=== design 1 ===
Figure 1. Routed metal, one color a layer (design 1).
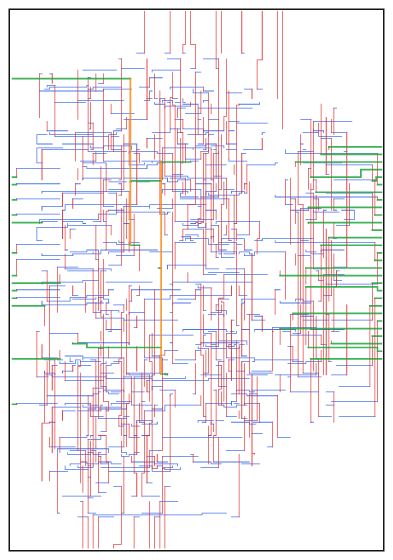

==> src/rtl/pipe_pkg.sv <==
// Shared pipeline definitions: sequencing-controller FSM states and the
// architectural zero-register index.
package pipe_pkg;

  typedef enum logic [1:0] {
    RUN      = 2'd0,
    MEM_WAIT = 2'd1,
    ERROR    = 2'd2
  } state_t;

  localparam logic [4:0] REG_ZERO = 5'd0;

endpackage

==> src/rtl/hazard_ctrl.sv <==
// Pipeline sequencing controller: load-use bubbles, taken-branch squashes,
// data-memory freezes with timeout, plus saturating stall/flush counters.
module hazard_ctrl
  import pipe_pkg::*;
#(
  parameter int MEM_TIMEOUT = 15,
  parameter int CNT_W       = 16
) (
  input  logic             clk,
  input  logic             rst_n,
  input  logic [4:0]       rs1_IF_ID,
  input  logic [4:0]       rs2_IF_ID,
  input  logic             uses_rs2_IF_ID,
  input  logic [4:0]       rd_ID_EX,
  input  logic             Mem_Read_ID_EX,
  input  logic             Reg_Write_ID_EX,
  input  logic             branch_taken_EX,
  input  logic             dmem_req,
  input  logic             dmem_ready,
  output logic             pc_en,
  output logic             if_id_en,
  output logic             if_id_flush,
  output logic             id_ex_en,
  output logic             id_ex_bubble,
  output logic             ex_mem_en,
  output logic             mem_wb_en,
  output logic [CNT_W-1:0] stall_cnt,
  output logic [CNT_W-1:0] flush_cnt,
  output logic             mem_timeout
);

  localparam int                 WAIT_W      = $clog2(MEM_TIMEOUT + 1);
  localparam logic [WAIT_W-1:0]  TIMEOUT_VAL = WAIT_W'(MEM_TIMEOUT);

  state_t            state;
  logic [WAIT_W-1:0] wait_cnt;
  logic              mem_stall;
  logic              load_use;

  assign mem_stall = dmem_req & ~dmem_ready;

  assign load_use = Mem_Read_ID_EX & Reg_Write_ID_EX & (rd_ID_EX != REG_ZERO) &
                    ((rd_ID_EX == rs1_IF_ID) |
                     (uses_rs2_IF_ID & (rd_ID_EX == rs2_IF_ID)));

  // Priority decode: ERROR > mem_stall > branch > load_use > normal.
  // Gated by rst_n so every control reads 0 while reset is held.
  always_comb begin
    // NOTE: every output gets a default first so no path leaves a latch.
    pc_en        = 1'b0;
    if_id_en     = 1'b0;
    if_id_flush  = 1'b0;
    id_ex_en     = 1'b0;
    id_ex_bubble = 1'b0;
    ex_mem_en    = 1'b0;
    mem_wb_en    = 1'b0;
    if (rst_n && state != ERROR && !mem_stall) begin
      id_ex_en  = 1'b1;
      ex_mem_en = 1'b1;
      mem_wb_en = 1'b1;
      if (branch_taken_EX) begin
        pc_en        = 1'b1;
        if_id_en     = 1'b1;
        if_id_flush  = 1'b1;
        id_ex_bubble = 1'b1;
      end else if (load_use) begin
        id_ex_bubble = 1'b1;
      end else begin
        pc_en    = 1'b1;
        if_id_en = 1'b1;
      end
    end
  end

  // NOTE: asynchronous active-low reset; all sequential state uses <= so
  // every register samples pre-edge values.
  always_ff @(posedge clk or negedge rst_n) begin
    if (!rst_n) begin
      state       <= RUN;
      wait_cnt    <= '0;
      stall_cnt   <= '0;
      flush_cnt   <= '0;
      mem_timeout <= 1'b0;
    end else begin
      if (!pc_en && state != ERROR && stall_cnt != {CNT_W{1'b1}})
        stall_cnt <= stall_cnt + CNT_W'(1);
      if (if_id_flush && flush_cnt != {CNT_W{1'b1}})
        flush_cnt <= flush_cnt + CNT_W'(1);

      case (state)
        RUN: begin
          if (mem_stall) begin
            wait_cnt <= WAIT_W'(1);
            if (TIMEOUT_VAL <= WAIT_W'(1)) begin
              state       <= ERROR;
              mem_timeout <= 1'b1;
            end else begin
              state <= MEM_WAIT;
            end
          end
        end
        MEM_WAIT: begin
          if (!mem_stall) begin
            state    <= RUN;
            wait_cnt <= '0;
          end else if (wait_cnt + WAIT_W'(1) == TIMEOUT_VAL) begin
            // This edge ends wait cycle MEM_TIMEOUT: declare the access hung.
            state       <= ERROR;
            wait_cnt    <= TIMEOUT_VAL;
            mem_timeout <= 1'b1;
          end else begin
            wait_cnt <= wait_cnt + WAIT_W'(1);
          end
        end
        ERROR:   state <= ERROR;
        default: state <= RUN;
      endcase
    end
  end

endmodule

==> config.mk <==
export PLATFORM = sky130hd
export DESIGN_NAME = hazard_ctrl
export DESIGN_NICKNAME = d
export VERILOG_FILES = /design/src/rtl/pipe_pkg.sv /design/src/rtl/hazard_ctrl.sv
export SDC_FILE = /design/constraint.sdc
export NUM_CORES = 1
export LEC_CHECK = 0
export CORE_AREA = 5 5 62 92
export CTS_CLUSTER_SIZE = 8
export DETAILED_ROUTE_END_ITERATION = 8
export DIE_AREA = 0 0 67 97
export PLACE_DENSITY = 0.74
export SETUP_SLACK_MARGIN = 0.2
export SYNTH_ARGS = -nofsm -noshare
export SYNTH_HDL_FRONTEND = slang
export SYNTH_SLANG_ARGS = --single-unit
==> constraint.sdc <==
create_clock -name clk -period 3.3 [get_ports clk]
set_clock_uncertainty 0.05 [all_clocks]
set_input_delay 0.99 -clock clk [delete_from_list [all_inputs] [get_ports clk]]
set_output_delay 0.99 -clock clk [all_outputs]
set_load 0.01 [all_outputs]
=== design 2 ===
## src/rtl/apb_master_bridge_if.sv

```systemverilog
// Bundle of the command stream, response stream and APB bus seen by the bridge.
//   master modport : the bridge (drives APB requests, cmd_ready and the response)
//   slave  modport : the environment (command source, response sink, APB responder)
interface apb_master_bridge_if #(
  parameter int unsigned DW = 32,
  parameter int unsigned AW = 32
);
  localparam int unsigned CW = 1 + DW + AW;

  // Command stream, packed as {write, wdata, addr}
  logic          cmd_valid;
  logic          cmd_ready;
  logic [CW-1:0] cmd_data;

  // Response stream
  logic          rsp_valid;
  logic          rsp_ready;
  logic [DW-1:0] rsp_data;
  logic          rsp_err;
  logic          rsp_timeout;

  // APB bus
  logic [AW-1:0] pADDR;
  logic          pSEL;
  logic          pENABLE;
  logic          pWRITE;
  logic [DW-1:0] pWDATA;
  logic [DW-1:0] pRDATA;
  logic          pREADY;
  logic          pSLVERR;

  modport master (
    input  cmd_valid, cmd_data,
    output cmd_ready,
    output rsp_valid, rsp_data, rsp_err, rsp_timeout,
    input  rsp_ready,
    output pADDR, pSEL, pENABLE, pWRITE, pWDATA,
    input  pRDATA, pREADY, pSLVERR
  );

  modport slave (
    output cmd_valid, cmd_data,
    input  cmd_ready,
    input  rsp_valid, rsp_data, rsp_err, rsp_timeout,
    output rsp_ready,
    input  pADDR, pSEL, pENABLE, pWRITE, pWDATA,
    output pRDATA, pREADY, pSLVERR
  );
endinterface

```

## src/rtl/apb_master_bridge.sv

```systemverilog
// Single-outstanding APB initiator: one command -> one SETUP/ACCESS transfer -> one response.
// A bounded ACCESS wait aborts the transfer if the responder never raises pREADY.
//   pCLK    : clock
//   pRESETn : asynchronous active-low reset
//   bus     : command stream in, response stream out, APB initiator signals
module apb_master_bridge #(
  parameter int unsigned DW     = 32,
  parameter int unsigned AW     = 32,
  parameter int unsigned TO_CYC = 16
) (
  input  logic                 pCLK,
  input  logic                 pRESETn,
  apb_master_bridge_if.master  bus
);

  localparam int unsigned CW    = 1 + DW + AW;
  localparam int unsigned RW    = DW;
  localparam int unsigned CNT_W = (TO_CYC == 0) ? 1 : $clog2(TO_CYC + 1);

  localparam bit               TO_EN    = (TO_CYC != 0);
  localparam logic [CNT_W-1:0] TO_LIMIT = CNT_W'(TO_CYC - 1);
  localparam logic [CNT_W-1:0] CNT_SAT  = '1;

  localparam logic [1:0] ST_IDLE   = 2'd0;
  localparam logic [1:0] ST_SETUP  = 2'd1;
  localparam logic [1:0] ST_ACCESS = 2'd2;
  localparam logic [1:0] ST_RESP   = 2'd3;

  logic [1:0]       state_q, state_d;
  logic [AW-1:0]    paddr_q, paddr_d;
  logic [DW-1:0]    pwdata_q, pwdata_d;
  logic             pwrite_q, pwrite_d;
  logic             psel_q, psel_d;
  logic             penable_q, penable_d;
  logic             rsp_valid_q, rsp_valid_d;
  logic [RW-1:0]    rsp_data_q, rsp_data_d;
  logic             rsp_err_q, rsp_err_d;
  logic             rsp_to_q, rsp_to_d;
  logic [CNT_W-1:0] cnt_q, cnt_d;

  // Command field split
  logic          cmd_write;
  logic [DW-1:0] cmd_wdata;
  logic [AW-1:0] cmd_addr;

  assign cmd_write = bus.cmd_data[CW-1];
  assign cmd_wdata = bus.cmd_data[AW +: DW];
  assign cmd_addr  = bus.cmd_data[AW-1:0];

  // Ready depends on state only so the source never sees a combinational loop
  assign bus.cmd_ready   = (state_q == ST_IDLE);

  assign bus.pADDR       = paddr_q;
  assign bus.pWDATA      = pwdata_q;
  assign bus.pWRITE      = pwrite_q;
  assign bus.pSEL        = psel_q;
  assign bus.pENABLE     = penable_q;
  assign bus.rsp_valid   = rsp_valid_q;
  assign bus.rsp_data    = rsp_data_q;
  assign bus.rsp_err     = rsp_err_q;
  assign bus.rsp_timeout = rsp_to_q;

  // Next-state and next-output logic
  always_comb begin
    state_d     = state_q;
    paddr_d     = paddr_q;
    pwdata_d    = pwdata_q;
    pwrite_d    = pwrite_q;
    psel_d      = psel_q;
    penable_d   = penable_q;
    rsp_valid_d = rsp_valid_q;
    rsp_data_d  = rsp_data_q;
    rsp_err_d   = rsp_err_q;
    rsp_to_d    = rsp_to_q;
    cnt_d       = cnt_q;

    case (state_q)
      ST_IDLE: begin
        if (bus.cmd_valid) begin
          paddr_d   = cmd_addr;
          pwdata_d  = cmd_wdata;
          pwrite_d  = cmd_write;
          psel_d    = 1'b1;
          penable_d = 1'b0;
          state_d   = ST_SETUP;
        end
      end

      ST_SETUP: begin
        psel_d    = 1'b1;
        penable_d = 1'b1;
        cnt_d     = '0;
        state_d   = ST_ACCESS;
      end

      ST_ACCESS: begin
        // pREADY is checked first so a completion on the limit cycle is not a timeout
        if (bus.pREADY) begin
          // Read data is only meaningful for a successful read
          rsp_data_d  = (pwrite_q || bus.pSLVERR) ? '0 : bus.pRDATA;
          rsp_err_d   = bus.pSLVERR;
          rsp_to_d    = 1'b0;
          psel_d      = 1'b0;
          penable_d   = 1'b0;
          rsp_valid_d = 1'b1;
          state_d     = ST_RESP;
        end else if (TO_EN && (cnt_q == TO_LIMIT)) begin
          rsp_data_d  = '0;
          rsp_err_d   = 1'b1;
          rsp_to_d    = 1'b1;
          psel_d      = 1'b0;
          penable_d   = 1'b0;
          rsp_valid_d = 1'b1;
          state_d     = ST_RESP;
        end else if (cnt_q != CNT_SAT) begin
          cnt_d = cnt_q + CNT_W'(1);
        end
      end

      ST_RESP: begin
        if (bus.rsp_ready) begin
          rsp_valid_d = 1'b0;
          state_d     = ST_IDLE;
        end
      end

      default: begin
        psel_d      = 1'b0;
        penable_d   = 1'b0;
        rsp_valid_d = 1'b0;
        state_d     = ST_IDLE;
      end
    endcase
  end

  // State and registered outputs
  always_ff @(posedge pCLK or negedge pRESETn) begin
    if (!pRESETn) begin
      state_q     <= ST_IDLE;
      paddr_q     <= '0;
      pwdata_q    <= '0;
      pwrite_q    <= 1'b0;
      psel_q      <= 1'b0;
      penable_q   <= 1'b0;
      rsp_valid_q <= 1'b0;
      rsp_data_q  <= '0;
      rsp_err_q   <= 1'b0;
      rsp_to_q    <= 1'b0;
      cnt_q       <= '0;
    end else begin
      state_q     <= state_d;
      paddr_q     <= paddr_d;
      pwdata_q    <= pwdata_d;
      pwrite_q    <= pwrite_d;
      psel_q      <= psel_d;
      penable_q   <= penable_d;
      rsp_valid_q <= rsp_valid_d;
      rsp_data_q  <= rsp_data_d;
      rsp_err_q   <= rsp_err_d;
      rsp_to_q    <= rsp_to_d;
      cnt_q       <= cnt_d;
    end
  end

endmodule

```

## src/flat_wrapper.sv

```systemverilog
// flat-port wrapper written by rule: the top's interface ports become plain ports
module apb_master_bridge_flat 
#(
  parameter int unsigned DW     = 32,
  parameter int unsigned AW     = 32,
  parameter int unsigned TO_CYC = 16
)
  (pCLK, pRESETn, bus_cmd_valid, bus_cmd_data, bus_cmd_ready, bus_rsp_valid, bus_rsp_data, bus_rsp_err, bus_rsp_timeout, bus_rsp_ready, bus_pADDR, bus_pSEL, bus_pENABLE, bus_pWRITE, bus_pWDATA, bus_pRDATA, bus_pREADY, bus_pSLVERR);
  apb_master_bridge_if #(.DW(DW), .AW(AW)) bus_i ();
  input  logic pCLK;
  input  logic pRESETn;
  input wire logic [$bits(bus_i.cmd_valid)-1:0] bus_cmd_valid;
  input wire logic [$bits(bus_i.cmd_data)-1:0] bus_cmd_data;
  output wire logic [$bits(bus_i.cmd_ready)-1:0] bus_cmd_ready;
  output wire logic [$bits(bus_i.rsp_valid)-1:0] bus_rsp_valid;
  output wire logic [$bits(bus_i.rsp_data)-1:0] bus_rsp_data;
  output wire logic [$bits(bus_i.rsp_err)-1:0] bus_rsp_err;
  output wire logic [$bits(bus_i.rsp_timeout)-1:0] bus_rsp_timeout;
  input wire logic [$bits(bus_i.rsp_ready)-1:0] bus_rsp_ready;
  output wire logic [$bits(bus_i.pADDR)-1:0] bus_pADDR;
  output wire logic [$bits(bus_i.pSEL)-1:0] bus_pSEL;
  output wire logic [$bits(bus_i.pENABLE)-1:0] bus_pENABLE;
  output wire logic [$bits(bus_i.pWRITE)-1:0] bus_pWRITE;
  output wire logic [$bits(bus_i.pWDATA)-1:0] bus_pWDATA;
  input wire logic [$bits(bus_i.pRDATA)-1:0] bus_pRDATA;
  input wire logic [$bits(bus_i.pREADY)-1:0] bus_pREADY;
  input wire logic [$bits(bus_i.pSLVERR)-1:0] bus_pSLVERR;
  assign bus_i.cmd_valid = bus_cmd_valid;
  assign bus_i.cmd_data = bus_cmd_data;
  assign bus_cmd_ready = bus_i.cmd_ready;
  assign bus_rsp_valid = bus_i.rsp_valid;
  assign bus_rsp_data = bus_i.rsp_data;
  assign bus_rsp_err = bus_i.rsp_err;
  assign bus_rsp_timeout = bus_i.rsp_timeout;
  assign bus_i.rsp_ready = bus_rsp_ready;
  assign bus_pADDR = bus_i.pADDR;
  assign bus_pSEL = bus_i.pSEL;
  assign bus_pENABLE = bus_i.pENABLE;
  assign bus_pWRITE = bus_i.pWRITE;
  assign bus_pWDATA = bus_i.pWDATA;
  assign bus_i.pRDATA = bus_pRDATA;
  assign bus_i.pREADY = bus_pREADY;
  assign bus_i.pSLVERR = bus_pSLVERR;
  apb_master_bridge #(.DW(DW), .AW(AW), .TO_CYC(TO_CYC)) u_core (.pCLK(pCLK), .pRESETn(pRESETn), .bus(bus_i));
endmodule
```

## config.mk

```make
export PLATFORM = sky130hd
export DESIGN_NAME = apb_master_bridge_flat
export DESIGN_NICKNAME = d
export VERILOG_FILES = /design/src/rtl/apb_master_bridge_if.sv /design/src/rtl/apb_master_bridge.sv /design/src/flat_wrapper.sv
export SDC_FILE = /design/constraint.sdc
export NUM_CORES = 1
export LEC_CHECK = 0
export ABC_AREA = 1
export ABC_CLOCK_PERIOD_IN_PS = 2350
export CORE_MARGIN = 3
export CORE_UTILIZATION = 41
export CTS_CLUSTER_DIAMETER = 50
export DETAILED_ROUTE_END_ITERATION = 8
export PLACE_DENSITY = 0.8
export SYNTH_ARGS = -nofsm -noshare
export SYNTH_HDL_FRONTEND = slang
export SYNTH_SLANG_ARGS = --single-unit
```

## constraint.sdc

```tcl
create_clock -name pCLK -period 2.35 [get_ports pCLK]
set_clock_uncertainty 0.05 [all_clocks]
set_input_delay 0.3525 -clock pCLK [delete_from_list [all_inputs] [get_ports pCLK]]
set_output_delay 0.3525 -clock pCLK [all_outputs]
set_load 0.05 [all_outputs]
```

=== design 3 ===
<file path="src/rtl/popcount16_unary_gen_pkg.sv">
// Shared constants, FSM state type and count clamping for the unary word generator.
package popcount16_pkg;

    localparam int N    = 16;
    localparam int CW   = 5;
    localparam int ACCW = 6;

    typedef enum logic [1:0] {
        IDLE = 2'd0,
        EMIT = 2'd1,
        DONE = 2'd2
    } state_t;

    // Requests above N saturate to N ones.
    function automatic logic [CW-1:0] clamp_count(input logic [CW-1:0] cin);
        return (cin > CW'(N)) ? CW'(N) : cin;
    endfunction

endpackage

</file>
<file path="src/rtl/popcount16_unary_gen_if.sv">
// Count request, serial bit stream and parallel word result of the unary generator.
interface popcount16_unary_gen_if;
    import popcount16_pkg::*;

    // Both streams use valid/ready: a transfer happens on a rising edge where
    // valid and ready are both high; a source holds valid and its payload
    // stable until that edge, and ready may toggle freely.
    logic          cnt_valid;
    logic          cnt_ready;
    logic [CW-1:0] cnt_in;
    logic          spread;
    logic          bit_valid;
    logic          bit_ready;
    logic          bit_out;
    logic          bit_last;
    logic          word_valid;
    logic [N-1:0]  word_out;
    logic          sat;
    logic          busy;

    modport slave (
        input  cnt_valid, cnt_in, spread, bit_ready,
        output cnt_ready, bit_valid, bit_out, bit_last, word_valid, word_out, sat, busy
    );

    modport master (
        output cnt_valid, cnt_in, spread, bit_ready,
        input  cnt_ready, bit_valid, bit_out, bit_last, word_valid, word_out, sat, busy
    );

endinterface

</file>
<file path="src/rtl/popcount16_unary_gen_step.sv">
// One step of unary generation: thermometer compare or Bresenham error accumulation.
module popcount16_unary_step
    import popcount16_pkg::*;
(
    input  logic            mode,
    input  logic [3:0]      k,
    input  logic [ACCW-1:0] acc,
    input  logic [CW-1:0]   c,
    output logic            step_bit,
    output logic [ACCW-1:0] acc_next
);

    logic [ACCW-1:0] s;

    always_comb begin
        s        = acc + ACCW'(c);
        step_bit = 1'b0;
        acc_next = acc;
        if (mode) begin
            // acc stays below N, so s fits in ACCW bits for any c <= N.
            step_bit = (s >= ACCW'(N));
            acc_next = step_bit ? (s - ACCW'(N)) : s;
        end else begin
            step_bit = ({1'b0, k} < c);
        end
    end

endmodule

</file>
<file path="src/rtl/popcount16_unary_gen.sv">
// Regenerates a 16-bit unary word with min(C,16) ones, streamed bit-serially and as a word.
module popcount16_unary_gen
    import popcount16_pkg::*;
(
    input  logic                  clk,
    input  logic                  rst,
    popcount16_unary_gen_if.slave bus,
    output state_t                state_dbg
);

    state_t          state;
    logic [3:0]      k;
    logic [ACCW-1:0] acc;
    logic [CW-1:0]   c_lat;
    logic            mode;
    logic [N-1:0]    asm_word;
    logic [N-1:0]    word_q;
    logic            sat_q;

    logic            step_bit;
    logic [ACCW-1:0] acc_next;

    popcount16_unary_step u_step (
        .mode     (mode),
        .k        (k),
        .acc      (acc),
        .c        (c_lat),
        .step_bit (step_bit),
        .acc_next (acc_next)
    );

    // Every output decodes from registers only, so a stalled bit stays put.
    assign bus.cnt_ready  = (state == IDLE);
    assign bus.bit_valid  = (state == EMIT);
    assign bus.bit_out    = (state == EMIT) && step_bit;
    assign bus.bit_last   = (state == EMIT) && (k == 4'd15);
    assign bus.word_valid = (state == DONE);
    assign bus.word_out   = word_q;
    assign bus.sat        = sat_q;
    assign bus.busy       = (state != IDLE);
    assign state_dbg      = state;

    always_ff @(posedge clk or posedge rst) begin
        if (rst) begin
            state    <= IDLE;
            k        <= '0;
            acc      <= '0;
            c_lat    <= '0;
            mode     <= 1'b0;
            asm_word <= '0;
            word_q   <= '0;
            sat_q    <= 1'b0;
        end else begin
            case (state)
                IDLE: begin
                    if (bus.cnt_valid) begin
                        c_lat    <= clamp_count(bus.cnt_in);
                        sat_q    <= (bus.cnt_in > CW'(N));
                        mode     <= bus.spread;
                        k        <= '0;
                        acc      <= '0;
                        asm_word <= '0;
                        state    <= EMIT;
                    end
                end
                EMIT: begin
                    if (bus.bit_ready) begin
                        // Shifting in at the top lands serial bit k at word bit k after 16 steps.
                        acc      <= acc_next;
                        asm_word <= {step_bit, asm_word[N-1:1]};
                        k        <= k + 4'd1;
                        if (k == 4'd15) begin
                            word_q <= {step_bit, asm_word[N-1:1]};
                            state  <= DONE;
                        end
                    end
                end
                DONE: begin
                    state <= IDLE;
                end
                default: begin
                    state <= IDLE;
                end
            endcase
        end
    end

endmodule
</file>
<file path="src/flat_wrapper.sv">
// flat-port wrapper written by rule: the top's interface ports become plain ports
module popcount16_unary_gen_flat import popcount16_pkg::*;
  (clk, rst, state_dbg, bus_cnt_valid, bus_cnt_in, bus_spread, bus_bit_ready, bus_cnt_ready, bus_bit_valid, bus_bit_out, bus_bit_last, bus_word_valid, bus_word_out, bus_sat, bus_busy);
  popcount16_unary_gen_if bus_i ();
  input  logic clk;
  input  logic rst;
  output state_t state_dbg;
  input wire logic [$bits(bus_i.cnt_valid)-1:0] bus_cnt_valid;
  input wire logic [$bits(bus_i.cnt_in)-1:0] bus_cnt_in;
  input wire logic [$bits(bus_i.spread)-1:0] bus_spread;
  input wire logic [$bits(bus_i.bit_ready)-1:0] bus_bit_ready;
  output wire logic [$bits(bus_i.cnt_ready)-1:0] bus_cnt_ready;
  output wire logic [$bits(bus_i.bit_valid)-1:0] bus_bit_valid;
  output wire logic [$bits(bus_i.bit_out)-1:0] bus_bit_out;
  output wire logic [$bits(bus_i.bit_last)-1:0] bus_bit_last;
  output wire logic [$bits(bus_i.word_valid)-1:0] bus_word_valid;
  output wire logic [$bits(bus_i.word_out)-1:0] bus_word_out;
  output wire logic [$bits(bus_i.sat)-1:0] bus_sat;
  output wire logic [$bits(bus_i.busy)-1:0] bus_busy;
  assign bus_i.cnt_valid = bus_cnt_valid;
  assign bus_i.cnt_in = bus_cnt_in;
  assign bus_i.spread = bus_spread;
  assign bus_i.bit_ready = bus_bit_ready;
  assign bus_cnt_ready = bus_i.cnt_ready;
  assign bus_bit_valid = bus_i.bit_valid;
  assign bus_bit_out = bus_i.bit_out;
  assign bus_bit_last = bus_i.bit_last;
  assign bus_word_valid = bus_i.word_valid;
  assign bus_word_out = bus_i.word_out;
  assign bus_sat = bus_i.sat;
  assign bus_busy = bus_i.busy;
  popcount16_unary_gen u_core (.clk(clk), .rst(rst), .bus(bus_i), .state_dbg(state_dbg));
endmodule
</file>
<file path="config.mk">
export PLATFORM = sky130hd
export DESIGN_NAME = popcount16_unary_gen_flat
export DESIGN_NICKNAME = d
export VERILOG_FILES = /design/src/rtl/popcount16_unary_gen_pkg.sv /design/src/rtl/popcount16_unary_gen_if.sv /design/src/rtl/popcount16_unary_gen_step.sv /design/src/rtl/popcount16_unary_gen.sv /design/src/flat_wrapper.sv
export SDC_FILE = /design/constraint.sdc
export NUM_CORES = 1
export LEC_CHECK = 0
export CORE_ASPECT_RATIO = 0.6
export CORE_MARGIN = 4
export CORE_UTILIZATION = 50
export CTS_CLUSTER_SIZE = 16
export DETAILED_ROUTE_END_ITERATION = 12
export PLACE_DENSITY = 0.74
export SLEW_MARGIN = 25
export SYNTH_ARGS = -nofsm -noshare
export SYNTH_HDL_FRONTEND = slang
export SYNTH_HIERARCHICAL = 1
export SYNTH_SLANG_ARGS = --single-unit
</file>
<file path="constraint.sdc">
create_clock -name clk -period 3 [get_ports clk]
set_input_delay 0.6 -clock clk [delete_from_list [all_inputs] [get_ports clk]]
set_output_delay 0.6 -clock clk [all_outputs]
set_load 0.05 [all_outputs]
</file>
Figure 2. Placement by cell class (design 1).
Bar = 20 um.
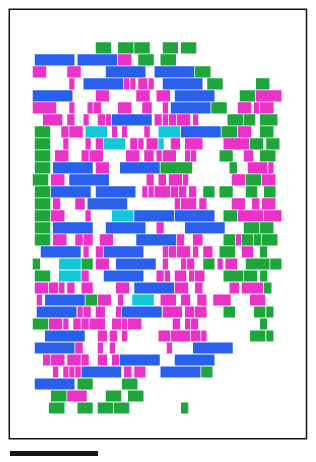
| color | class | cells |
|---|---|---|
| blue | flops | 39 |
| green | other buffers and delay cells | 76 |
| magenta | all other logic | 173 |
| cyan | clock drivers and dummy loads | 8 |

## Picture notes: Figure 1
| color | layer | wire length |
|---|---|---|
| red | met2 | 2600 um |
| orange | met4 | 68.0 um |
| blue | met1 | 1960 um |
| green | met3 | 324 um |

==> run notes, design 1 <==
run results: Power Density 474 nW/um^2, comb pwr 0.000409 W, MUX area fraction 0.0223, Switching Power 0.000418 W, Synth Cell Area 2080 um^2, CP Data Arrival Time 2140 ps, dpl hpwl 3820 um, Top cells by area dfrtp_1 (47%), xnor2_1 (9.3%), xor2_1 (6.7%), routed wire length per instance 13.7 um, clk pwr 0.000345 W, Port-buffer cells 62, outcome complete, no violations, R2R Path Start stall_cnt[0], Yosys top cell by instances dfrtp_1, Biggest Area Class combinational gates, Final clock-cell share 0.0338, CP Data Required Time 2260 ps, combinational share of cell area 0.368, post-layout minimum cycle time 3180 ps, clk sinks 39, leakage 1.38 nW, number of diodes 0, DR WL met3 324 um
[design 1: metrics by stage]
stage / hold slack [ps] / cells / area, um^2 / TNS [ps] / utilization
6_report: 418 / 362 / 2960 / 0 / 0.620
5_1_grt: 439 / 362 / 2960 / 0 / 0.620
4_1_cts: 427 / 362 / 2930 / 0 / 0.615
3_5_place_dp: 405 / 351 / 2840 / -2870 / 0.595
3_3_place_gp: 404 / 351 / 2840 / -2620 / 0.595
2_1_floorplan: 428 / 216 / 2080 / 0 / -
[design 1: flip-flops by register name, summed over array words and instances (netlist names)]
signal and count:
flush_cnt 16, mem_timeout 1, stall_cnt 16, wait_cnt 4, state 2
Figure 3. Supply network (design 2).
Bar = 20 um. Pins as bars on the die edge. Tap cells in gray.
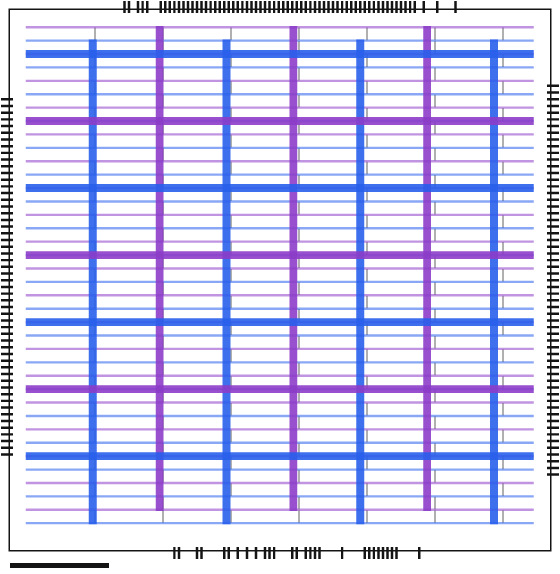
| color | net |
|---|---|
| blue | VSS |
| purple | VDD |
met5 straps: 7
signal pins: 206
met4 straps: 7
met1 rails: 38

==> run notes, design 2 <==
run results: outcome complete, no violations, number of global-route vias before repair 3420, final tally of hold violations 0, clk latency of the worst-skew pair 360 ps, register share after synthesis 0.620, Main synth FF type dfrtp_1, area leader, netlist dfrtp_1, GR Layer Usage met3 0.0705, clock share of power 0.098, Num CTS Buffers 9, 1st-pass router iterations 4, Setup CP Type reg2out, H-Tree Level Count 3, FF-to-FF End u_core.cnt_q[0], CP max stage delay 820 ps, Inverters excl. clock 13, asr flop ratio synth 1.00, register area 2730 um^2, Yosys Instances 362, flip-flops with a built-in enable 0, Peak supply drop 0.899 mV, Syn Nets 474, clk sinks 109, CTS max path bufs 2, Vias 3357, GRT Util Overall 0.180, fmax 0.508 GHz, area of the core 10400 um^2, pre-CTS WS 412 ps, Final Net Count 680, Syn Inst Count 362, DR WL met3 1190 um
## design 2: tightest hold or removal path: stages, from the launching register on
cell and delay (ps):
dfrtp_1 350, nand2_1 50, nand2_1 50
## design 2: state kept, by name, summed over array words and instances (netlist names)
signal and cells:
u_core.bus.pADDR 32, u_core.bus.pENABLE 1, u_core.bus.pSEL 1, u_core.bus.pWDATA 32, u_core.bus.pWRITE 1, u_core.bus.rsp_data 32, u_core.bus.rsp_err 1, u_core.bus.rsp_timeout 1
u_core.bus.rsp_valid 1, u_core.cnt_q 5, u_core.state_q 2
Figure 4. Supply network (design 3).
Bar = 20 um. Pins as bars on the die edge. Tap cells in gray.
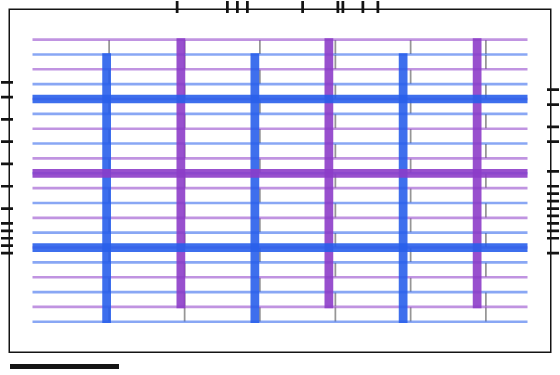
| color | net |
|---|---|
| purple | VDD |
| blue | VSS |
met1 rails: 20
rows: 19
met5 straps: 3

Figure 5. Clock distribution (design 3).
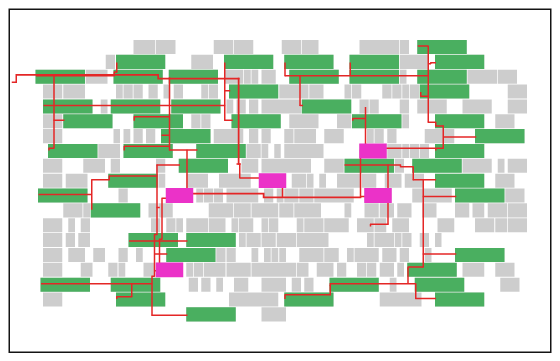
[red] clock wires | length: 558 um
[magenta] cells driving clock nets | count: 5
[green] flip-flops | count: 50
flops lie: all over the die

==> run notes, design 3 <==
run results: Final clock-cell share 0.0286, final instance area 3150 um^2, CP max-delay cell dfrtp_1, Min-Delay Endpoint u_core/bus.word_out[8], non-clk buf share 0.150, CP max stage delay 420 ps, CP Data Required Time 2400 ps, outcome complete, no violations, GPL Wtd Cong 0.887, most frequent cells in the layout dfrtp_1 (50), clkdlybuf4s50_1 (31), nand2_1 (30), o21ai_0 (29), nand3_1 (22), worst setup path endpoint bus_bit_out, ys flops 50, Setup CP Type reg2out, period utilisation layout 0.984, worst hold path class reg2reg, Final Skew 4.12 ps, largest non-sequential cell family by area simple AND/OR/NAND/NOR gates, yosys stat area 2480 um^2, Gate Area 1220 um^2, Cell Type Count 45, Num CTS Buffers 5, DIE AREA 6180 um^2, GRT Util Overall 0.181, Syn Nets 253, Reg2Reg Depth 7, CTS max path bufs 2, Synth Cell Area 2480 um^2, MUX area fraction 0.117, flip-flops with a built-in enable 0, Yosys Instances 233, global-route wire length before repair 8990 um, Layout fillers 364, Tot Pwr 0.00335 W, flop count 50, Seq power 0.00114 W, worst setup margin 47.7 ps, sum of buffers and inverters on the critical path 1, FF-to-FF setup slack 720 ps, clk sinks 50, asr flop ratio synth 1.00, number of global-route vias before repair 1803, Comb gates 161, Clock Root Buffer clkbuf_8, Main synth FF type dfrtp_1, Startpoint Class flop, delay-heaviest family, CP AND-OR/OR-AND gates, post-layout minimum cycle time 2950 ps, placed cell count 325, crit-path max FO 3, layout cells sized above 1 0.218
-- design 3: state kept, by name (all words and copies together), names as in the netlist --
register and count:
u_core/c_lat 5, u_core/bus.word_out 16, u_core/state_dbg 2, u_core/acc 6, u_core/mode 1, u_core/k 4, u_core/bus.sat 1, u_core/asm_word 15
-- design 3: timing repair --
item,in CTS,in global routing
hold buffers,0,0
buffers inserted,2,3
setup endpoints to repair,1,1
pin swaps,4,7
hold endpoints to repair,0,0
resized,4,11

==> gallery <==
Routing congestion map.
image #1
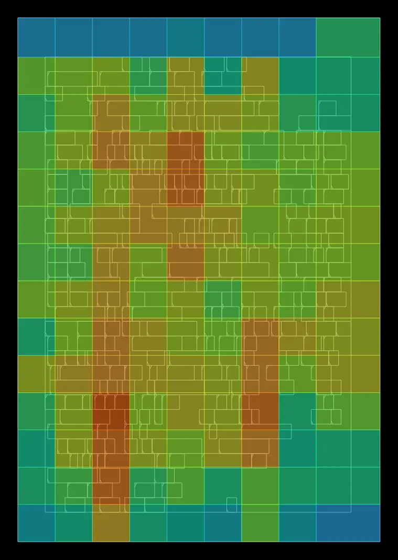
image #2
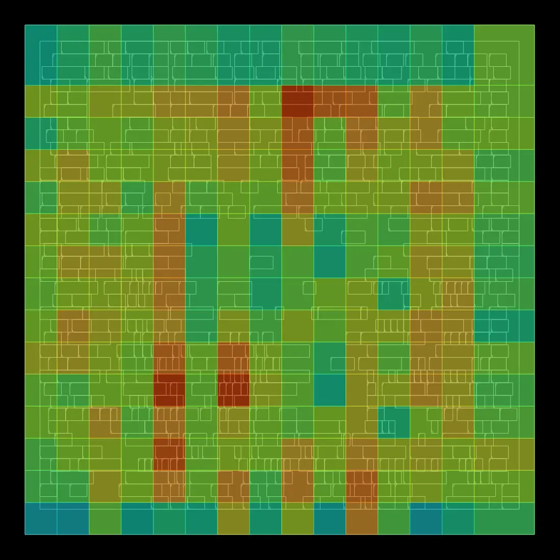
image #3
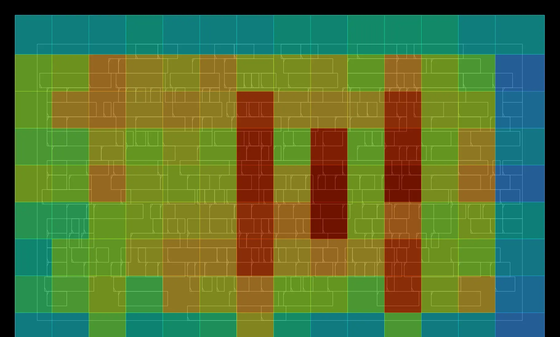
- image #3 = design 3
- image #2 = design 2
- image #1 = design 1


=== design 4 ===
Figure 6. Supply network (design 4).
Bar = 100 um. Pins as bars on the die edge. Tap cells in gray.
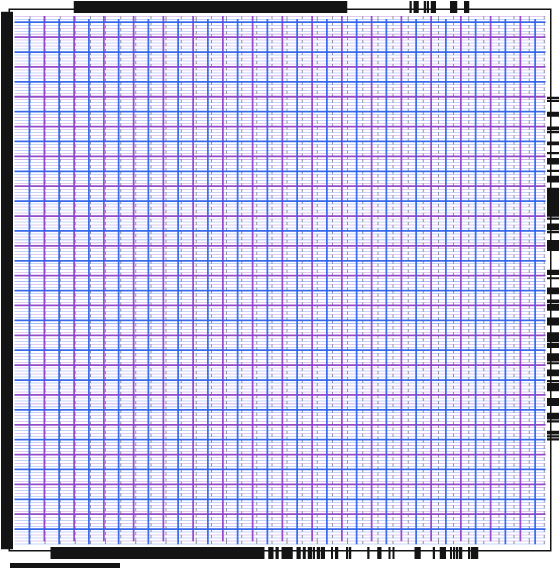

[src/rtl/evm_arith_pkg.sv]
// Shared definitions for the multi-cycle arithmetic units (multiplier, divider).
package evm_arith_pkg;

    // Native word width of the arithmetic units; narrower instances cast these down.
    localparam int unsigned ARITH_WIDTH = 256;

    localparam logic [ARITH_WIDTH-1:0] ZEROS = '0;
    localparam logic [ARITH_WIDTH-1:0] ONE   = ARITH_WIDTH'(1);

    // Sequencing states shared by the iterative arithmetic units.
    typedef enum logic [1:0] {
        StIdle = 2'd0,
        StLoad = 2'd1,
        StCalc = 2'd2,
        StDone = 2'd3
    } arith_state_t;

endpackage

[src/rtl/shift_add_mul.sv]
// Iterative unsigned shift-add multiplier: one partial product per cycle,
// with short-cut results for zero and unit operands.
module shift_add_mul
    import evm_arith_pkg::*;
#(
    parameter int unsigned WIDTH = 256
) (
    input  logic             clk,
    input  logic             rst,
    input  logic [WIDTH-1:0] multiplicand,
    input  logic [WIDTH-1:0] multiplier,
    input  logic             start,
    output logic             ready,
    output logic [WIDTH-1:0] product_lo,
    output logic [WIDTH-1:0] product_hi
);

    localparam int unsigned        CNT_W    = $clog2(WIDTH + 1);
    localparam logic [WIDTH-1:0]   W_ZERO   = WIDTH'(ZEROS);
    localparam logic [WIDTH-1:0]   W_ONE    = WIDTH'(ONE);
    // Counter value seen during the final CALC cycle (before its increment).
    localparam logic [CNT_W-1:0]   LAST_CNT = CNT_W'(WIDTH - 1);

    arith_state_t     state_q, state_d;
    logic [WIDTH-1:0] m_q, a_q, q_q;
    logic [WIDTH-1:0] res_hi_q, res_lo_q;
    logic [CNT_W-1:0] cnt_q;

    logic             op_zero, m_one, q_one, trivial;
    logic [WIDTH-1:0] triv_lo;
    logic [WIDTH:0]   sum;

    // Operand short-cut detection and the inline WIDTH+1-bit adder.
    always_comb begin
        op_zero = (multiplicand == W_ZERO) || (multiplier == W_ZERO);
        m_one   = (multiplicand == W_ONE);
        q_one   = (multiplier == W_ONE);
        trivial = op_zero || m_one || q_one;
        if (op_zero) begin
            triv_lo = W_ZERO;
        end else if (m_one) begin
            triv_lo = multiplier;
        end else begin
            triv_lo = multiplicand;
        end
        // Carry out lands in sum[WIDTH] and is folded into A by the shift.
        sum = {1'b0, a_q} + {1'b0, (q_q[0] ? m_q : W_ZERO)};
    end

    // Next-state and output decode; reset forces quiet outputs immediately.
    always_comb begin
        state_d    = state_q;
        ready      = 1'b0;
        product_hi = res_hi_q;
        product_lo = res_lo_q;
        case (state_q)
            StIdle: begin
                if (start) state_d = StLoad;
            end
            StLoad: begin
                if (trivial) begin
                    ready      = 1'b1;
                    product_hi = W_ZERO;
                    product_lo = triv_lo;
                    state_d    = StIdle;
                end else begin
                    state_d = StCalc;
                end
            end
            StCalc: begin
                if (cnt_q == LAST_CNT) state_d = StDone;
            end
            StDone: begin
                ready      = 1'b1;
                product_hi = a_q;
                product_lo = q_q;
                state_d    = StIdle;
            end
            default: begin
                state_d = StIdle;
            end
        endcase
        if (!rst) begin
            state_d    = StIdle;
            ready      = 1'b0;
            product_hi = W_ZERO;
            product_lo = W_ZERO;
        end
    end

    // State register.
    always_ff @(posedge clk) begin
        if (!rst) begin
            state_q <= StIdle;
        end else begin
            state_q <= state_d;
        end
    end

    // Datapath: operand load, shift-add iteration and result capture.
    always_ff @(posedge clk) begin
        if (!rst) begin
            m_q      <= W_ZERO;
            a_q      <= W_ZERO;
            q_q      <= W_ZERO;
            cnt_q    <= '0;
            res_hi_q <= W_ZERO;
            res_lo_q <= W_ZERO;
        end else begin
            case (state_q)
                StLoad: begin
                    if (trivial) begin
                        res_hi_q <= W_ZERO;
                        res_lo_q <= triv_lo;
                    end else begin
                        m_q   <= multiplicand;
                        a_q   <= W_ZERO;
                        q_q   <= multiplier;
                        cnt_q <= '0;
                    end
                end
                StCalc: begin
                    // {C,A,Q} >> 1 with {C,A} = sum.
                    a_q   <= sum[WIDTH:1];
                    q_q   <= {sum[0], q_q[WIDTH-1:1]};
                    cnt_q <= cnt_q + 1'b1;
                end
                StDone: begin
                    res_hi_q <= a_q;
                    res_lo_q <= q_q;
                end
                default: ;
            endcase
        end
    end

endmodule

[config.mk]
export PLATFORM = sky130hd
export DESIGN_NAME = shift_add_mul
export DESIGN_NICKNAME = d
export VERILOG_FILES = /design/src/rtl/evm_arith_pkg.sv /design/src/rtl/shift_add_mul.sv
export SDC_FILE = /design/constraint.sdc
export NUM_CORES = 2
export LEC_CHECK = 0
export CAP_MARGIN = 0
export CORE_MARGIN = 4
export CORE_UTILIZATION = 30
export CTS_CLUSTER_DIAMETER = 200
export CTS_CLUSTER_SIZE = 28
export DETAILED_ROUTE_END_ITERATION = 10
export GPL_TIMING_DRIVEN = 0
export PLACE_DENSITY = 0.47
export SLEW_MARGIN = 30
export SYNTH_ARGS = -nofsm -noshare
export SYNTH_HDL_FRONTEND = slang
export SYNTH_SLANG_ARGS = --single-unit
[constraint.sdc]
create_clock -name clk -period 5.2 [get_ports clk]
set_clock_uncertainty 0.05 [all_clocks]
set_input_delay 0.52 -clock clk [delete_from_list [all_inputs] [get_ports clk]]
set_output_delay 0.52 -clock clk [all_outputs]
set_load 0.1 [all_outputs]
=== design 5 ===
**config.mk**
```make
export PLATFORM = sky130hd
export DESIGN_NAME = spi_slave_port_flat
export DESIGN_NICKNAME = d
export VERILOG_FILES = /design/src/rtl/spi_pkg.sv /design/src/rtl/spi_slave_port_if.sv /design/src/rtl/spi_pin_sync.sv /design/src/rtl/spi_slave_port.sv /design/src/flat_wrapper.sv
export SDC_FILE = /design/constraint.sdc
export NUM_CORES = 1
export LEC_CHECK = 0
export CAP_MARGIN = 10
export CORE_MARGIN = 3
export CORE_UTILIZATION = 61
export CTS_BUF_LIST = sky130_fd_sc_hd__clkbuf_2
export DETAILED_ROUTE_END_ITERATION = 8
export PLACE_DENSITY_LB_ADDON = 0.05
export SYNTH_ARGS = -nofsm -noshare
export SYNTH_HDL_FRONTEND = slang
export SYNTH_HIERARCHICAL = 1
export SYNTH_SLANG_ARGS = --single-unit
```
**constraint.sdc**
```tcl
create_clock -name clk -period 3.05 [get_ports clk]
set_clock_uncertainty 0.1 [all_clocks]
set_input_delay 0.4575 -clock clk [delete_from_list [all_inputs] [get_ports clk]]
set_output_delay 0.4575 -clock clk [all_outputs]
set_load 0.005 [all_outputs]
```
**src/rtl/spi_pkg.sv**
```systemverilog
// Shared SPI definitions: default frame width, bus mode and the responder state type.
package spi_pkg;

    localparam int SPI_DATA_W = 8;

    // {CPOL, CPHA}; this bus runs mode 0 only.
    localparam logic [1:0] SPI_MODE = 2'b00;

    typedef enum logic {
        ST_IDLE   = 1'b0,
        ST_ACTIVE = 1'b1
    } spi_state_e;

endpackage

```
**src/rtl/spi_slave_port_if.sv**
```systemverilog
// Pin-side and parallel-side signals of one SPI responder port.
interface spi_slave_port_if #(
    parameter int DATA_W = 8
);
    logic              sck;
    logic              cs_n;
    logic              mosi;
    logic              miso;
    logic              miso_oe;
    logic [DATA_W-1:0] tx_data;
    logic              tx_valid;
    logic              tx_ready;
    logic [DATA_W-1:0] rx_data;
    logic              rx_valid;
    logic              tx_underrun;
    logic              frame_abort;

    modport slave (
        input  sck, cs_n, mosi, tx_data, tx_valid,
        output miso, miso_oe, tx_ready, rx_data, rx_valid, tx_underrun, frame_abort
    );

    modport master (
        output sck, cs_n, mosi, tx_data, tx_valid,
        input  miso, miso_oe, tx_ready, rx_data, rx_valid, tx_underrun, frame_abort
    );
endinterface

```
**src/rtl/spi_pin_sync.sv**
```systemverilog
// Multi-flop synchroniser for one asynchronous pin, with registered rise/fall strobes.
module spi_pin_sync #(
    parameter int STAGES = 2
) (
    input  logic clk,
    input  logic rst_n,
    input  logic i_async,
    output logic o_sync,
    output logic o_rise,
    output logic o_fall
);

    logic [STAGES-1:0] r_sync;
    logic              r_last;
    logic              r_rise;
    logic              r_fall;

    // Synchronise the pin and compare the last stage with one extra flop to find edges.
    // NOTE: clocked state uses <= so every flop samples pre-edge values, regardless of statement order.
    always_ff @(posedge clk or negedge rst_n) begin
        if (!rst_n) begin
            r_sync <= '0;
            r_last <= 1'b0;
            r_rise <= 1'b0;
            r_fall <= 1'b0;
        end else begin
            r_sync <= {r_sync[STAGES-2:0], i_async};
            r_last <= r_sync[STAGES-1];
            r_rise <= r_sync[STAGES-1] & ~r_last;
            r_fall <= ~r_sync[STAGES-1] & r_last;
        end
    end

    assign o_sync = r_sync[STAGES-1];
    assign o_rise = r_rise;
    assign o_fall = r_fall;

endmodule

```
**src/rtl/spi_slave_port.sv**
```systemverilog
// Mode-0, MSB-first SPI responder: oversampled pins, one-byte transmit buffer, rx strobe.
module spi_slave_port
    import spi_pkg::*;
#(
    parameter int DATA_W      = SPI_DATA_W,
    parameter int SYNC_STAGES = 2
) (
    input  logic            clk,
    input  logic            rst_n,
    spi_slave_port_if.slave bus
);

    localparam int                CNT_W    = $clog2(DATA_W);
    localparam logic [CNT_W-1:0]  LAST_BIT = CNT_W'(DATA_W - 1);

    logic w_sck_rise, w_sck_fall, w_cs_rise, w_cs_fall, w_mosi_sync;
    logic w_sck_level_unused, w_cs_level_unused, w_mosi_rise_unused, w_mosi_fall_unused;

    spi_state_e        r_state, w_state_nxt;
    logic              w_start, w_end, w_abort, w_load, w_shift_tx, w_shift_rx, w_wr;
    logic [DATA_W-1:0] w_rx_next;

    logic [DATA_W-1:0] r_tx_shift, r_rx_shift, r_rx_data, r_buf;
    logic [CNT_W-1:0]  r_bit_cnt;
    logic              r_reload, r_buf_full, r_rx_valid, r_tx_underrun, r_frame_abort;

    spi_pin_sync #(.STAGES(SYNC_STAGES)) u_sck_sync (
        .clk(clk), .rst_n(rst_n), .i_async(bus.sck),
        .o_sync(w_sck_level_unused), .o_rise(w_sck_rise), .o_fall(w_sck_fall)
    );

    spi_pin_sync #(.STAGES(SYNC_STAGES)) u_cs_sync (
        .clk(clk), .rst_n(rst_n), .i_async(bus.cs_n),
        .o_sync(w_cs_level_unused), .o_rise(w_cs_rise), .o_fall(w_cs_fall)
    );

    spi_pin_sync #(.STAGES(SYNC_STAGES)) u_mosi_sync (
        .clk(clk), .rst_n(rst_n), .i_async(bus.mosi),
        .o_sync(w_mosi_sync), .o_rise(w_mosi_rise_unused), .o_fall(w_mosi_fall_unused)
    );

    assign w_wr      = bus.tx_valid && !r_buf_full;
    assign w_rx_next = {r_rx_shift[DATA_W-2:0], w_mosi_sync};

    // Frame state register.
    always_ff @(posedge clk or negedge rst_n) begin
        if (!rst_n) r_state <= ST_IDLE;
        else        r_state <= w_state_nxt;
    end

    // Next state and per-cycle datapath controls; CS deassertion outranks any SCK strobe.
    // NOTE: every signal gets a default first so no path through the case leaves one unassigned (no latch).
    always_comb begin
        w_state_nxt = r_state;
        w_start     = 1'b0;
        w_end       = 1'b0;
        w_abort     = 1'b0;
        w_load      = 1'b0;
        w_shift_tx  = 1'b0;
        w_shift_rx  = 1'b0;
        case (r_state)
            ST_IDLE: begin
                if (w_cs_fall) begin
                    w_state_nxt = ST_ACTIVE;
                    w_start     = 1'b1;
                    w_load      = 1'b1;
                end
            end
            ST_ACTIVE: begin
                if (w_cs_rise) begin
                    w_state_nxt = ST_IDLE;
                    w_end       = 1'b1;
                    w_abort     = (r_bit_cnt != '0);
                end else begin
                    w_shift_rx = w_sck_rise;
                    if (w_sck_fall) begin
                        w_load     = r_reload;
                        w_shift_tx = !r_reload;
                    end
                end
            end
            default: w_state_nxt = ST_IDLE;
        endcase
    end

    // Transmit buffer and shifter; a load in the same cycle as a write still sees the old (empty) buffer.
    always_ff @(posedge clk or negedge rst_n) begin
        if (!rst_n) begin
            r_buf         <= '0;
            r_buf_full    <= 1'b0;
            r_tx_shift    <= '0;
            r_tx_underrun <= 1'b0;
        end else begin
            r_tx_underrun <= w_load && !r_buf_full;
            if (w_load)          r_tx_shift <= r_buf_full ? r_buf : '0;
            else if (w_shift_tx) r_tx_shift <= {r_tx_shift[DATA_W-2:0], 1'b0};
            else if (w_end)      r_tx_shift <= '0;
            if (w_wr) begin
                r_buf      <= bus.tx_data;
                r_buf_full <= 1'b1;
            end else if (w_load) begin
                r_buf_full <= 1'b0;
            end
        end
    end

    // Receive shifter, bit counter, byte-complete strobe and abort detection.
    always_ff @(posedge clk or negedge rst_n) begin
        if (!rst_n) begin
            r_rx_shift    <= '0;
            r_rx_data     <= '0;
            r_rx_valid    <= 1'b0;
            r_bit_cnt     <= '0;
            r_reload      <= 1'b0;
            r_frame_abort <= 1'b0;
        end else begin
            r_rx_valid    <= 1'b0;
            r_frame_abort <= w_abort;
            if (w_end) begin
                r_rx_shift <= '0;
                r_bit_cnt  <= '0;
                r_reload   <= 1'b0;
            end else if (w_start) begin
                r_bit_cnt <= '0;
                r_reload  <= 1'b0;
            end else begin
                if (w_shift_rx) begin
                    r_rx_shift <= w_rx_next;
                    if (r_bit_cnt == LAST_BIT) begin
                        r_rx_data  <= w_rx_next;
                        r_rx_valid <= 1'b1;
                        r_bit_cnt  <= '0;
                        r_reload   <= 1'b1;
                    end else begin
                        r_bit_cnt <= r_bit_cnt + 1'b1;
                    end
                end
                if (w_load) r_reload <= 1'b0;
            end
        end
    end

    assign bus.miso        = (r_state == ST_ACTIVE) && r_tx_shift[DATA_W-1];
    assign bus.miso_oe     = (r_state == ST_ACTIVE);
    assign bus.tx_ready    = !r_buf_full;
    assign bus.rx_data     = r_rx_data;
    assign bus.rx_valid    = r_rx_valid;
    assign bus.tx_underrun = r_tx_underrun;
    assign bus.frame_abort = r_frame_abort;

endmodule

```
**src/flat_wrapper.sv**
```systemverilog
// flat-port wrapper written by rule: the top's interface ports become plain ports
module spi_slave_port_flat import spi_pkg::*;
#(
    parameter int DATA_W      = SPI_DATA_W,
    parameter int SYNC_STAGES = 2
)
  (clk, rst_n, bus_sck, bus_cs_n, bus_mosi, bus_tx_data, bus_tx_valid, bus_miso, bus_miso_oe, bus_tx_ready, bus_rx_data, bus_rx_valid, bus_tx_underrun, bus_frame_abort);
  spi_slave_port_if #(.DATA_W(DATA_W)) bus_i ();
  input  logic clk;
  input  logic rst_n;
  input wire logic [$bits(bus_i.sck)-1:0] bus_sck;
  input wire logic [$bits(bus_i.cs_n)-1:0] bus_cs_n;
  input wire logic [$bits(bus_i.mosi)-1:0] bus_mosi;
  input wire logic [$bits(bus_i.tx_data)-1:0] bus_tx_data;
  input wire logic [$bits(bus_i.tx_valid)-1:0] bus_tx_valid;
  output wire logic [$bits(bus_i.miso)-1:0] bus_miso;
  output wire logic [$bits(bus_i.miso_oe)-1:0] bus_miso_oe;
  output wire logic [$bits(bus_i.tx_ready)-1:0] bus_tx_ready;
  output wire logic [$bits(bus_i.rx_data)-1:0] bus_rx_data;
  output wire logic [$bits(bus_i.rx_valid)-1:0] bus_rx_valid;
  output wire logic [$bits(bus_i.tx_underrun)-1:0] bus_tx_underrun;
  output wire logic [$bits(bus_i.frame_abort)-1:0] bus_frame_abort;
  assign bus_i.sck = bus_sck;
  assign bus_i.cs_n = bus_cs_n;
  assign bus_i.mosi = bus_mosi;
  assign bus_i.tx_data = bus_tx_data;
  assign bus_i.tx_valid = bus_tx_valid;
  assign bus_miso = bus_i.miso;
  assign bus_miso_oe = bus_i.miso_oe;
  assign bus_tx_ready = bus_i.tx_ready;
  assign bus_rx_data = bus_i.rx_data;
  assign bus_rx_valid = bus_i.rx_valid;
  assign bus_tx_underrun = bus_i.tx_underrun;
  assign bus_frame_abort = bus_i.frame_abort;
  spi_slave_port #(.DATA_W(DATA_W), .SYNC_STAGES(SYNC_STAGES)) u_core (.clk(clk), .rst_n(rst_n), .bus(bus_i));
endmodule
```
=== design 6 ===
==> src/rtl/clb_cfg_loader_if.sv <==
// Bus between the serial configuration source and the CLB configuration loader.
// The master side drives the serial bit stream. The slave side is the loader,
// which returns the applied configuration and its status.
interface clb_cfg_loader_if #(
  parameter int CFG_W = 37
);
  logic             DIN;
  logic             DIN_VALID;
  logic [CFG_W-1:0] CFG;
  logic             CFG_UPDATE;
  logic             BUSY;
  logic             ERR;
  logic [7:0]       FRAMES;

  modport master (
    output DIN, DIN_VALID,
    input  CFG, CFG_UPDATE, BUSY, ERR, FRAMES
  );

  modport slave (
    input  DIN, DIN_VALID,
    output CFG, CFG_UPDATE, BUSY, ERR, FRAMES
  );
endinterface

==> src/rtl/clb_cfg_loader.sv <==
// Serial CLB configuration loader.
// It searches the bit stream for a sync word and then captures a 37-bit frame,
// MSB first, into a shadow register. It then checks one even-parity bit.
// The CLB configuration is updated only when a frame passes this check, so the
// tile never sees a partial or corrupted configuration.
module clb_cfg_loader #(
  parameter int               SYNC_W    = 8,
  parameter logic [SYNC_W-1:0] SYNC_WORD = 8'hB5,
  parameter int               CFG_W     = 37,
  parameter logic [CFG_W-1:0]  CFG_RST   = 37'h0_380A_8116
) (
  input logic K,
  input logic RST,
  clb_cfg_loader_if.slave bus
);

  localparam int CNT_W = $clog2(CFG_W);

  typedef enum logic [1:0] {
    HUNT = 2'd0,
    LOAD = 2'd1,
    PAR  = 2'd2
  } state_t;

  state_t            state_q;
  logic [SYNC_W-1:0] sync_q;
  logic [CNT_W-1:0]  cnt_q;
  logic [CFG_W-1:0]  shadow_q;
  logic              par_q;
  logic [CFG_W-1:0]  cfg_q;
  logic              cfg_update_q;
  logic              busy_q;
  logic              err_q;
  logic [7:0]        frames_q;

  // Shifter value that results if the current valid bit is taken in HUNT.
  logic [SYNC_W-1:0] sync_d;
  assign sync_d = {sync_q[SYNC_W-2:0], bus.DIN};

  // Sequencing for hunt, load and parity, with all outputs registered.
  // Cycles where DIN_VALID is low leave every register unchanged, except
  // the update pulse, which lasts a single cycle.
  always_ff @(posedge K) begin
    if (RST) begin
      state_q      <= HUNT;
      sync_q       <= '0;
      cnt_q        <= '0;
      shadow_q     <= '0;
      par_q        <= 1'b0;
      cfg_q        <= CFG_RST;
      cfg_update_q <= 1'b0;
      busy_q       <= 1'b0;
      err_q        <= 1'b0;
      frames_q     <= '0;
    end else begin
      cfg_update_q <= 1'b0;
      if (bus.DIN_VALID) begin
        case (state_q)
          HUNT: begin
            sync_q <= sync_d;
            if (sync_d == SYNC_WORD) begin
              state_q <= LOAD;
              cnt_q   <= CNT_W'(CFG_W - 1);
              busy_q  <= 1'b1;
            end
          end
          LOAD: begin
            shadow_q[cnt_q] <= bus.DIN;
            par_q           <= par_q ^ bus.DIN;
            if (cnt_q == '0) begin
              state_q <= PAR;
            end else begin
              cnt_q <= cnt_q - 1'b1;
            end
          end
          PAR: begin
            if ((par_q ^ bus.DIN) == 1'b0) begin
              cfg_q        <= shadow_q;
              cfg_update_q <= 1'b1;
              frames_q     <= frames_q + 8'd1;
              err_q        <= 1'b0;
            end else begin
              err_q <= 1'b1;
            end
            // Clear the shifter so that frame bits cannot seed a false sync.
            state_q <= HUNT;
            sync_q  <= '0;
            par_q   <= 1'b0;
            busy_q  <= 1'b0;
          end
          default: begin
            state_q <= HUNT;
            sync_q  <= '0;
            par_q   <= 1'b0;
            busy_q  <= 1'b0;
          end
        endcase
      end
    end
  end

  assign bus.CFG        = cfg_q;
  assign bus.CFG_UPDATE = cfg_update_q;
  assign bus.BUSY       = busy_q;
  assign bus.ERR        = err_q;
  assign bus.FRAMES     = frames_q;

endmodule

==> src/flat_wrapper.sv <==
// flat-port wrapper written by rule: the top's interface ports become plain ports
module clb_cfg_loader_flat 
#(
  parameter int               SYNC_W    = 8,
  parameter logic [SYNC_W-1:0] SYNC_WORD = 8'hB5,
  parameter int               CFG_W     = 37,
  parameter logic [CFG_W-1:0]  CFG_RST   = 37'h0_380A_8116
)
  (K, RST, bus_DIN, bus_DIN_VALID, bus_CFG, bus_CFG_UPDATE, bus_BUSY, bus_ERR, bus_FRAMES);
  clb_cfg_loader_if #(.CFG_W(CFG_W)) bus_i ();
  input logic K;
  input logic RST;
  input wire logic [$bits(bus_i.DIN)-1:0] bus_DIN;
  input wire logic [$bits(bus_i.DIN_VALID)-1:0] bus_DIN_VALID;
  output wire logic [$bits(bus_i.CFG)-1:0] bus_CFG;
  output wire logic [$bits(bus_i.CFG_UPDATE)-1:0] bus_CFG_UPDATE;
  output wire logic [$bits(bus_i.BUSY)-1:0] bus_BUSY;
  output wire logic [$bits(bus_i.ERR)-1:0] bus_ERR;
  output wire logic [$bits(bus_i.FRAMES)-1:0] bus_FRAMES;
  assign bus_i.DIN = bus_DIN;
  assign bus_i.DIN_VALID = bus_DIN_VALID;
  assign bus_CFG = bus_i.CFG;
  assign bus_CFG_UPDATE = bus_i.CFG_UPDATE;
  assign bus_BUSY = bus_i.BUSY;
  assign bus_ERR = bus_i.ERR;
  assign bus_FRAMES = bus_i.FRAMES;
  clb_cfg_loader #(.SYNC_W(SYNC_W), .SYNC_WORD(SYNC_WORD), .CFG_W(CFG_W), .CFG_RST(CFG_RST)) u_core (.K(K), .RST(RST), .bus(bus_i));
endmodule
==> config.mk <==
export PLATFORM = sky130hd
export DESIGN_NAME = clb_cfg_loader_flat
export DESIGN_NICKNAME = d
export VERILOG_FILES = /design/src/rtl/clb_cfg_loader_if.sv /design/src/rtl/clb_cfg_loader.sv /design/src/flat_wrapper.sv
export SDC_FILE = /design/constraint.sdc
export NUM_CORES = 1
export LEC_CHECK = 0
export CAP_MARGIN = 25
export CORE_MARGIN = 5
export CORE_UTILIZATION = 50
export DETAILED_ROUTE_END_ITERATION = 10
export GPL_ROUTABILITY_DRIVEN = 0
export PLACE_DENSITY = 0.73
export SETUP_SLACK_MARGIN = 0.02
export SLEW_MARGIN = 25
export SYNTH_ARGS = -nofsm -noshare
export SYNTH_HDL_FRONTEND = slang
export SYNTH_SLANG_ARGS = --single-unit
==> constraint.sdc <==
create_clock -name K -period 2.2 [get_ports K]
set_input_delay 0.44 -clock K [delete_from_list [all_inputs] [get_ports K]]
set_output_delay 0.44 -clock K [all_outputs]
set_load 0.02 [all_outputs]
=== design 7 ===
==> src/rtl/uart_receiver.sv <==
// uart_receiver: oversampling 8N1 UART receiver delivering bytes through a valid/ready holding register.
// Optional feature macro UART_RECEIVER_PARITY_EN adds an even-parity bit after the data bits.
module uart_receiver #(
  parameter int CLKS_PER_SAMPLE = 4,
  parameter int OVERSAMPLE      = 16
) (
  input  logic       clk_in,
  input  logic       rst,
  input  logic       rx,
  output logic [7:0] data_out,
  output logic       data_valid,
  input  logic       data_ready,
  output logic       framing_error,
  output logic       overrun,
  output logic       parity_error
);

  localparam int CW = (CLKS_PER_SAMPLE > 1) ? $clog2(CLKS_PER_SAMPLE) : 1;
  localparam int TW = $clog2(OVERSAMPLE);
  localparam logic [CW-1:0] CLK_LAST  = CW'(CLKS_PER_SAMPLE - 1);
  localparam logic [TW-1:0] HALF_LAST = TW'(OVERSAMPLE / 2 - 1);
  localparam logic [TW-1:0] BIT_LAST  = TW'(OVERSAMPLE - 1);

  typedef enum logic [2:0] {
    ST_IDLE   = 3'd0,
    ST_START  = 3'd1,
    ST_DATA   = 3'd2,
`ifdef UART_RECEIVER_PARITY_EN
    ST_PARITY = 3'd3,
`endif
    ST_STOP   = 3'd4,
    ST_BREAK  = 3'd5
  } state_t;

`ifdef UART_RECEIVER_PARITY_EN
  function automatic logic parity8(input logic [7:0] d);
    return ^d;
  endfunction
`endif

  state_t          state_r, state_nx;
  logic            rx_meta_r, rx_s;
  logic [CW-1:0]   clk_cnt_r;
  logic [TW-1:0]   tick_cnt_r;
  logic [2:0]      bit_cnt_r;
  logic [7:0]      shift_r;
  logic            deliver_r, ferr_pend_r;
  logic            tick_s, half_done_s, bit_done_s;
  logic            tick_clr_s, shift_en_s, stop_ok_s, stop_bad_s;
`ifdef UART_RECEIVER_PARITY_EN
  logic            par_smp_s, par_bad_r;
`endif

  assign tick_s      = (state_r != ST_IDLE) && (clk_cnt_r == CLK_LAST);
  assign half_done_s = tick_s && (tick_cnt_r == HALF_LAST);
  assign bit_done_s  = tick_s && (tick_cnt_r == BIT_LAST);

  // Two-flop synchronizer on the asynchronous rx pin
  always_ff @(posedge clk_in) begin
    if (rst) begin
      rx_meta_r <= 1'b1;
      rx_s      <= 1'b1;
    end else begin
      rx_meta_r <= rx;
      rx_s      <= rx_meta_r;
    end
  end

  // FSM state register
  always_ff @(posedge clk_in) begin
    if (rst) state_r <= ST_IDLE;
    else     state_r <= state_nx;
  end

  // FSM next-state and per-cycle control strobes
  always_comb begin
    state_nx   = state_r;
    tick_clr_s = 1'b0;
    shift_en_s = 1'b0;
    stop_ok_s  = 1'b0;
    stop_bad_s = 1'b0;
`ifdef UART_RECEIVER_PARITY_EN
    par_smp_s  = 1'b0;
`endif
    case (state_r)
      ST_IDLE: begin
        tick_clr_s = 1'b1;
        if (!rx_s) state_nx = ST_START;
        else       state_nx = ST_IDLE;
      end
      ST_START: begin
        if (half_done_s) begin
          tick_clr_s = 1'b1;
          if (rx_s) state_nx = ST_IDLE;
          else      state_nx = ST_DATA;
        end else begin
          state_nx = ST_START;
        end
      end
      ST_DATA: begin
        if (bit_done_s) begin
          tick_clr_s = 1'b1;
          shift_en_s = 1'b1;
`ifdef UART_RECEIVER_PARITY_EN
          if (bit_cnt_r == 3'd7) state_nx = ST_PARITY;
`else
          if (bit_cnt_r == 3'd7) state_nx = ST_STOP;
`endif
          else                   state_nx = ST_DATA;
        end else begin
          state_nx = ST_DATA;
        end
      end
`ifdef UART_RECEIVER_PARITY_EN
      ST_PARITY: begin
        if (bit_done_s) begin
          tick_clr_s = 1'b1;
          par_smp_s  = 1'b1;
          state_nx   = ST_STOP;
        end else begin
          state_nx = ST_PARITY;
        end
      end
`endif
      ST_STOP: begin
        if (bit_done_s) begin
          tick_clr_s = 1'b1;
          if (rx_s) begin
            stop_ok_s = 1'b1;
            state_nx  = ST_IDLE;
          end else begin
            stop_bad_s = 1'b1;
            state_nx   = ST_BREAK;
          end
        end else begin
          state_nx = ST_STOP;
        end
      end
      // A held-low line must return high before another start bit is accepted
      ST_BREAK: begin
        if (rx_s) state_nx = ST_IDLE;
        else      state_nx = ST_BREAK;
      end
      default: state_nx = ST_IDLE;
    endcase
  end

  // Sample-tick, tick and bit counters plus the LSB-first shift register
  always_ff @(posedge clk_in) begin
    if (rst) begin
      clk_cnt_r  <= CW'(0);
      tick_cnt_r <= TW'(0);
      bit_cnt_r  <= 3'd0;
      shift_r    <= 8'd0;
    end else begin
      if ((state_r == ST_IDLE) || tick_s) clk_cnt_r <= CW'(0);
      else                                clk_cnt_r <= clk_cnt_r + CW'(1);
      if (tick_clr_s)  tick_cnt_r <= TW'(0);
      else if (tick_s) tick_cnt_r <= tick_cnt_r + TW'(1);
      else             tick_cnt_r <= tick_cnt_r;
      if (state_r == ST_IDLE) bit_cnt_r <= 3'd0;
      else if (shift_en_s)    bit_cnt_r <= bit_cnt_r + 3'd1;
      else                    bit_cnt_r <= bit_cnt_r;
      if (shift_en_s) shift_r <= {rx_s, shift_r[7:1]};
      else            shift_r <= shift_r;
    end
  end

  // Holding register, handshake and one-cycle status pulses, one cycle after the stop sample
  always_ff @(posedge clk_in) begin
    if (rst) begin
      deliver_r     <= 1'b0;
      ferr_pend_r   <= 1'b0;
      data_out      <= 8'd0;
      data_valid    <= 1'b0;
      framing_error <= 1'b0;
      overrun       <= 1'b0;
      parity_error  <= 1'b0;
`ifdef UART_RECEIVER_PARITY_EN
      par_bad_r     <= 1'b0;
`endif
    end else begin
      deliver_r     <= stop_ok_s;
      ferr_pend_r   <= stop_bad_s;
      framing_error <= ferr_pend_r;
      if (deliver_r) begin
        if (!data_valid || data_ready) begin
          data_out   <= shift_r;
          data_valid <= 1'b1;
          overrun    <= 1'b0;
        end else begin
          overrun    <= 1'b1;
        end
      end else begin
        overrun <= 1'b0;
        if (data_valid && data_ready) data_valid <= 1'b0;
        else                          data_valid <= data_valid;
      end
`ifdef UART_RECEIVER_PARITY_EN
      if (par_smp_s) par_bad_r <= rx_s ^ parity8(shift_r);
      else           par_bad_r <= par_bad_r;
      parity_error <= deliver_r & par_bad_r;
`else
      parity_error <= 1'b0;
`endif
    end
  end

endmodule
==> config.mk <==
export PLATFORM = sky130hd
export DESIGN_NAME = uart_receiver
export DESIGN_NICKNAME = d
export VERILOG_FILES = /design/src/rtl/uart_receiver.sv
export SDC_FILE = /design/constraint.sdc
export NUM_CORES = 1
export LEC_CHECK = 0
export CORE_AREA = 5 5 79 45
export DETAILED_ROUTE_END_ITERATION = 8
export DIE_AREA = 0 0 84 50
export PLACE_DENSITY = 0.74
export SLEW_MARGIN = 20
export SYNTH_ARGS = -nofsm -noshare
export SYNTH_HDL_FRONTEND = slang
export SYNTH_SLANG_ARGS = --single-unit
==> constraint.sdc <==
create_clock -name clk_in -period 2 [get_ports clk_in]
set_clock_uncertainty 0.15 [all_clocks]
set_input_delay 0.3 -clock clk_in [delete_from_list [all_inputs] [get_ports clk_in]]
set_output_delay 0.3 -clock clk_in [all_outputs]
set_load 0.02 [all_outputs]
Figure 7. Clock distribution (design 6).
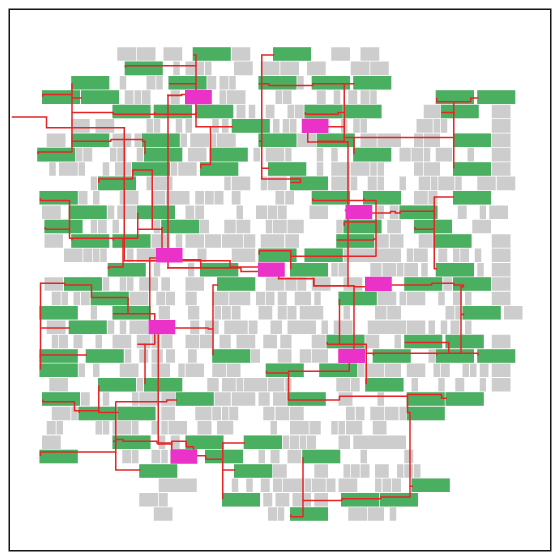
[magenta] cells driving clock nets | count: 9
[red] clock wires | length: 1100 um
[green] flip-flops | count: 101
routed clock nets: 10

==> run notes, design 6 <==
run results: initial antenna violation count 0, combinational share of cell area 0.402, CP Depth 1, Peak supply drop 0.305 mV, drc violations 0, tool warning count 27, CP Data Arrival Time 1440 ps, clock buffer count 9, outcome complete, no violations, clock slew at reported path FFs 100 ps, Plain + repair buffers 71, leakage 1.89 nW, # IOs 52, flop count 101, DR WL met3 353 um, period utilisation layout 0.854, GR Layer Usage met3 0.0334, fmax 0.532 GHz, Final clock-cell share 0.0372, Biggest Area Class combinational gates, Inverters excl. clock 4, post-layout minimum cycle time 1880 ps, Switching Power 0.000684 W, CP endpoint kind primary output, clk pwr 0.00114 W, ys flops 101, worst slew pin tran 740 ps, CP Data Required Time 1760 ps, flop share of the area 0.398, WL final 9220 um, clock share of power 0.374, Reg power frac 0.599, Basic Gates by Area 0.277, synth warn 0, Port-buffer cells 51, top cells by count dfxtp_1 (101), nand2_1 (89), nor2_1 (54), DP Area 4890 um^2, crit-path max FO 6, Syn Inst Count 496, area leader, netlist dfxtp_1, Main synth FF type dfxtp_1, Hold WS 458 ps, Combinational Power Share 0.027, unrepaired setup endpoints after global routing false, syn avg cell area 8.56 um^2, top sig layer met4, Post-Synth AOI/OAI Area 0.0881, placed cell count 632, source of the worst hold timing path u_core.bus.CFG[9], Synth Cell Area 4250 um^2, XOR/XNOR Area Share 0.0168, Comb gates 351, Reg2Reg Depth 4, Final Skew 9.44 ps, Pint 0.00237 W, pre-CTS WS 76.7 ps, number of diodes 0, register area 2020 um^2, max-slew violations 0, final setup TNS 0 ps, H-Tree Level Count 3, register share after synthesis 0.476, Routed Antenna Nets 0, final setup vio count 0, Top cells by area dfxtp_1 (48%), mux2i_1 (9.0%), nand2_1 (7.9%), worst setup path endpoint bus_FRAMES[2], total grt overflow 0, M1 GR Usage 0.250
==> design 6: logic make-up after synthesis <==
| kind of cell | after synthesis |
|---|---|
| xor gates and xnor gates | 6 |
| AOI/OAI and AO/OA | 65 |
| adders and majority gates | 3 |
| and+or+nand+nor | 239 |
| DFF | 101 |
| buffers and inverters | 44 |
| muxes | 38 |
==> design 6: cells in the final DEF (no fill, tap or decap), types with 7 or more instances in the layout <==
cell type and count:
mux2i_1 38, nand3_1 28, nand3b_1 7, dfxtp_1 101, nand4_1 8, clkdlybuf4s50_1 50
a21oi_1 47, nor3_1 15, buf_4 18, nand2_1 89, clkbuf_8 9, nor2_1 54
Figure 8. Routed metal, one color a layer (design 7).
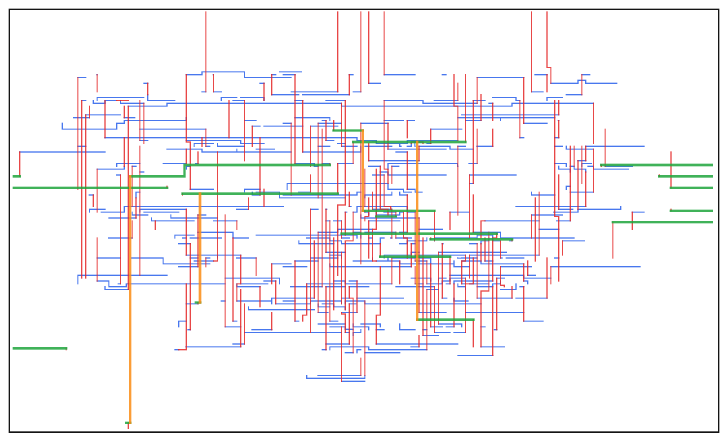
| color | layer | wire length |
|---|---|---|
| green | met3 | 180 um |
| blue | met1 | 1180 um |
| orange | met4 | 72.8 um |
| red | met2 | 1070 um |

Figure 9. Supply network (design 7).
Bar = 20 um. Pins as bars on the die edge. Tap cells in gray.
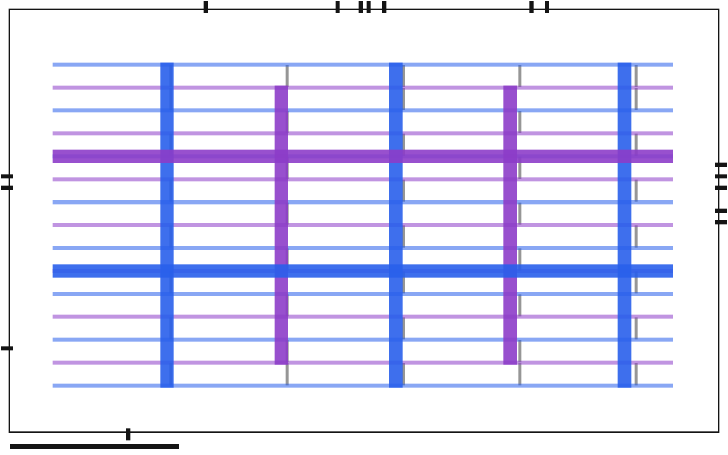
| color | net |
|---|---|
| purple | VDD |
| blue | VSS |
rows: 14
met1 rails: 15
tap cells: 40

==> run notes, design 7 <==
run results: worst setup path endpoint shift_r[5], CTS max path bufs 2, worst hold path cell count 1, max-cap check violation count 0, largest non-sequential cell family by area simple AND/OR/NAND/NOR gates, area leader, netlist dfxtp_1, most frequent cells in the layout dfxtp_1 (35), nor2_1 (29), mux2i_1 (19), clkdlybuf4s50_1 (14), clkbuf_8 (7), number of diodes 0, fmax 0.582 GHz, Power Density 774 nW/um^2, combinational share of cell area 0.386, ys flops 35, source of the worst hold timing path rx_meta_r, CP max-delay cell and4_1, met2 WL post-DR 1070 um, asr flop ratio synth 0, outcome complete, no violations, layer with the highest usage met2, CP Data Required Time 2020 ps, Post-Synth AOI/OAI Area 0.0687, final instance area 1660 um^2, clock buffer count 8, MUX area fraction 0.136, Top cells by area dfxtp_1 (50%), mux2i_1 (14%), nor2_1 (7.8%), Main synth FF type dfxtp_1, R2R Path Start clk_cnt_r[0], CTS Hold Bufs 0, Worst Setup SP clk_cnt_r[0], drc violations 0, area of the core 2800 um^2, clk latency of the worst-skew pair 290 ps, dpl hpwl 1790 um, Tap Count 40, clk sinks 35, DR WL met3 180 um, pre-CTS WS 171 ps, Reg2Reg Depth 5, Plain + repair buffers 16, Setup CP Type reg2reg, Routed Antenna Nets 0, largest net degree at the start of global routing 23, leakage 0.772 nW, final setup TNS 0 ps
design 7: sequential cells by signal, indices dropped and copies added (netlist names):
signal and cells:
rx_meta_r 1, bit_cnt_r 3, ferr_pend_r 1, rx_s 1, overrun 1, framing_error 1
shift_r 8, state_r 3, tick_cnt_r 4, clk_cnt_r 2, data_out 8, data_valid 1
deliver_r 1
design 7: power by group:
group | switching [W] | internal [W]
clock network | 0.000239 | 0.000314
logic | 0.0000167 | 0.0000122
registers | 0.00000484 | 0.000701
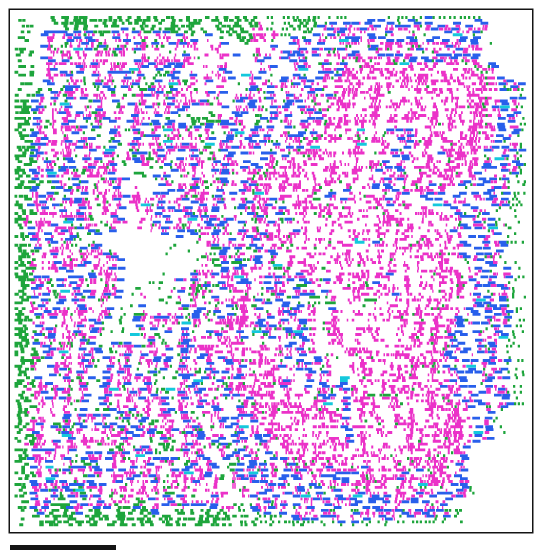
Figure 10: design 4, placement by cell class.
Bar = 100 um.
| color | class | cells |
|---|---|---|
| magenta | all other logic | 7605 |
| blue | flops | 1291 |
| cyan | clock drivers and dummy loads | 57 |
| green | other buffers and delay cells | 1823 |

Figure 11. Clock distribution (design 4).
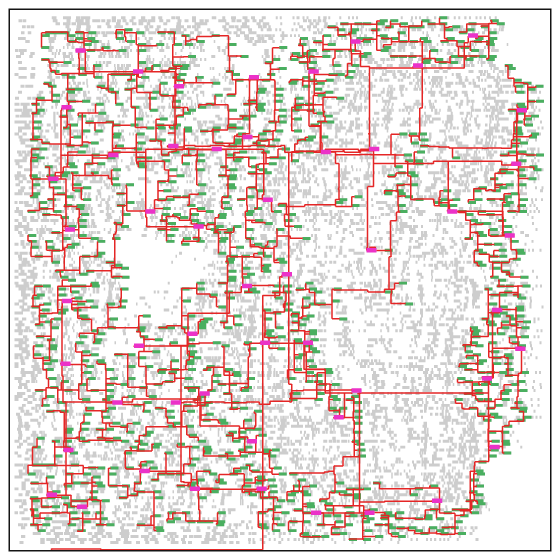
[red] clock wires | length: 17700 um
[magenta] cells driving clock nets | count: 52
[green] flip-flops | count: 1291
routed clock nets: 53

About Figure 6:
| color | net |
|---|---|
| blue | VSS |
| purple | VDD |
met1 rails: 178
met5 straps: 35
met4 straps: 35

==> run notes, design 4 <==
run results: outcome finished with violations, failing checks negative setup slack, Final clock-cell share 0.0158, Peak supply drop 0.302 mV, max-slew violations 0, global-route wire length before repair 587000 um, initial antenna violation count 108, FP Core Util 0.302, post-layout minimum cycle time 5260 ps, DR WL met3 38300 um, area leader, netlist dfxtp_1, worst setup margin -56.0 ps, XOR/XNOR Area Share 0.0311, final instance area 88300 um^2, largest net degree at the start of global routing 29, Non-Filler Instances 13900, worst slew pin tran 1140 ps, placed cell count 13800, drc violations 0, register area 25800 um^2, layer with the highest usage met2, DP Area 84600 um^2, met2 GRT Util 0.489, CTS resizes 2940, syn avg cell area 7.32 um^2, 1st-pass router iterations 6, Main synth FF type dfxtp_1, Comb gates 7496, clk latency of the worst-skew pair 810 ps, final setup vio count 7, Setup CP Type reg2reg, CTS Hold Bufs 0, clock slew at reported path FFs 120 ps, Top cells by area dfxtp_1 (37%), nand2_1 (9.9%), a21oi_1 (7.7%), Synth Cell Area 70400 um^2, top sig layer met5, Yosys top cell by instances nand2_1, flop count 1291, number of global-route vias before repair 74700, Final Util 0.379, initial drt markers 9642, Die W 493 um, max-cap check violation count 0, CP max stage delay 430 ps, num rows 177, tool warning count 29, Inverters excl. clock 109, CP max-delay cell dfxtp_4, worst hold path class in2reg, Tot Pwr 0.0188 W, most instantiated logic cell after routing nand2_1
## design 4: tightest hold or removal path, cell delays in order
cell	delay, ps
dlymetal6s2s_1	170
nand2_1	70
a311oi_1	80
## design 4: state kept, by name, summed over array words and instances, names as in the netlist, named ones only
signal / count
res_lo_q: 256
a_q: 256
m_q: 256
state_q: 1
cnt_q: 9
q_q: 256
res_hi_q: 256
## design 4: where the power goes
group	switching [W]	internal, W	total, W
Clock	0.00357	0.00187	0.00545
Combinational	0.00206	0.000840	0.00290
Sequential	0.000246	0.0102	0.0104
Total	0.00589	0.0129	0.0188
Figure 12. Routing congestion map (design 5).
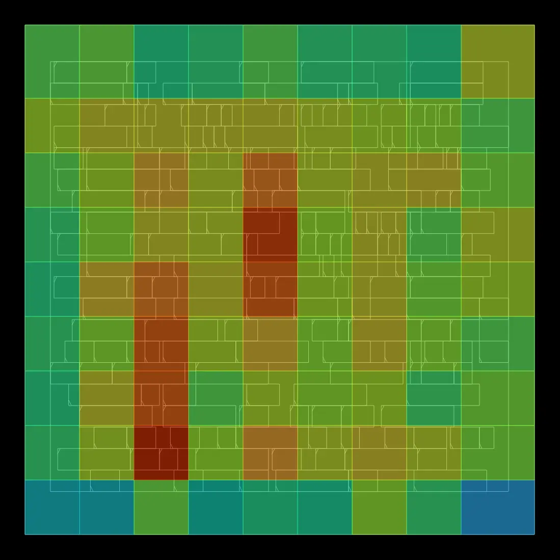
GRT Util Overall: 0.185
layer with the highest usage: met2

Figure 13. Clock distribution (design 5).
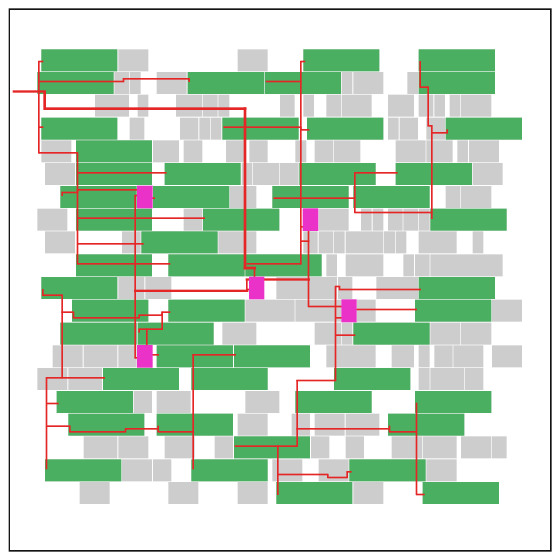
[red] clock wires | length: 503 um
[magenta] cells driving clock nets | count: 5
[green] flip-flops | count: 52
routed clock nets: 6
flops lie: all over the die

==> run notes, design 5 <==
run results: Switching Power 0.000456 W, clk latency of the worst-skew pair 380 ps, clock share of power 0.154, worst slew pin tran 1070 ps, placed cell count 222, non-clk buf share 0.111, clock buffer count 6, Combinational Power Share 0.233, CP endpoint kind primary output, clk pwr 0.000242 W, GPL Wtd Cong 0.775, CP Data Required Time 2490 ps, Final Util 0.760, Syn Inst Count 158, tool warning count 27, number of diodes 0, dpl hpwl 2280 um, Die H 64.5 um, Clock Root Buffer clkbuf_2, global-route wire length before repair 5930 um, switching share of power 0.291, routed wire length per instance 14.4 um, FP Core Util 0.662, synth warn 6, Port-buffer cells 27, worst hold path class in2async, post-layout minimum cycle time 2520 ps, DIE AREA 4160 um^2, max-slew violations 0, Plain + repair buffers 27, Startpoint Class flop, 1st-pass router iterations 4, Reg power frac 0.613, Hold WS 126 ps, CTS resizes 0, Layout fillers 212, leakage 1.14 nW, worst setup path endpoint bus_miso, Seq power 0.000961 W, Num CTS Buffers 5, Top Consumer sequential cells, # IOs 28, register area 1300 um^2, R2R Path Start u_core/bus.miso_oe, Syn Nets 175, Synth Cell Area 2090 um^2, largest net degree at the start of global routing 53, crit-path max FO 18, Inverters excl. clock 12, CTS Hold Bufs 0, outcome complete, no violations, initial antenna violation count 0
[design 5: per-layer routing]
layer / up-vias / track usage / wire, um / part of all wire
met4: 0 / 0.0607 / 19 / 0.0058
met5: - / 0 / 0 / 0
met3: 2 / 0.0433 / 157 / 0.048
li1: 605 / - / - / -
met2: 30 / 0.295 / 1610 / 0.49
met1: 630 / 0.252 / 1520 / 0.46
[design 5: worst register-to-register path: stages (launching register included)]
cell and delay [ps]:
dfrtp_1 860, nand2b_2 290, a21oi_4 100, a221o_1 370

=== design 8 ===
Figure 14. Routed metal, one color a layer (design 8).
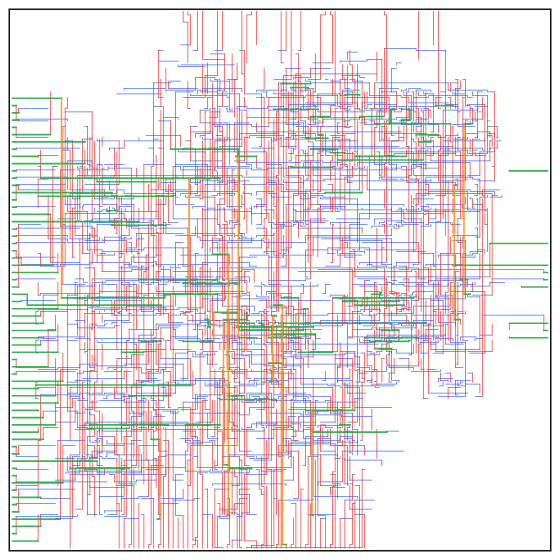

<file path="src/rtl/fp_norm_sequencer.sv">
// Post-add normalization controller: drives an external left shifter until the hidden bit is set.
// Optional NORM_UFLOW_FLAG_EN adds the out_uflow port and its register. EXP_W must be >= 5.
module fp_norm_sequencer #(
    parameter int EXP_W    = 8,
    parameter int MAX_STEP = 8
) (
    input  logic             clk,
    input  logic             rst_n,
    input  logic             in_valid,
    output logic             in_ready,
    input  logic [27:0]      in_mant,
    input  logic [EXP_W-1:0] in_exp,
    input  logic             in_sign,
    output logic [27:0]      sh_data_out,
    output logic [4:0]       sh_amount,
    input  logic [27:0]      sh_data_in,
    output logic             out_valid,
    input  logic             out_ready,
    output logic [27:0]      out_mant,
    output logic [EXP_W-1:0] out_exp,
    output logic             out_sign,
    output logic             out_zero,
    output logic             out_ovf
`ifdef NORM_UFLOW_FLAG_EN
    ,
    output logic             out_uflow
`endif
);

    typedef enum logic [1:0] {IDLE, EVAL, SHIFT, DONE} state_t;

    state_t             state_q, state_d;
    logic [27:0]        mant_q;
    logic [EXP_W-1:0]   exp_q;
    logic               sign_q, zero_q, ovf_q;
    logic [4:0]         rem_q;
`ifdef NORM_UFLOW_FLAG_EN
    logic               uflow_q;
`endif

    logic [4:0]         lzc, amt, rem_next;
    logic [EXP_W-1:0]   exp_m1, exp_inc, exp_next_sh;
    logic               no_shift;

    // Leading-zero count measured from the hidden-bit position (bit 26).
    always_comb begin
        // NOTE: every always_comb output gets a default first so no latch is inferred.
        lzc = 5'd0;
        for (int i = 0; i <= 26; i++) begin
            if (mant_q[i]) lzc = 5'(26 - i);
        end
    end

    // Step size limited by remaining distance, per-cycle shifter reach and exponent floor.
    always_comb begin
        exp_m1 = exp_q - EXP_W'(1);
        amt    = rem_q;
        if (amt > 5'(MAX_STEP)) amt = 5'(MAX_STEP);
        if (exp_m1 < EXP_W'(amt)) amt = exp_m1[4:0];
    end

    assign rem_next    = rem_q - amt;
    assign exp_next_sh = exp_q - EXP_W'(amt);
    assign exp_inc     = exp_q + EXP_W'(1);
    assign no_shift    = (mant_q == 28'd0) || mant_q[27] || mant_q[26] || (exp_q <= EXP_W'(1));

    always_ff @(posedge clk or negedge rst_n) begin
        // NOTE: sequential state uses non-blocking assignments so all registers update together.
        if (!rst_n) state_q <= IDLE;
        else        state_q <= state_d;
    end

    always_comb begin
        state_d = state_q;
        case (state_q)
            IDLE:  if (in_valid) state_d = EVAL;
            EVAL:  state_d = no_shift ? DONE : SHIFT;
            SHIFT: if (rem_next == 5'd0 || exp_next_sh == EXP_W'(1)) state_d = DONE;
            DONE:  if (out_ready) state_d = IDLE;
            default: state_d = IDLE;
        endcase
    end

    always_comb begin
        in_ready  = (state_q == IDLE);
        out_valid = (state_q == DONE);
        sh_amount = (state_q == SHIFT) ? amt : 5'd0;
    end

    always_ff @(posedge clk or negedge rst_n) begin
        if (!rst_n) begin
            mant_q  <= '0;
            exp_q   <= '0;
            sign_q  <= 1'b0;
            zero_q  <= 1'b0;
            ovf_q   <= 1'b0;
            rem_q   <= '0;
`ifdef NORM_UFLOW_FLAG_EN
            uflow_q <= 1'b0;
`endif
        end else begin
            case (state_q)
                IDLE: if (in_valid) begin
                    mant_q  <= in_mant;
                    exp_q   <= in_exp;
                    sign_q  <= in_sign;
                    zero_q  <= 1'b0;
                    ovf_q   <= 1'b0;
                    rem_q   <= '0;
`ifdef NORM_UFLOW_FLAG_EN
                    uflow_q <= 1'b0;
`endif
                end
                EVAL: begin
                    if (mant_q == 28'd0) begin
                        exp_q  <= '0;
                        zero_q <= 1'b1;
                    end else if (mant_q[27]) begin
                        // Carry renormalization keeps the shifted-out bit as sticky.
                        exp_q <= exp_inc;
                        if (exp_inc == '1) begin
                            mant_q <= '0;
                            ovf_q  <= 1'b1;
                        end else begin
                            mant_q <= {1'b0, mant_q[27:1]} | {27'd0, mant_q[0]};
                        end
                    end else if (mant_q[26]) begin
                        if (exp_q == '0) exp_q <= EXP_W'(1);
                    end else if (exp_q <= EXP_W'(1)) begin
                        exp_q <= '0;
`ifdef NORM_UFLOW_FLAG_EN
                        uflow_q <= 1'b1;
`endif
                    end else begin
                        rem_q <= lzc;
                    end
                end
                SHIFT: begin
                    mant_q <= sh_data_in;
                    rem_q  <= rem_next;
                    if (rem_next != 5'd0 && exp_next_sh == EXP_W'(1)) begin
                        exp_q <= '0;
`ifdef NORM_UFLOW_FLAG_EN
                        uflow_q <= 1'b1;
`endif
                    end else begin
                        exp_q <= exp_next_sh;
                    end
                end
                default: ;
            endcase
        end
    end

    assign sh_data_out = mant_q;
    assign out_mant    = mant_q;
    assign out_exp     = exp_q;
    assign out_sign    = sign_q;
    assign out_zero    = zero_q;
    assign out_ovf     = ovf_q;
`ifdef NORM_UFLOW_FLAG_EN
    assign out_uflow   = uflow_q;
`endif

endmodule

</file>
<file path="config.mk">
export PLATFORM = sky130hd
export DESIGN_NAME = fp_norm_sequencer
export DESIGN_NICKNAME = d
export VERILOG_FILES = /design/src/rtl/fp_norm_sequencer.sv
export SDC_FILE = /design/constraint.sdc
export NUM_CORES = 1
export LEC_CHECK = 0
export ABC_AREA = 1
export CAP_MARGIN = 20
export CORE_MARGIN = 5
export CORE_UTILIZATION = 50
export DETAILED_ROUTE_END_ITERATION = 10
export PLACE_DENSITY = 0.95
export SYNTH_ARGS = -nofsm -noshare
export SYNTH_HDL_FRONTEND = slang
export SYNTH_SLANG_ARGS = --single-unit
export TNS_END_PERCENT = 1
</file>
<file path="constraint.sdc">
create_clock -name clk -period 6.6 [get_ports clk]
set_clock_uncertainty 0.1 [all_clocks]
set_input_delay 1.32 -clock clk [delete_from_list [all_inputs] [get_ports clk]]
set_output_delay 1.32 -clock clk [all_outputs]
set_load 0.03 [all_outputs]
</file>
=== design 9 ===
===== src/rtl/rob_pkg.sv =====
`default_nettype none
// ============================================================================
// Module      : rob_pkg
// Description : Shared types and sizes for the multi-way reorder buffer.
// Revision    : 1.0 - initial release
// ============================================================================
package rob_pkg;

    // Register-file sizes mirror nand_cpu.svh
    localparam int NUM_D_REG = 64;
    localparam int NUM_S_REG = 32;
    localparam int ROB_DEPTH = 16;

    localparam int D_AW   = $clog2(NUM_D_REG);
    localparam int S_AW   = $clog2(NUM_S_REG);
    localparam int ROB_TW = $clog2(ROB_DEPTH);

    typedef logic [ROB_TW-1:0] rob_tag_t;

    typedef struct packed {
        logic            use_rw;
        logic [D_AW-1:0] prev_rw_addr;
        logic            use_rs;
        logic [S_AW-1:0] prev_rs_addr;
    } rob_entry_t;

endpackage
`default_nettype wire


===== src/rtl/rob_commit_select.sv =====
`default_nettype none
// ============================================================================
// Module      : rob_commit_select
// Description : Picks the oldest contiguous run of occupied+done entries.
// Revision    : 1.0 - initial release
// ============================================================================
module rob_commit_select
    import rob_pkg::*;
#(
    parameter  int DEPTH    = ROB_DEPTH,
    parameter  int COMMIT_W = 2,
    localparam int TW       = $clog2(DEPTH),
    localparam int CW       = TW + 1
) (
    input  logic [TW-1:0]       head,
    input  logic [CW-1:0]       count,
    input  logic [DEPTH-1:0]    occupied,
    input  logic [DEPTH-1:0]    done,
    output logic [COMMIT_W-1:0] commit_mask,
    output logic [CW-1:0]       ncommit
);

    logic          w_run;
    logic [TW-1:0] w_idx;

    // Bounding by count keeps an empty buffer silent even with stale done bits
    always_comb begin
        commit_mask = '0;
        ncommit     = '0;
        w_run       = 1'b1;
        w_idx       = head;
        for (int k = 0; k < COMMIT_W; k++) begin
            w_idx = head + TW'(k);
            if (w_run && (CW'(k) < count) && occupied[w_idx] && done[w_idx]) begin
                commit_mask[k] = 1'b1;
                ncommit        = ncommit + CW'(1);
            end else begin
                w_run = 1'b0;
            end
        end
    end

endmodule
`default_nettype wire


===== src/rtl/reorder_buffer_mw.sv =====
`default_nettype none
// ============================================================================
// Module      : reorder_buffer_mw
// Description : Multi-way ROB: in-order allocate, tagged completion, in-order
//               retire, partial rollback and full flush.
// Revision    : 1.0 - initial release
// ============================================================================
module reorder_buffer_mw
    import rob_pkg::*;
#(
    parameter  int DEPTH      = 16,
    parameter  int DISPATCH_W = 2,
    parameter  int COMMIT_W   = 2,
    parameter  int CPL_W      = 2,
    localparam int TW         = $clog2(DEPTH),
    localparam int CW         = TW + 1
) (
    input  logic                           clk,
    input  logic                           n_rst,
    input  logic [DISPATCH_W-1:0]          disp_valid,
    input  rob_entry_t [DISPATCH_W-1:0]    disp_entry,
    output logic                           disp_ready,
    output logic [DISPATCH_W-1:0][TW-1:0]  disp_tag,
    output logic [CW-1:0]                  free_slots,
    input  logic [CPL_W-1:0]               cpl_valid,
    input  logic [CPL_W-1:0][TW-1:0]       cpl_tag,
    output logic [COMMIT_W-1:0]            commit_valid,
    output rob_entry_t [COMMIT_W-1:0]      commit_entry,
    input  logic                           rollback_valid,
    input  logic [TW-1:0]                  rollback_tag,
    input  logic                           flush
);

    localparam logic [CW-1:0] DEPTH_CNT  = CW'(DEPTH);
    localparam logic [CW-1:0] DISP_W_CNT = CW'(DISPATCH_W);

    logic [TW-1:0]    head_q, head_d;
    logic [TW-1:0]    tail_q, tail_d;
    logic [CW-1:0]    count_q, count_d;
    logic [DEPTH-1:0] occupied_q, occupied_d;
    logic [DEPTH-1:0] done_q, done_d;
    rob_entry_t       entries_q [DEPTH];
    rob_entry_t       entries_d [DEPTH];

    logic [CW-1:0]    w_ncommit;
    logic [CW-1:0]    w_ndisp;
    logic [CW-1:0]    w_keep;
    logic [TW-1:0]    w_offs;

    assign free_slots = DEPTH_CNT - count_q;
    assign disp_ready = (free_slots >= DISP_W_CNT);

    generate
        for (genvar i = 0; i < DISPATCH_W; i++) begin : g_disp_tag
            assign disp_tag[i] = tail_q + TW'(i);
        end
        for (genvar k = 0; k < COMMIT_W; k++) begin : g_commit_entry
            assign commit_entry[k] = entries_q[head_q + TW'(k)];
        end
    endgenerate

    rob_commit_select #(
        .DEPTH    (DEPTH),
        .COMMIT_W (COMMIT_W)
    ) u_commit_select (
        .head        (head_q),
        .count       (count_q),
        .occupied    (occupied_q),
        .done        (done_q),
        .commit_mask (commit_valid),
        .ncommit     (w_ncommit)
    );

    always_comb begin
        head_d     = head_q;
        tail_d     = tail_q;
        count_d    = count_q;
        occupied_d = occupied_q;
        done_d     = done_q;
        entries_d  = entries_q;
        w_ndisp    = '0;
        w_keep     = '0;
        w_offs     = '0;

        for (int i = 0; i < DISPATCH_W; i++) begin
            if (disp_ready && disp_valid[i]) begin
                w_ndisp = w_ndisp + CW'(1);
            end
        end

        // Unoccupied targets are ignored; done is idempotent so duplicates are harmless
        for (int p = 0; p < CPL_W; p++) begin
            if (cpl_valid[p] && occupied_q[cpl_tag[p]]) begin
                done_d[cpl_tag[p]] = 1'b1;
            end
        end

        for (int k = 0; k < COMMIT_W; k++) begin
            if (commit_valid[k]) begin
                occupied_d[head_q + TW'(k)] = 1'b0;
                done_d[head_q + TW'(k)]     = 1'b0;
            end
        end
        head_d = head_q + TW'(w_ncommit);

        if (flush) begin
            head_d     = '0;
            tail_d     = '0;
            count_d    = '0;
            occupied_d = '0;
            done_d     = '0;
        end else if (rollback_valid) begin
            // Survivors span head..rollback_tag; a full buffer rolled back to head-1 keeps DEPTH
            w_keep  = {1'b0, rollback_tag - head_q} + CW'(1);
            tail_d  = rollback_tag + TW'(1);
            count_d = w_keep - w_ncommit;
            for (int i = 0; i < DEPTH; i++) begin
                w_offs = TW'(i) - head_q;
                if ({1'b0, w_offs} >= w_keep) begin
                    occupied_d[i] = 1'b0;
                    done_d[i]     = 1'b0;
                end
            end
        end else begin
            for (int i = 0; i < DISPATCH_W; i++) begin
                if (disp_ready && disp_valid[i]) begin
                    entries_d[tail_q + TW'(i)]  = disp_entry[i];
                    occupied_d[tail_q + TW'(i)] = 1'b1;
                    done_d[tail_q + TW'(i)]     = 1'b0;
                end
            end
            tail_d  = tail_q + TW'(w_ndisp);
            count_d = count_q + w_ndisp - w_ncommit;
        end
    end

    always_ff @(posedge clk) begin
        if (!n_rst) begin
            head_q     <= '0;
            tail_q     <= '0;
            count_q    <= '0;
            occupied_q <= '0;
            done_q     <= '0;
        end else begin
            head_q     <= head_d;
            tail_q     <= tail_d;
            count_q    <= count_d;
            occupied_q <= occupied_d;
            done_q     <= done_d;
        end
    end

    // Payload is only meaningful behind an occupied bit, so it needs no reset
    always_ff @(posedge clk) begin
        entries_q <= entries_d;
    end

endmodule
`default_nettype wire

===== config.mk =====
export PLATFORM = sky130hd
export DESIGN_NAME = reorder_buffer_mw
export DESIGN_NICKNAME = d
export VERILOG_FILES = /design/src/rtl/rob_pkg.sv /design/src/rtl/rob_commit_select.sv /design/src/rtl/reorder_buffer_mw.sv
export SDC_FILE = /design/constraint.sdc
export NUM_CORES = 1
export LEC_CHECK = 0
export CAP_MARGIN = 20
export CORE_AREA = 2 2 176 178
export CTS_BUF_LIST = sky130_fd_sc_hd__clkbuf_16
export CTS_CLUSTER_DIAMETER = 150
export DETAILED_ROUTE_END_ITERATION = 7
export DIE_AREA = 0 0 178 180
export DONT_BUFFER_PORTS = 1
export HOLD_SLACK_MARGIN = 0.1
export PLACE_DENSITY = 0.88
export REMOVE_ABC_BUFFERS = 1
export SLEW_MARGIN = 10
export SYNTH_ARGS = -nofsm -noshare
export SYNTH_HDL_FRONTEND = slang
export SYNTH_HIERARCHICAL = 1
export SYNTH_SLANG_ARGS = --single-unit

===== constraint.sdc =====
create_clock -name clk -period 16.4 [get_ports clk]
set_clock_uncertainty 0.05 [all_clocks]
set_input_delay 4.92 -clock clk [delete_from_list [all_inputs] [get_ports clk]]
set_output_delay 4.92 -clock clk [all_outputs]
set_load 0.005 [all_outputs]

=== design 10 ===
`src/rtl/regfile_2w2r_sb.sv`:
```
// Two-write, two-read register file with a per-register busy scoreboard.
// Reads are combinational with write-first bypass; port 1 wins same-address writes.
module regfile_2w2r_sb #(
    parameter int DATA_W  = 8,
    parameter int ADDR_W  = 3,
    parameter int ZERO_R0 = 1
) (
    input  logic              clk,
    input  logic              rst,
    input  logic              we0,
    input  logic [ADDR_W-1:0] waddr0,
    input  logic [DATA_W-1:0] wdata0,
    input  logic              we1,
    input  logic [ADDR_W-1:0] waddr1,
    input  logic [DATA_W-1:0] wdata1,
    input  logic [ADDR_W-1:0] a_addr,
    input  logic [ADDR_W-1:0] b_addr,
    output logic [DATA_W-1:0] a_data,
    output logic [DATA_W-1:0] b_data,
    input  logic              rsv_en,
    input  logic [ADDR_W-1:0] rsv_addr,
    output logic              a_busy,
    output logic              b_busy,
    output logic              wr_coll
);

    localparam int DEPTH = 2 ** ADDR_W;
    localparam bit ZR    = (ZERO_R0 != 0);

    logic [DATA_W-1:0] regs_q [DEPTH];
    logic [DATA_W-1:0] regs_d [DEPTH];
    logic [DEPTH-1:0]  busy_q;
    logic [DEPTH-1:0]  busy_d;
    logic              wr_coll_q;
    logic              wr_coll_d;
    logic              w0_ok;
    logic              w1_ok;

    // A write only commits when it does not target the hardwired zero register.
    always_comb begin
        w0_ok = we0 && !(ZR && (waddr0 == '0));
        w1_ok = we1 && !(ZR && (waddr1 == '0));
    end

    always_comb begin
        for (int i = 0; i < DEPTH; i++) begin
            regs_d[i] = regs_q[i];
        end
        busy_d = busy_q;
        if (w0_ok) begin
            regs_d[waddr0] = wdata0;
            busy_d[waddr0] = 1'b0;
        end
        if (w1_ok) begin
            regs_d[waddr1] = wdata1;
            busy_d[waddr1] = 1'b0;
        end
        // Reserve is applied last: a new producer outranks the completing write.
        if (rsv_en) begin
            busy_d[rsv_addr] = 1'b1;
        end
        if (ZR) begin
            busy_d[0] = 1'b0;
        end
        wr_coll_d = we0 && we1 && (waddr0 == waddr1);
    end

    always_ff @(posedge clk) begin
        if (rst) begin
            for (int i = 0; i < DEPTH; i++) begin
                regs_q[i] <= '0;
            end
            busy_q    <= '0;
            wr_coll_q <= 1'b0;
        end else begin
            for (int i = 0; i < DEPTH; i++) begin
                regs_q[i] <= regs_d[i];
            end
            busy_q    <= busy_d;
            wr_coll_q <= wr_coll_d;
        end
    end

    // Read port A: zero register, then port 1 bypass, then port 0 bypass, then storage.
    always_comb begin
        a_data = regs_q[a_addr];
        if (ZR && (a_addr == '0)) begin
            a_data = '0;
        end else if (!rst && w1_ok && (waddr1 == a_addr)) begin
            a_data = wdata1;
        end else if (!rst && w0_ok && (waddr0 == a_addr)) begin
            a_data = wdata0;
        end
    end

    always_comb begin
        b_data = regs_q[b_addr];
        if (ZR && (b_addr == '0)) begin
            b_data = '0;
        end else if (!rst && w1_ok && (waddr1 == b_addr)) begin
            b_data = wdata1;
        end else if (!rst && w0_ok && (waddr0 == b_addr)) begin
            b_data = wdata0;
        end
    end

    assign a_busy  = busy_q[a_addr];
    assign b_busy  = busy_q[b_addr];
    assign wr_coll = wr_coll_q;

endmodule
```
`config.mk`:
```
export PLATFORM = sky130hd
export DESIGN_NAME = regfile_2w2r_sb
export DESIGN_NICKNAME = d
export VERILOG_FILES = /design/src/rtl/regfile_2w2r_sb.sv
export SDC_FILE = /design/constraint.sdc
export NUM_CORES = 1
export LEC_CHECK = 0
export CAP_MARGIN = 20
export CORE_MARGIN = 3
export CORE_UTILIZATION = 60
export CTS_BUF_LIST = sky130_fd_sc_hd__clkbuf_8
export CTS_CLUSTER_SIZE = 20
export DETAILED_ROUTE_END_ITERATION = 8
export GPL_TIMING_DRIVEN = 0
export HOLD_SLACK_MARGIN = 0.03
export PLACE_DENSITY = 0.84
export SETUP_SLACK_MARGIN = 0.05
export SYNTH_ARGS = -nofsm -noshare
export SYNTH_HDL_FRONTEND = slang
export SYNTH_SLANG_ARGS = --single-unit
export TNS_END_PERCENT = 1
```
`constraint.sdc`:
```
create_clock -name clk -period 2.3 [get_ports clk]
set_input_delay 0.23 -clock clk [delete_from_list [all_inputs] [get_ports clk]]
set_output_delay 0.23 -clock clk [all_outputs]
set_load 0.005 [all_outputs]
```

==> gallery <==
Placement by cell class.
picture 1
Bar = 50 um.
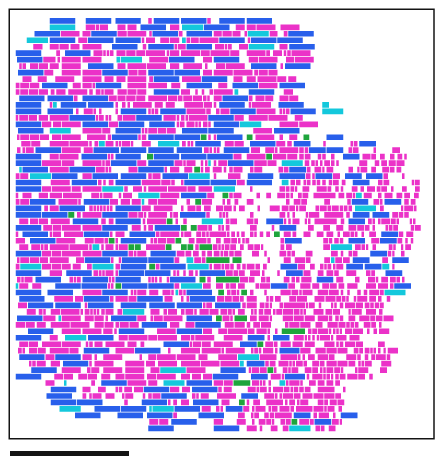
picture 2
Bar = 20 um.
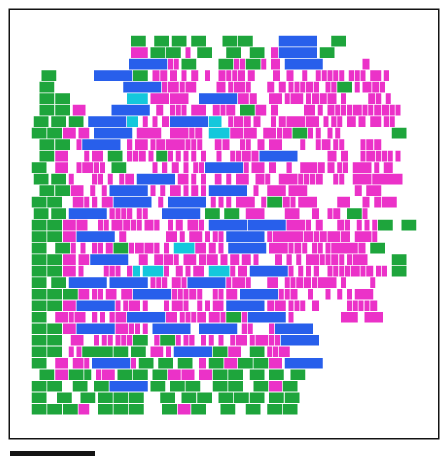
picture 3
Bar = 20 um.
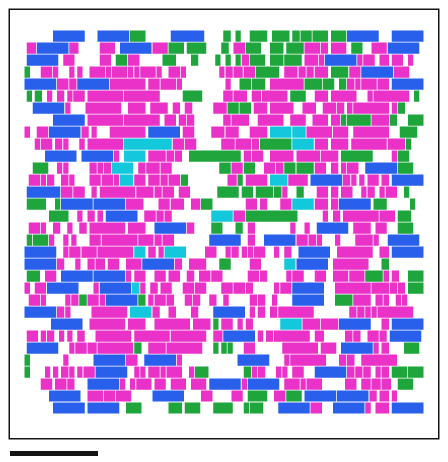
picture 1 -> design 9
picture 3 -> design 10
picture 2 -> design 8
- fewest sequential cells: picture 2
- most sequential cells: picture 1

Figure 15. Routing congestion map (design 10).
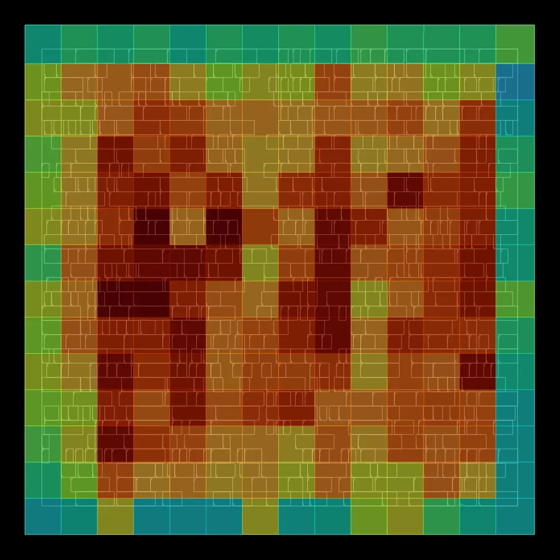
GR Layer Usage met3: 0.0983
layer with the highest usage: met2
GRT Util Overall: 0.405

==> run notes, design 10 <==
run results: ys flops 72, Reg2Reg Depth 2, most instantiated logic cell after routing nor2_1, final instance area 6000 um^2, FF-to-FF End regs_q[4][6], worst setup path endpoint a_data[0], worst setup margin -154 ps, Yosys top cell by instances nor2_1, layout cells sized above 1 0.227, yosys stat area 4980 um^2, WL final 19200 um, Plain + repair buffers 108, top cells by count nor2_1 (93), dfxtp_1 (72), a211oi_1 (56), a21oi_1 (56), mux4_2 (34), placed cell count 701, CP Data Required Time 2070 ps, Min-Delay Endpoint regs_q[0][4], worst slew margin relative to its limit 0.449, flop share of the area 0.241, final setup vio count 4, area leader, netlist dfxtp_1, final setup TNS -377 ps, Main synth FF type dfxtp_1, FP Core Util 0.631, Startpoint Class primary input, outcome finished with violations, initial drt markers 657, fmax 0.407 GHz, GPL Wtd Cong 1.02, failing checks negative setup slack, final tally of hold violations 0, CP max-delay cell clkdlybuf4s50_1, CP Data Arrival Time 2220 ps
-- design 10: kinds of logic after synthesis --
| group | after synthesis | share of synthesized area |
|---|---|---|
| xor+xnor | 15 | 0.0264 |
| buf+inv | 70 | 0.0686 |
| mux | 76 | 0.243 |
| simple gates | 161 | 0.157 |
| compound gates | 165 | 0.215 |
| flops | 72 | 0.290 |
-- design 10: flip-flops by register name, summed over array words and instances (netlist names) --
| register | flops |
|---|---|
| regs_q | 64 |
| busy_q | 7 |
| wr_coll | 1 |
-- design 10: worst reg2reg max path, stage by stage (launching register included) --
cell and delay, ps:
dfxtp_1 370, mux2i_1 90, a211oi_1 280
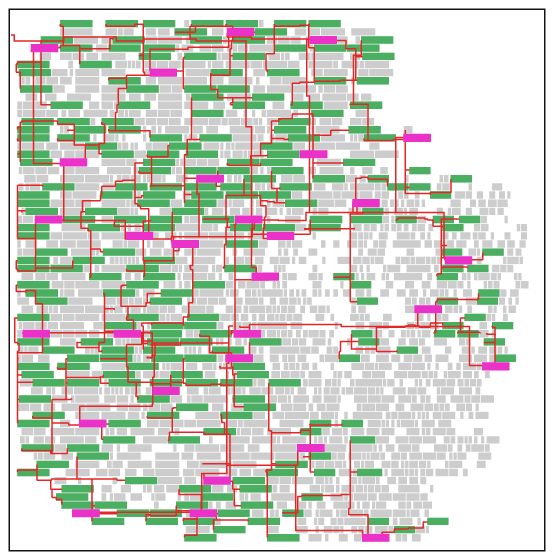
Figure 16: design 9, clock distribution.
[green] flip-flops | count: 253
[magenta] cells driving clock nets | count: 29
[red] clock wires | length: 3480 um
routed clock nets: 30

==> run notes, design 9 <==
run results: outcome finished with violations, failing checks design-rule violations, area leader, netlist edfxtp_1, GPL Wtd Cong 0.981, worst setup path endpoint commit_entry[25], Final clock-cell share 0.0450, most instantiated logic cell after routing edfxtp_1, H-Tree Level Count 1, Num CTS Buffers 29, syn avg cell area 11.4 um^2, Setup CP Type reg2out, Vias 16000, most frequent cells in the layout edfxtp_1 (208), mux2_2 (199), nand2_1 (158), mux4_2 (131), nor2_1 (107), worst slew margin relative to its limit 0.155, final setup TNS 0 ps, routed wire length per instance 29.8 um, non-clk buf share 0.0176, initial antenna violation count 0, Main synth FF type edfxtp_1, post-layout minimum cycle time 9440 ps, Tap Count 396, fmax 0.106 GHz, adder-cell area share of the yosys netlist 0.0588, clk latency of the worst-skew pair 570 ps, Port-buffer cells 0, Cell Type Count 78, Yosys top cell by instances edfxtp_1, Startpoint Class flop, FP Core Util 0.653, most frequent CP cell buf_4, WL final 61900 um, source of the worst hold timing path occupied_q[9], drc violations 10, Area growth syn-to-layout 6.24%, worst hold path class reg2reg, CP Data Required Time 11430 ps
## design 9: sequential cells by signal, indices dropped and copies added (netlist names)
name / cells
entries_q: 208
done_q: 16
occupied_q: 16
count_q: 5
head_q: 4
tail_q: 4
## design 9: metal layers
layer,vias up,routed length (um),GRT usage
li1,6537,-,-
met1,7723,20300,0.464
met2,1318,28300,0.601
met3,374,8520,0.124
met4,0,4740,0.238
met5,-,0,0
Figure 17. Routing congestion map (design 8).
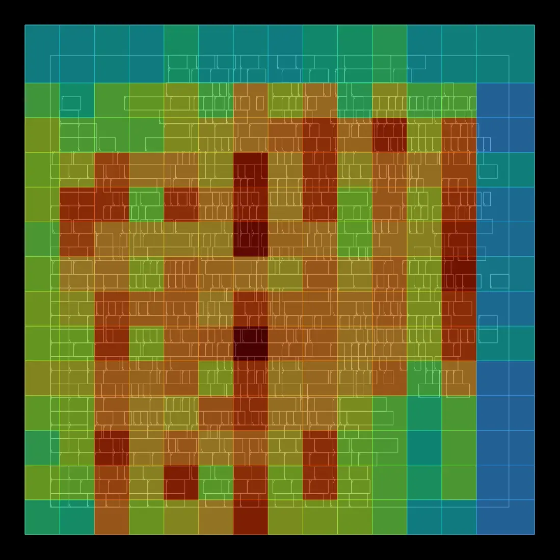
layer with the highest usage: met2
Final Util: 0.676
GRT Util Overall: 0.259
M1 GR Usage: 0.331

Notes on Figure 14 above:
| color | layer | wire length |
|---|---|---|
| orange | met4 | 322 um |
| green | met3 | 967 um |
| red | met2 | 6670 um |
| blue | met1 | 5420 um |

==> run notes, design 8 <==
run results: outcome complete, no violations, worst setup margin 1730 ps, final tally of hold violations 0, asr flop ratio synth 1.00, total grt overflow 0, register area 1150 um^2, Gate Area 2390 um^2, Top cells by area dfrtp_1 (28%), nand2_1 (14%), inv_1 (7.3%), dpl hpwl 10300 um, num rows 33, Syn Nets 687, GR Layer Usage met3 0.0434, Port-buffer cells 142, register share after synthesis 0.277, Worst Setup SP out_exp[0], syn avg cell area 6.95 um^2, FP Core Util 0.509, routed wire length per instance 16.6 um, Routed Antenna Nets 0, final setup TNS 0 ps, flip-flops with a built-in enable 0, drc violations 0, sum of buffers and inverters on the critical path 2, Num CTS Buffers 5, H-Tree Level Count 2, Post-CTS Setup Inserts 0, Yosys Instances 599, DR WL met3 966 um, Synth Cell Area 4160 um^2, clk latency of the worst-skew pair 310 ps, CTS max path bufs 2, fmax 0.205 GHz, final instance area 5520 um^2, layout cells sized above 1 0.0541, worst slew pin tran 972 ps, Final Net Count 789, worst hold path class reg2reg, Min-Delay Endpoint out_zero, Setup CP Type reg2out, R2R Path Start out_exp[0], final setup vio count 0, Cell Type Count 45, number of global-route vias before repair 4632, CTS resizes 0, Avg Vias per Cell 5.72, Startpoint Class flop, CP Data Arrival Time 3450 ps, unrepaired setup endpoints after global routing false, initial antenna violation count 0, CP max-delay cell clkdlybuf4s50_1, FF-to-FF setup slack 2270 ps, pre-CTS WS 2070 ps, met2 GRT Util 0.452, Die W 101 um, Reg2Reg Depth 24, area leader, netlist dfrtp_1, CTS Hold Bufs 0, placed cell count 798, global-route wire length before repair 21700 um, met1 wire length 5420 um, 1st-pass router iterations 7, CP endpoint kind primary output, WL final 13400 um, worst path cell trace inv_1 -> ha_1 -> nand3_1 -> nand2_1 -> ha_1 -> or2_2 -> nor2_1 -> nand2_2 -> nor2_8 -> nand2_4 -> o21ai_0 -> o21ai_0 -> nor2_1 -> clkdlybuf4s50_1, GPL Wtd Cong 0.925
[design 8: area by class of cell]
cell class | instances | area share
flip-flops and latches | 46 | 0.208
clock inverters | 3 | 0.00385
well taps | 105 | 0.0238
multi-input cells | 420 | 0.433
inverters | 84 | 0.0571
clock buffers | 5 | 0.0125
repair buffers | 144 | 0.261
[design 8: kinds of logic after synthesis]
group,Yosys count,synth area share
AOI/OAI and AO/OA,109,0.187
xor gates and xnor gates,9,0.0189
adders and majority gates,19,0.0589
buffers and inverters,133,0.151
DFF,46,0.277
muxes,1,0.00271
other,1,0.000901
and+or+nand+nor,281,0.304

=== design 11 ===
Figure 18. Supply network (design 11).
Bar = 20 um. Pins as bars on the die edge. Tap cells in gray.
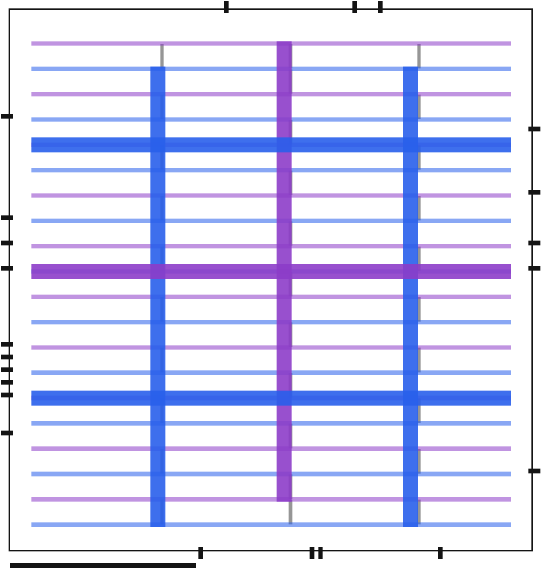
### src/rtl/seq_detect_pkg.sv
// Shared types and helpers for the serial pattern detector.
// Latency: n/a (types and pure functions only).
// Backpressure: n/a.
package seq_detect_pkg;

    typedef enum logic [1:0] {
        EMPTY   = 2'b00,
        FILLING = 2'b01,
        ARMED   = 2'b10
    } fill_state_t;

    // Increment that sticks at the all-ones value of a 'width'-bit counter
    function automatic logic [31:0] sat_inc(input logic [31:0] val, input int unsigned width);
        logic [31:0] max_val;
        max_val = (width >= 32) ? 32'hFFFF_FFFF : ((32'd1 << width) - 32'd1);
        return (val >= max_val) ? val : val + 32'd1;
    endfunction

endpackage

### src/rtl/seq_detect_sat_counter.sv
// Saturating event counter with a sticky saturation flag.
// Latency: count/sat update on the falling edge that samples inc/clr.
// Backpressure: none; clr has priority over inc, inc=0 holds.
module sat_counter
    import seq_detect_pkg::*;
#(
    parameter int CNT_W = 8
) (
    input  logic             n_clk,
    input  logic             rst,
    input  logic             inc,
    input  logic             clr,
    output logic [CNT_W-1:0] count,
    output logic             sat
);

    logic [CNT_W-1:0] count_inc;

    // Next value if an event arrives; holds once all-ones is reached
    always_comb begin
        count_inc = CNT_W'(sat_inc(32'(count), CNT_W));
    end

    // Count events; clear wins over a same-edge event, sat stays set until cleared
    always_ff @(negedge n_clk or negedge rst) begin
        if (!rst) begin
            count <= '0;
            sat   <= 1'b0;
        end else if (clr) begin
            count <= '0;
            sat   <= 1'b0;
        end else if (inc) begin
            count <= count_inc;
            if (&count_inc) begin
                sat <= 1'b1;
            end
        end
    end

endmodule

### src/rtl/seq_detect_p.sv
// Detects a loadable PAT_W-bit pattern on serial input a, counting matches.
// Latency: match pulses for one cycle after the edge sampling the last pattern bit.
// Backpressure: none; en=0 freezes history/fill/count, load restarts history.
module seq_detect_p
    import seq_detect_pkg::*;
#(
    parameter int PAT_W   = 4,
    parameter int CNT_W   = 8,
    parameter int OVERLAP = 1
) (
    input  logic             n_clk,
    input  logic             rst,
    input  logic             a,
    input  logic             en,
    input  logic             load,
    input  logic [PAT_W-1:0] pattern,
    input  logic             clr,
    output logic             match,
    output logic [CNT_W-1:0] count,
    output logic             sat,
    output logic [1:0]       state_o
);

    localparam int FW = $clog2(PAT_W + 1);
    localparam logic [FW-1:0] FULL = FW'(PAT_W);

    logic [PAT_W-1:0] pat_q;
    logic [PAT_W-1:0] hist;
    logic [FW-1:0]    fill;
    fill_state_t      state;

    logic [PAT_W-1:0] hist_n;
    logic [FW-1:0]    fill_n;
    logic [FW-1:0]    fill_upd;
    logic             hit;
    fill_state_t      state_n;

    // Next history/fill for a sampled bit and the resulting hit decision
    always_comb begin
        hist_n   = {hist[PAT_W-2:0], a};
        fill_n   = (fill == FULL) ? fill : fill + FW'(1);
        hit      = en && !load && (fill_n == FULL) && (hist_n == pat_q);
        fill_upd = (hit && (OVERLAP == 0)) ? '0 : fill_n;
        if (fill_upd == '0) begin
            state_n = EMPTY;
        end else if (fill_upd == FULL) begin
            state_n = ARMED;
        end else begin
            state_n = FILLING;
        end
    end

    // Fill-tracking FSM: load restarts, enabled edges shift in a bit, match is registered
    always_ff @(negedge n_clk or negedge rst) begin
        if (!rst) begin
            pat_q <= '0;
            hist  <= '0;
            fill  <= '0;
            state <= EMPTY;
            match <= 1'b0;
        end else if (load) begin
            pat_q <= pattern;
            hist  <= '0;
            fill  <= '0;
            state <= EMPTY;
            match <= 1'b0;
        end else if (en) begin
            hist  <= hist_n;
            fill  <= fill_upd;
            state <= state_n;
            match <= hit;
        end else begin
            match <= 1'b0;
        end
    end

    assign state_o = state;

    sat_counter #(
        .CNT_W (CNT_W)
    ) u_cnt (
        .n_clk (n_clk),
        .rst   (rst),
        .inc   (hit),
        .clr   (clr),
        .count (count),
        .sat   (sat)
    );

endmodule

### config.mk
export PLATFORM = sky130hd
export DESIGN_NAME = seq_detect_p
export DESIGN_NICKNAME = d
export VERILOG_FILES = /design/src/rtl/seq_detect_pkg.sv /design/src/rtl/seq_detect_sat_counter.sv /design/src/rtl/seq_detect_p.sv
export SDC_FILE = /design/constraint.sdc
export NUM_CORES = 1
export LEC_CHECK = 0
export ABC_AREA = 0
export CAP_MARGIN = 20
export CORE_AREA = 2 2 54 56
export DETAILED_ROUTE_END_ITERATION = 10
export DIE_AREA = 0 0 56 58
export GPL_TIMING_DRIVEN = 0
export HOLD_SLACK_MARGIN = 0.02
export PLACE_DENSITY = 0.74
export SETUP_SLACK_MARGIN = 0.4
export SLEW_MARGIN = 40
export SYNTH_ARGS = -nofsm -noshare
export SYNTH_HDL_FRONTEND = slang
export SYNTH_HIERARCHICAL = 1
export SYNTH_SLANG_ARGS = --single-unit
### constraint.sdc
create_clock -name n_clk -period 3.85 [get_ports n_clk]
set_input_delay 0.77 -clock n_clk [delete_from_list [all_inputs] [get_ports n_clk]]
set_output_delay 0.77 -clock n_clk [all_outputs]
set_load 0.05 [all_outputs]
==> run notes <==
run results: num rows 19, switching share of power 0.258, CP max stage delay 340 ps, clk latency of the worst-skew pair 300 ps, Plain + repair buffers 44, Yosys Instances 127, dpl hpwl 1800 um, Post-Synth AOI/OAI Area 0.105, worst path cell trace buf_8 -> xnor2_2 -> nand3_2 -> nor4_4 -> inv_2 -> a311oi_2 -> xnor2_1 -> nor2_1, most frequent cells in the layout dfrtn_1 (22), buf_4 (19), nor2_1 (13), buf_6 (12), mux2i_1 (8), layout cells sized above 1 0.377, adder-cell area share of the yosys netlist 0.0293, Cell Type Count 41, clock buffer count 4, delay-heaviest family, CP simple AND/OR/NAND/NOR gates, Die W 56 um, Syn Nets 140, Port-buffer cells 19, CTS tree yes, unrepaired setup endpoints after global routing true, Comb gates 92, Avg Vias per Cell 5.49, failing checks negative setup slack, GR Layer Usage met3 0.0223, outcome finished with violations, clk sinks 22, DIE AREA 3250 um^2, worst setup margin -4.88 ps, final setup vio count 1, CP endpoint kind flop, CTS resizes 93, Syn Inst Count 127, CP Data Required Time 2070 ps, worst slew margin relative to its limit 0.675, final instance area 1780 um^2, DR WL met3 133 um, M1 GR Usage 0.255, final tally of hold violations 0, Largest Register u_cnt/count, pre-CTS WS -955 ps, DP Area 1570 um^2, worst hold path class reg2reg, WL final 2720 um, worst slew pin tran 487 ps, FP Core Util 0.481, register area 551 um^2, syn avg cell area 10.1 um^2, Yosys top cell by instances dfrtn_1
## Picture notes: Figure 18
| color | net |
|---|---|
| purple | VDD |
| blue | VSS |
met1 rails: 20
signal pins: 22

==> final timing paths <==
check / startpoint / end / slack, ps / cells past startpoint
max reg2reg: fill[0] / u_cnt/count[3] / 1280 / 9
min in group asynchronous: rst / fill[0] / 2220 / 1
max: a / u_cnt/count[3] / -5 / 8
min reg2reg: pat_q[3] / pat_q[3] / 480 / 1
max in group asynchronous: rst / u_cnt/count[2] / 1270 / 1
min: pat_q[3] / pat_q[3] / 480 / 1


==> gallery <==
Placement by cell class.
Bar = 20 um.
Plate I
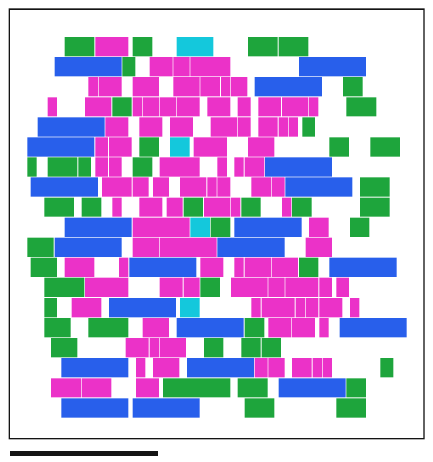
Plate II
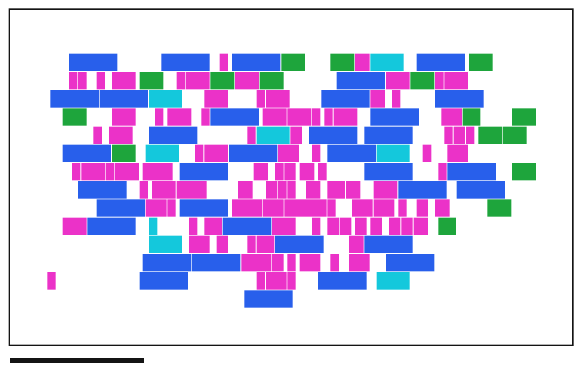
Plate III
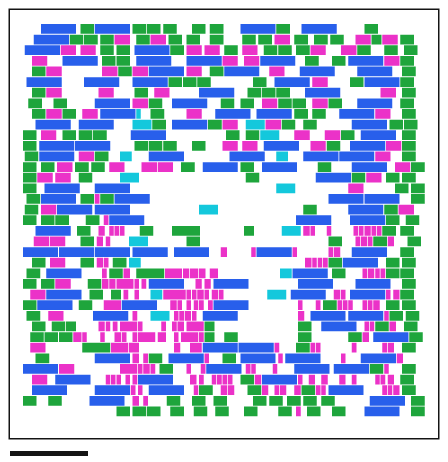
Plate IV
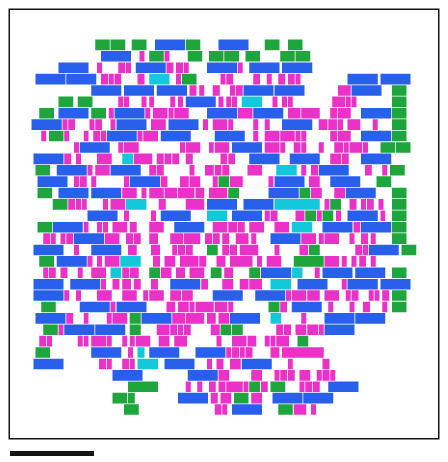
Plate V
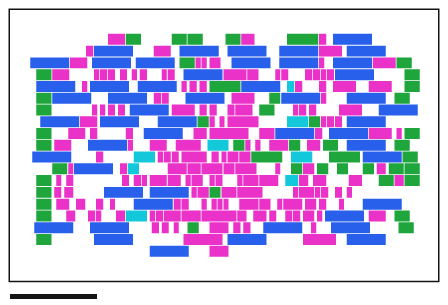
Plate VI
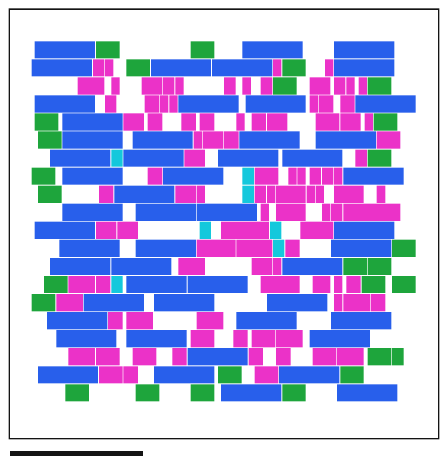
Of these, smallest die: Plate I
Of these, fewest sequential cells: Plate I
| picture | from |
|---|---|
| Plate V | design 3 |
| Plate I | design 11 |
| Plate VI | design 5 |
| Plate II | design 7 |
| Plate IV | design 6 |
| Plate III | design 2 |

Key to Plate I:
| color | class | cells |
|---|---|---|
| green | other buffers and delay cells | 44 |
| cyan | clock drivers and dummy loads | 4 |
| magenta | all other logic | 97 |
| blue | flops | 22 |


==> layout pictures side by side <==
Routing congestion map.
panel A
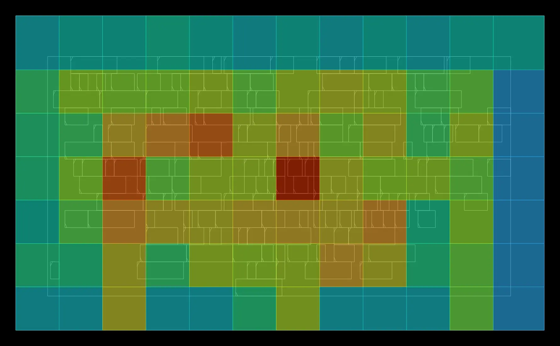
panel B
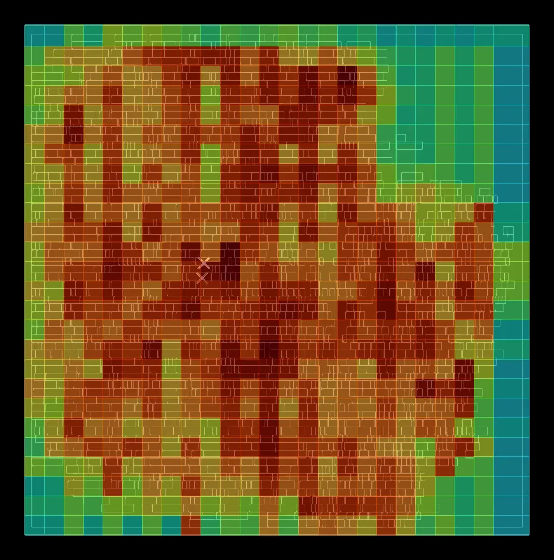
panel C
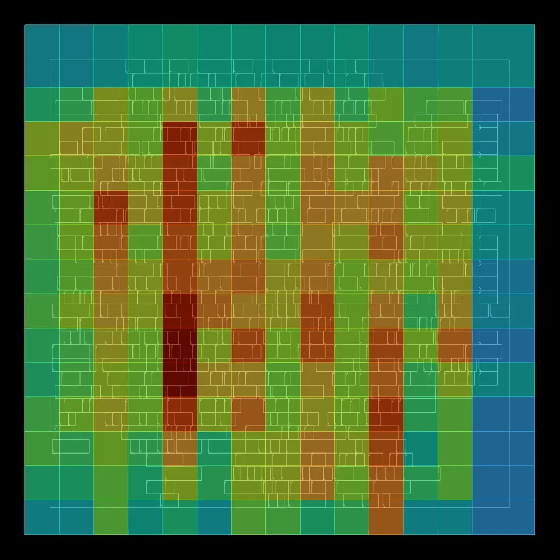
panel D
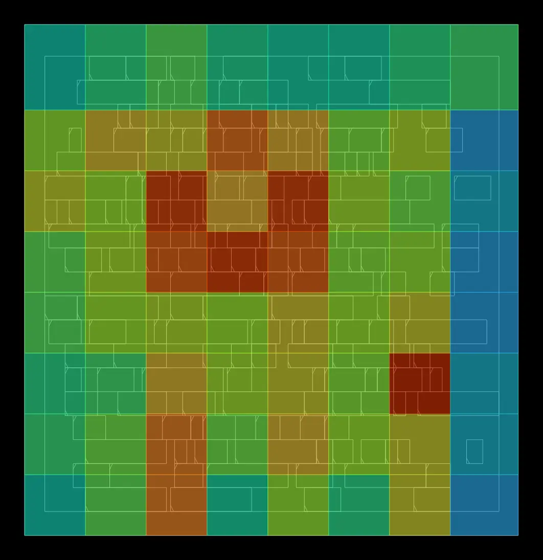
panel E
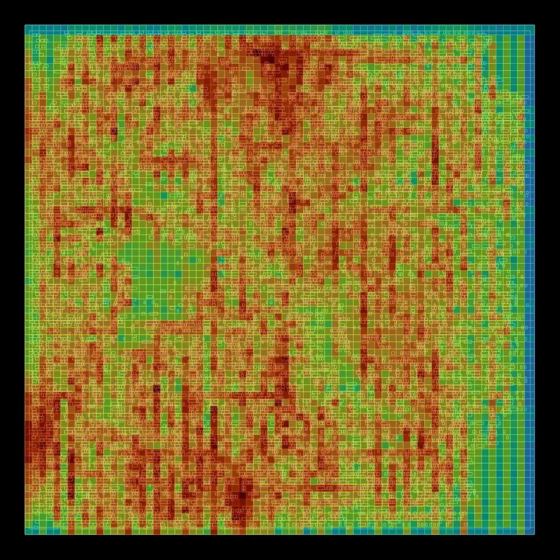
| from | picture |
|---|---|
| design 6 | panel C |
| design 4 | panel E |
| design 11 | panel D |
| design 9 | panel B |
| design 7 | panel A |

Power figures rest on the tool's default switching activity, not on a simulated workload.
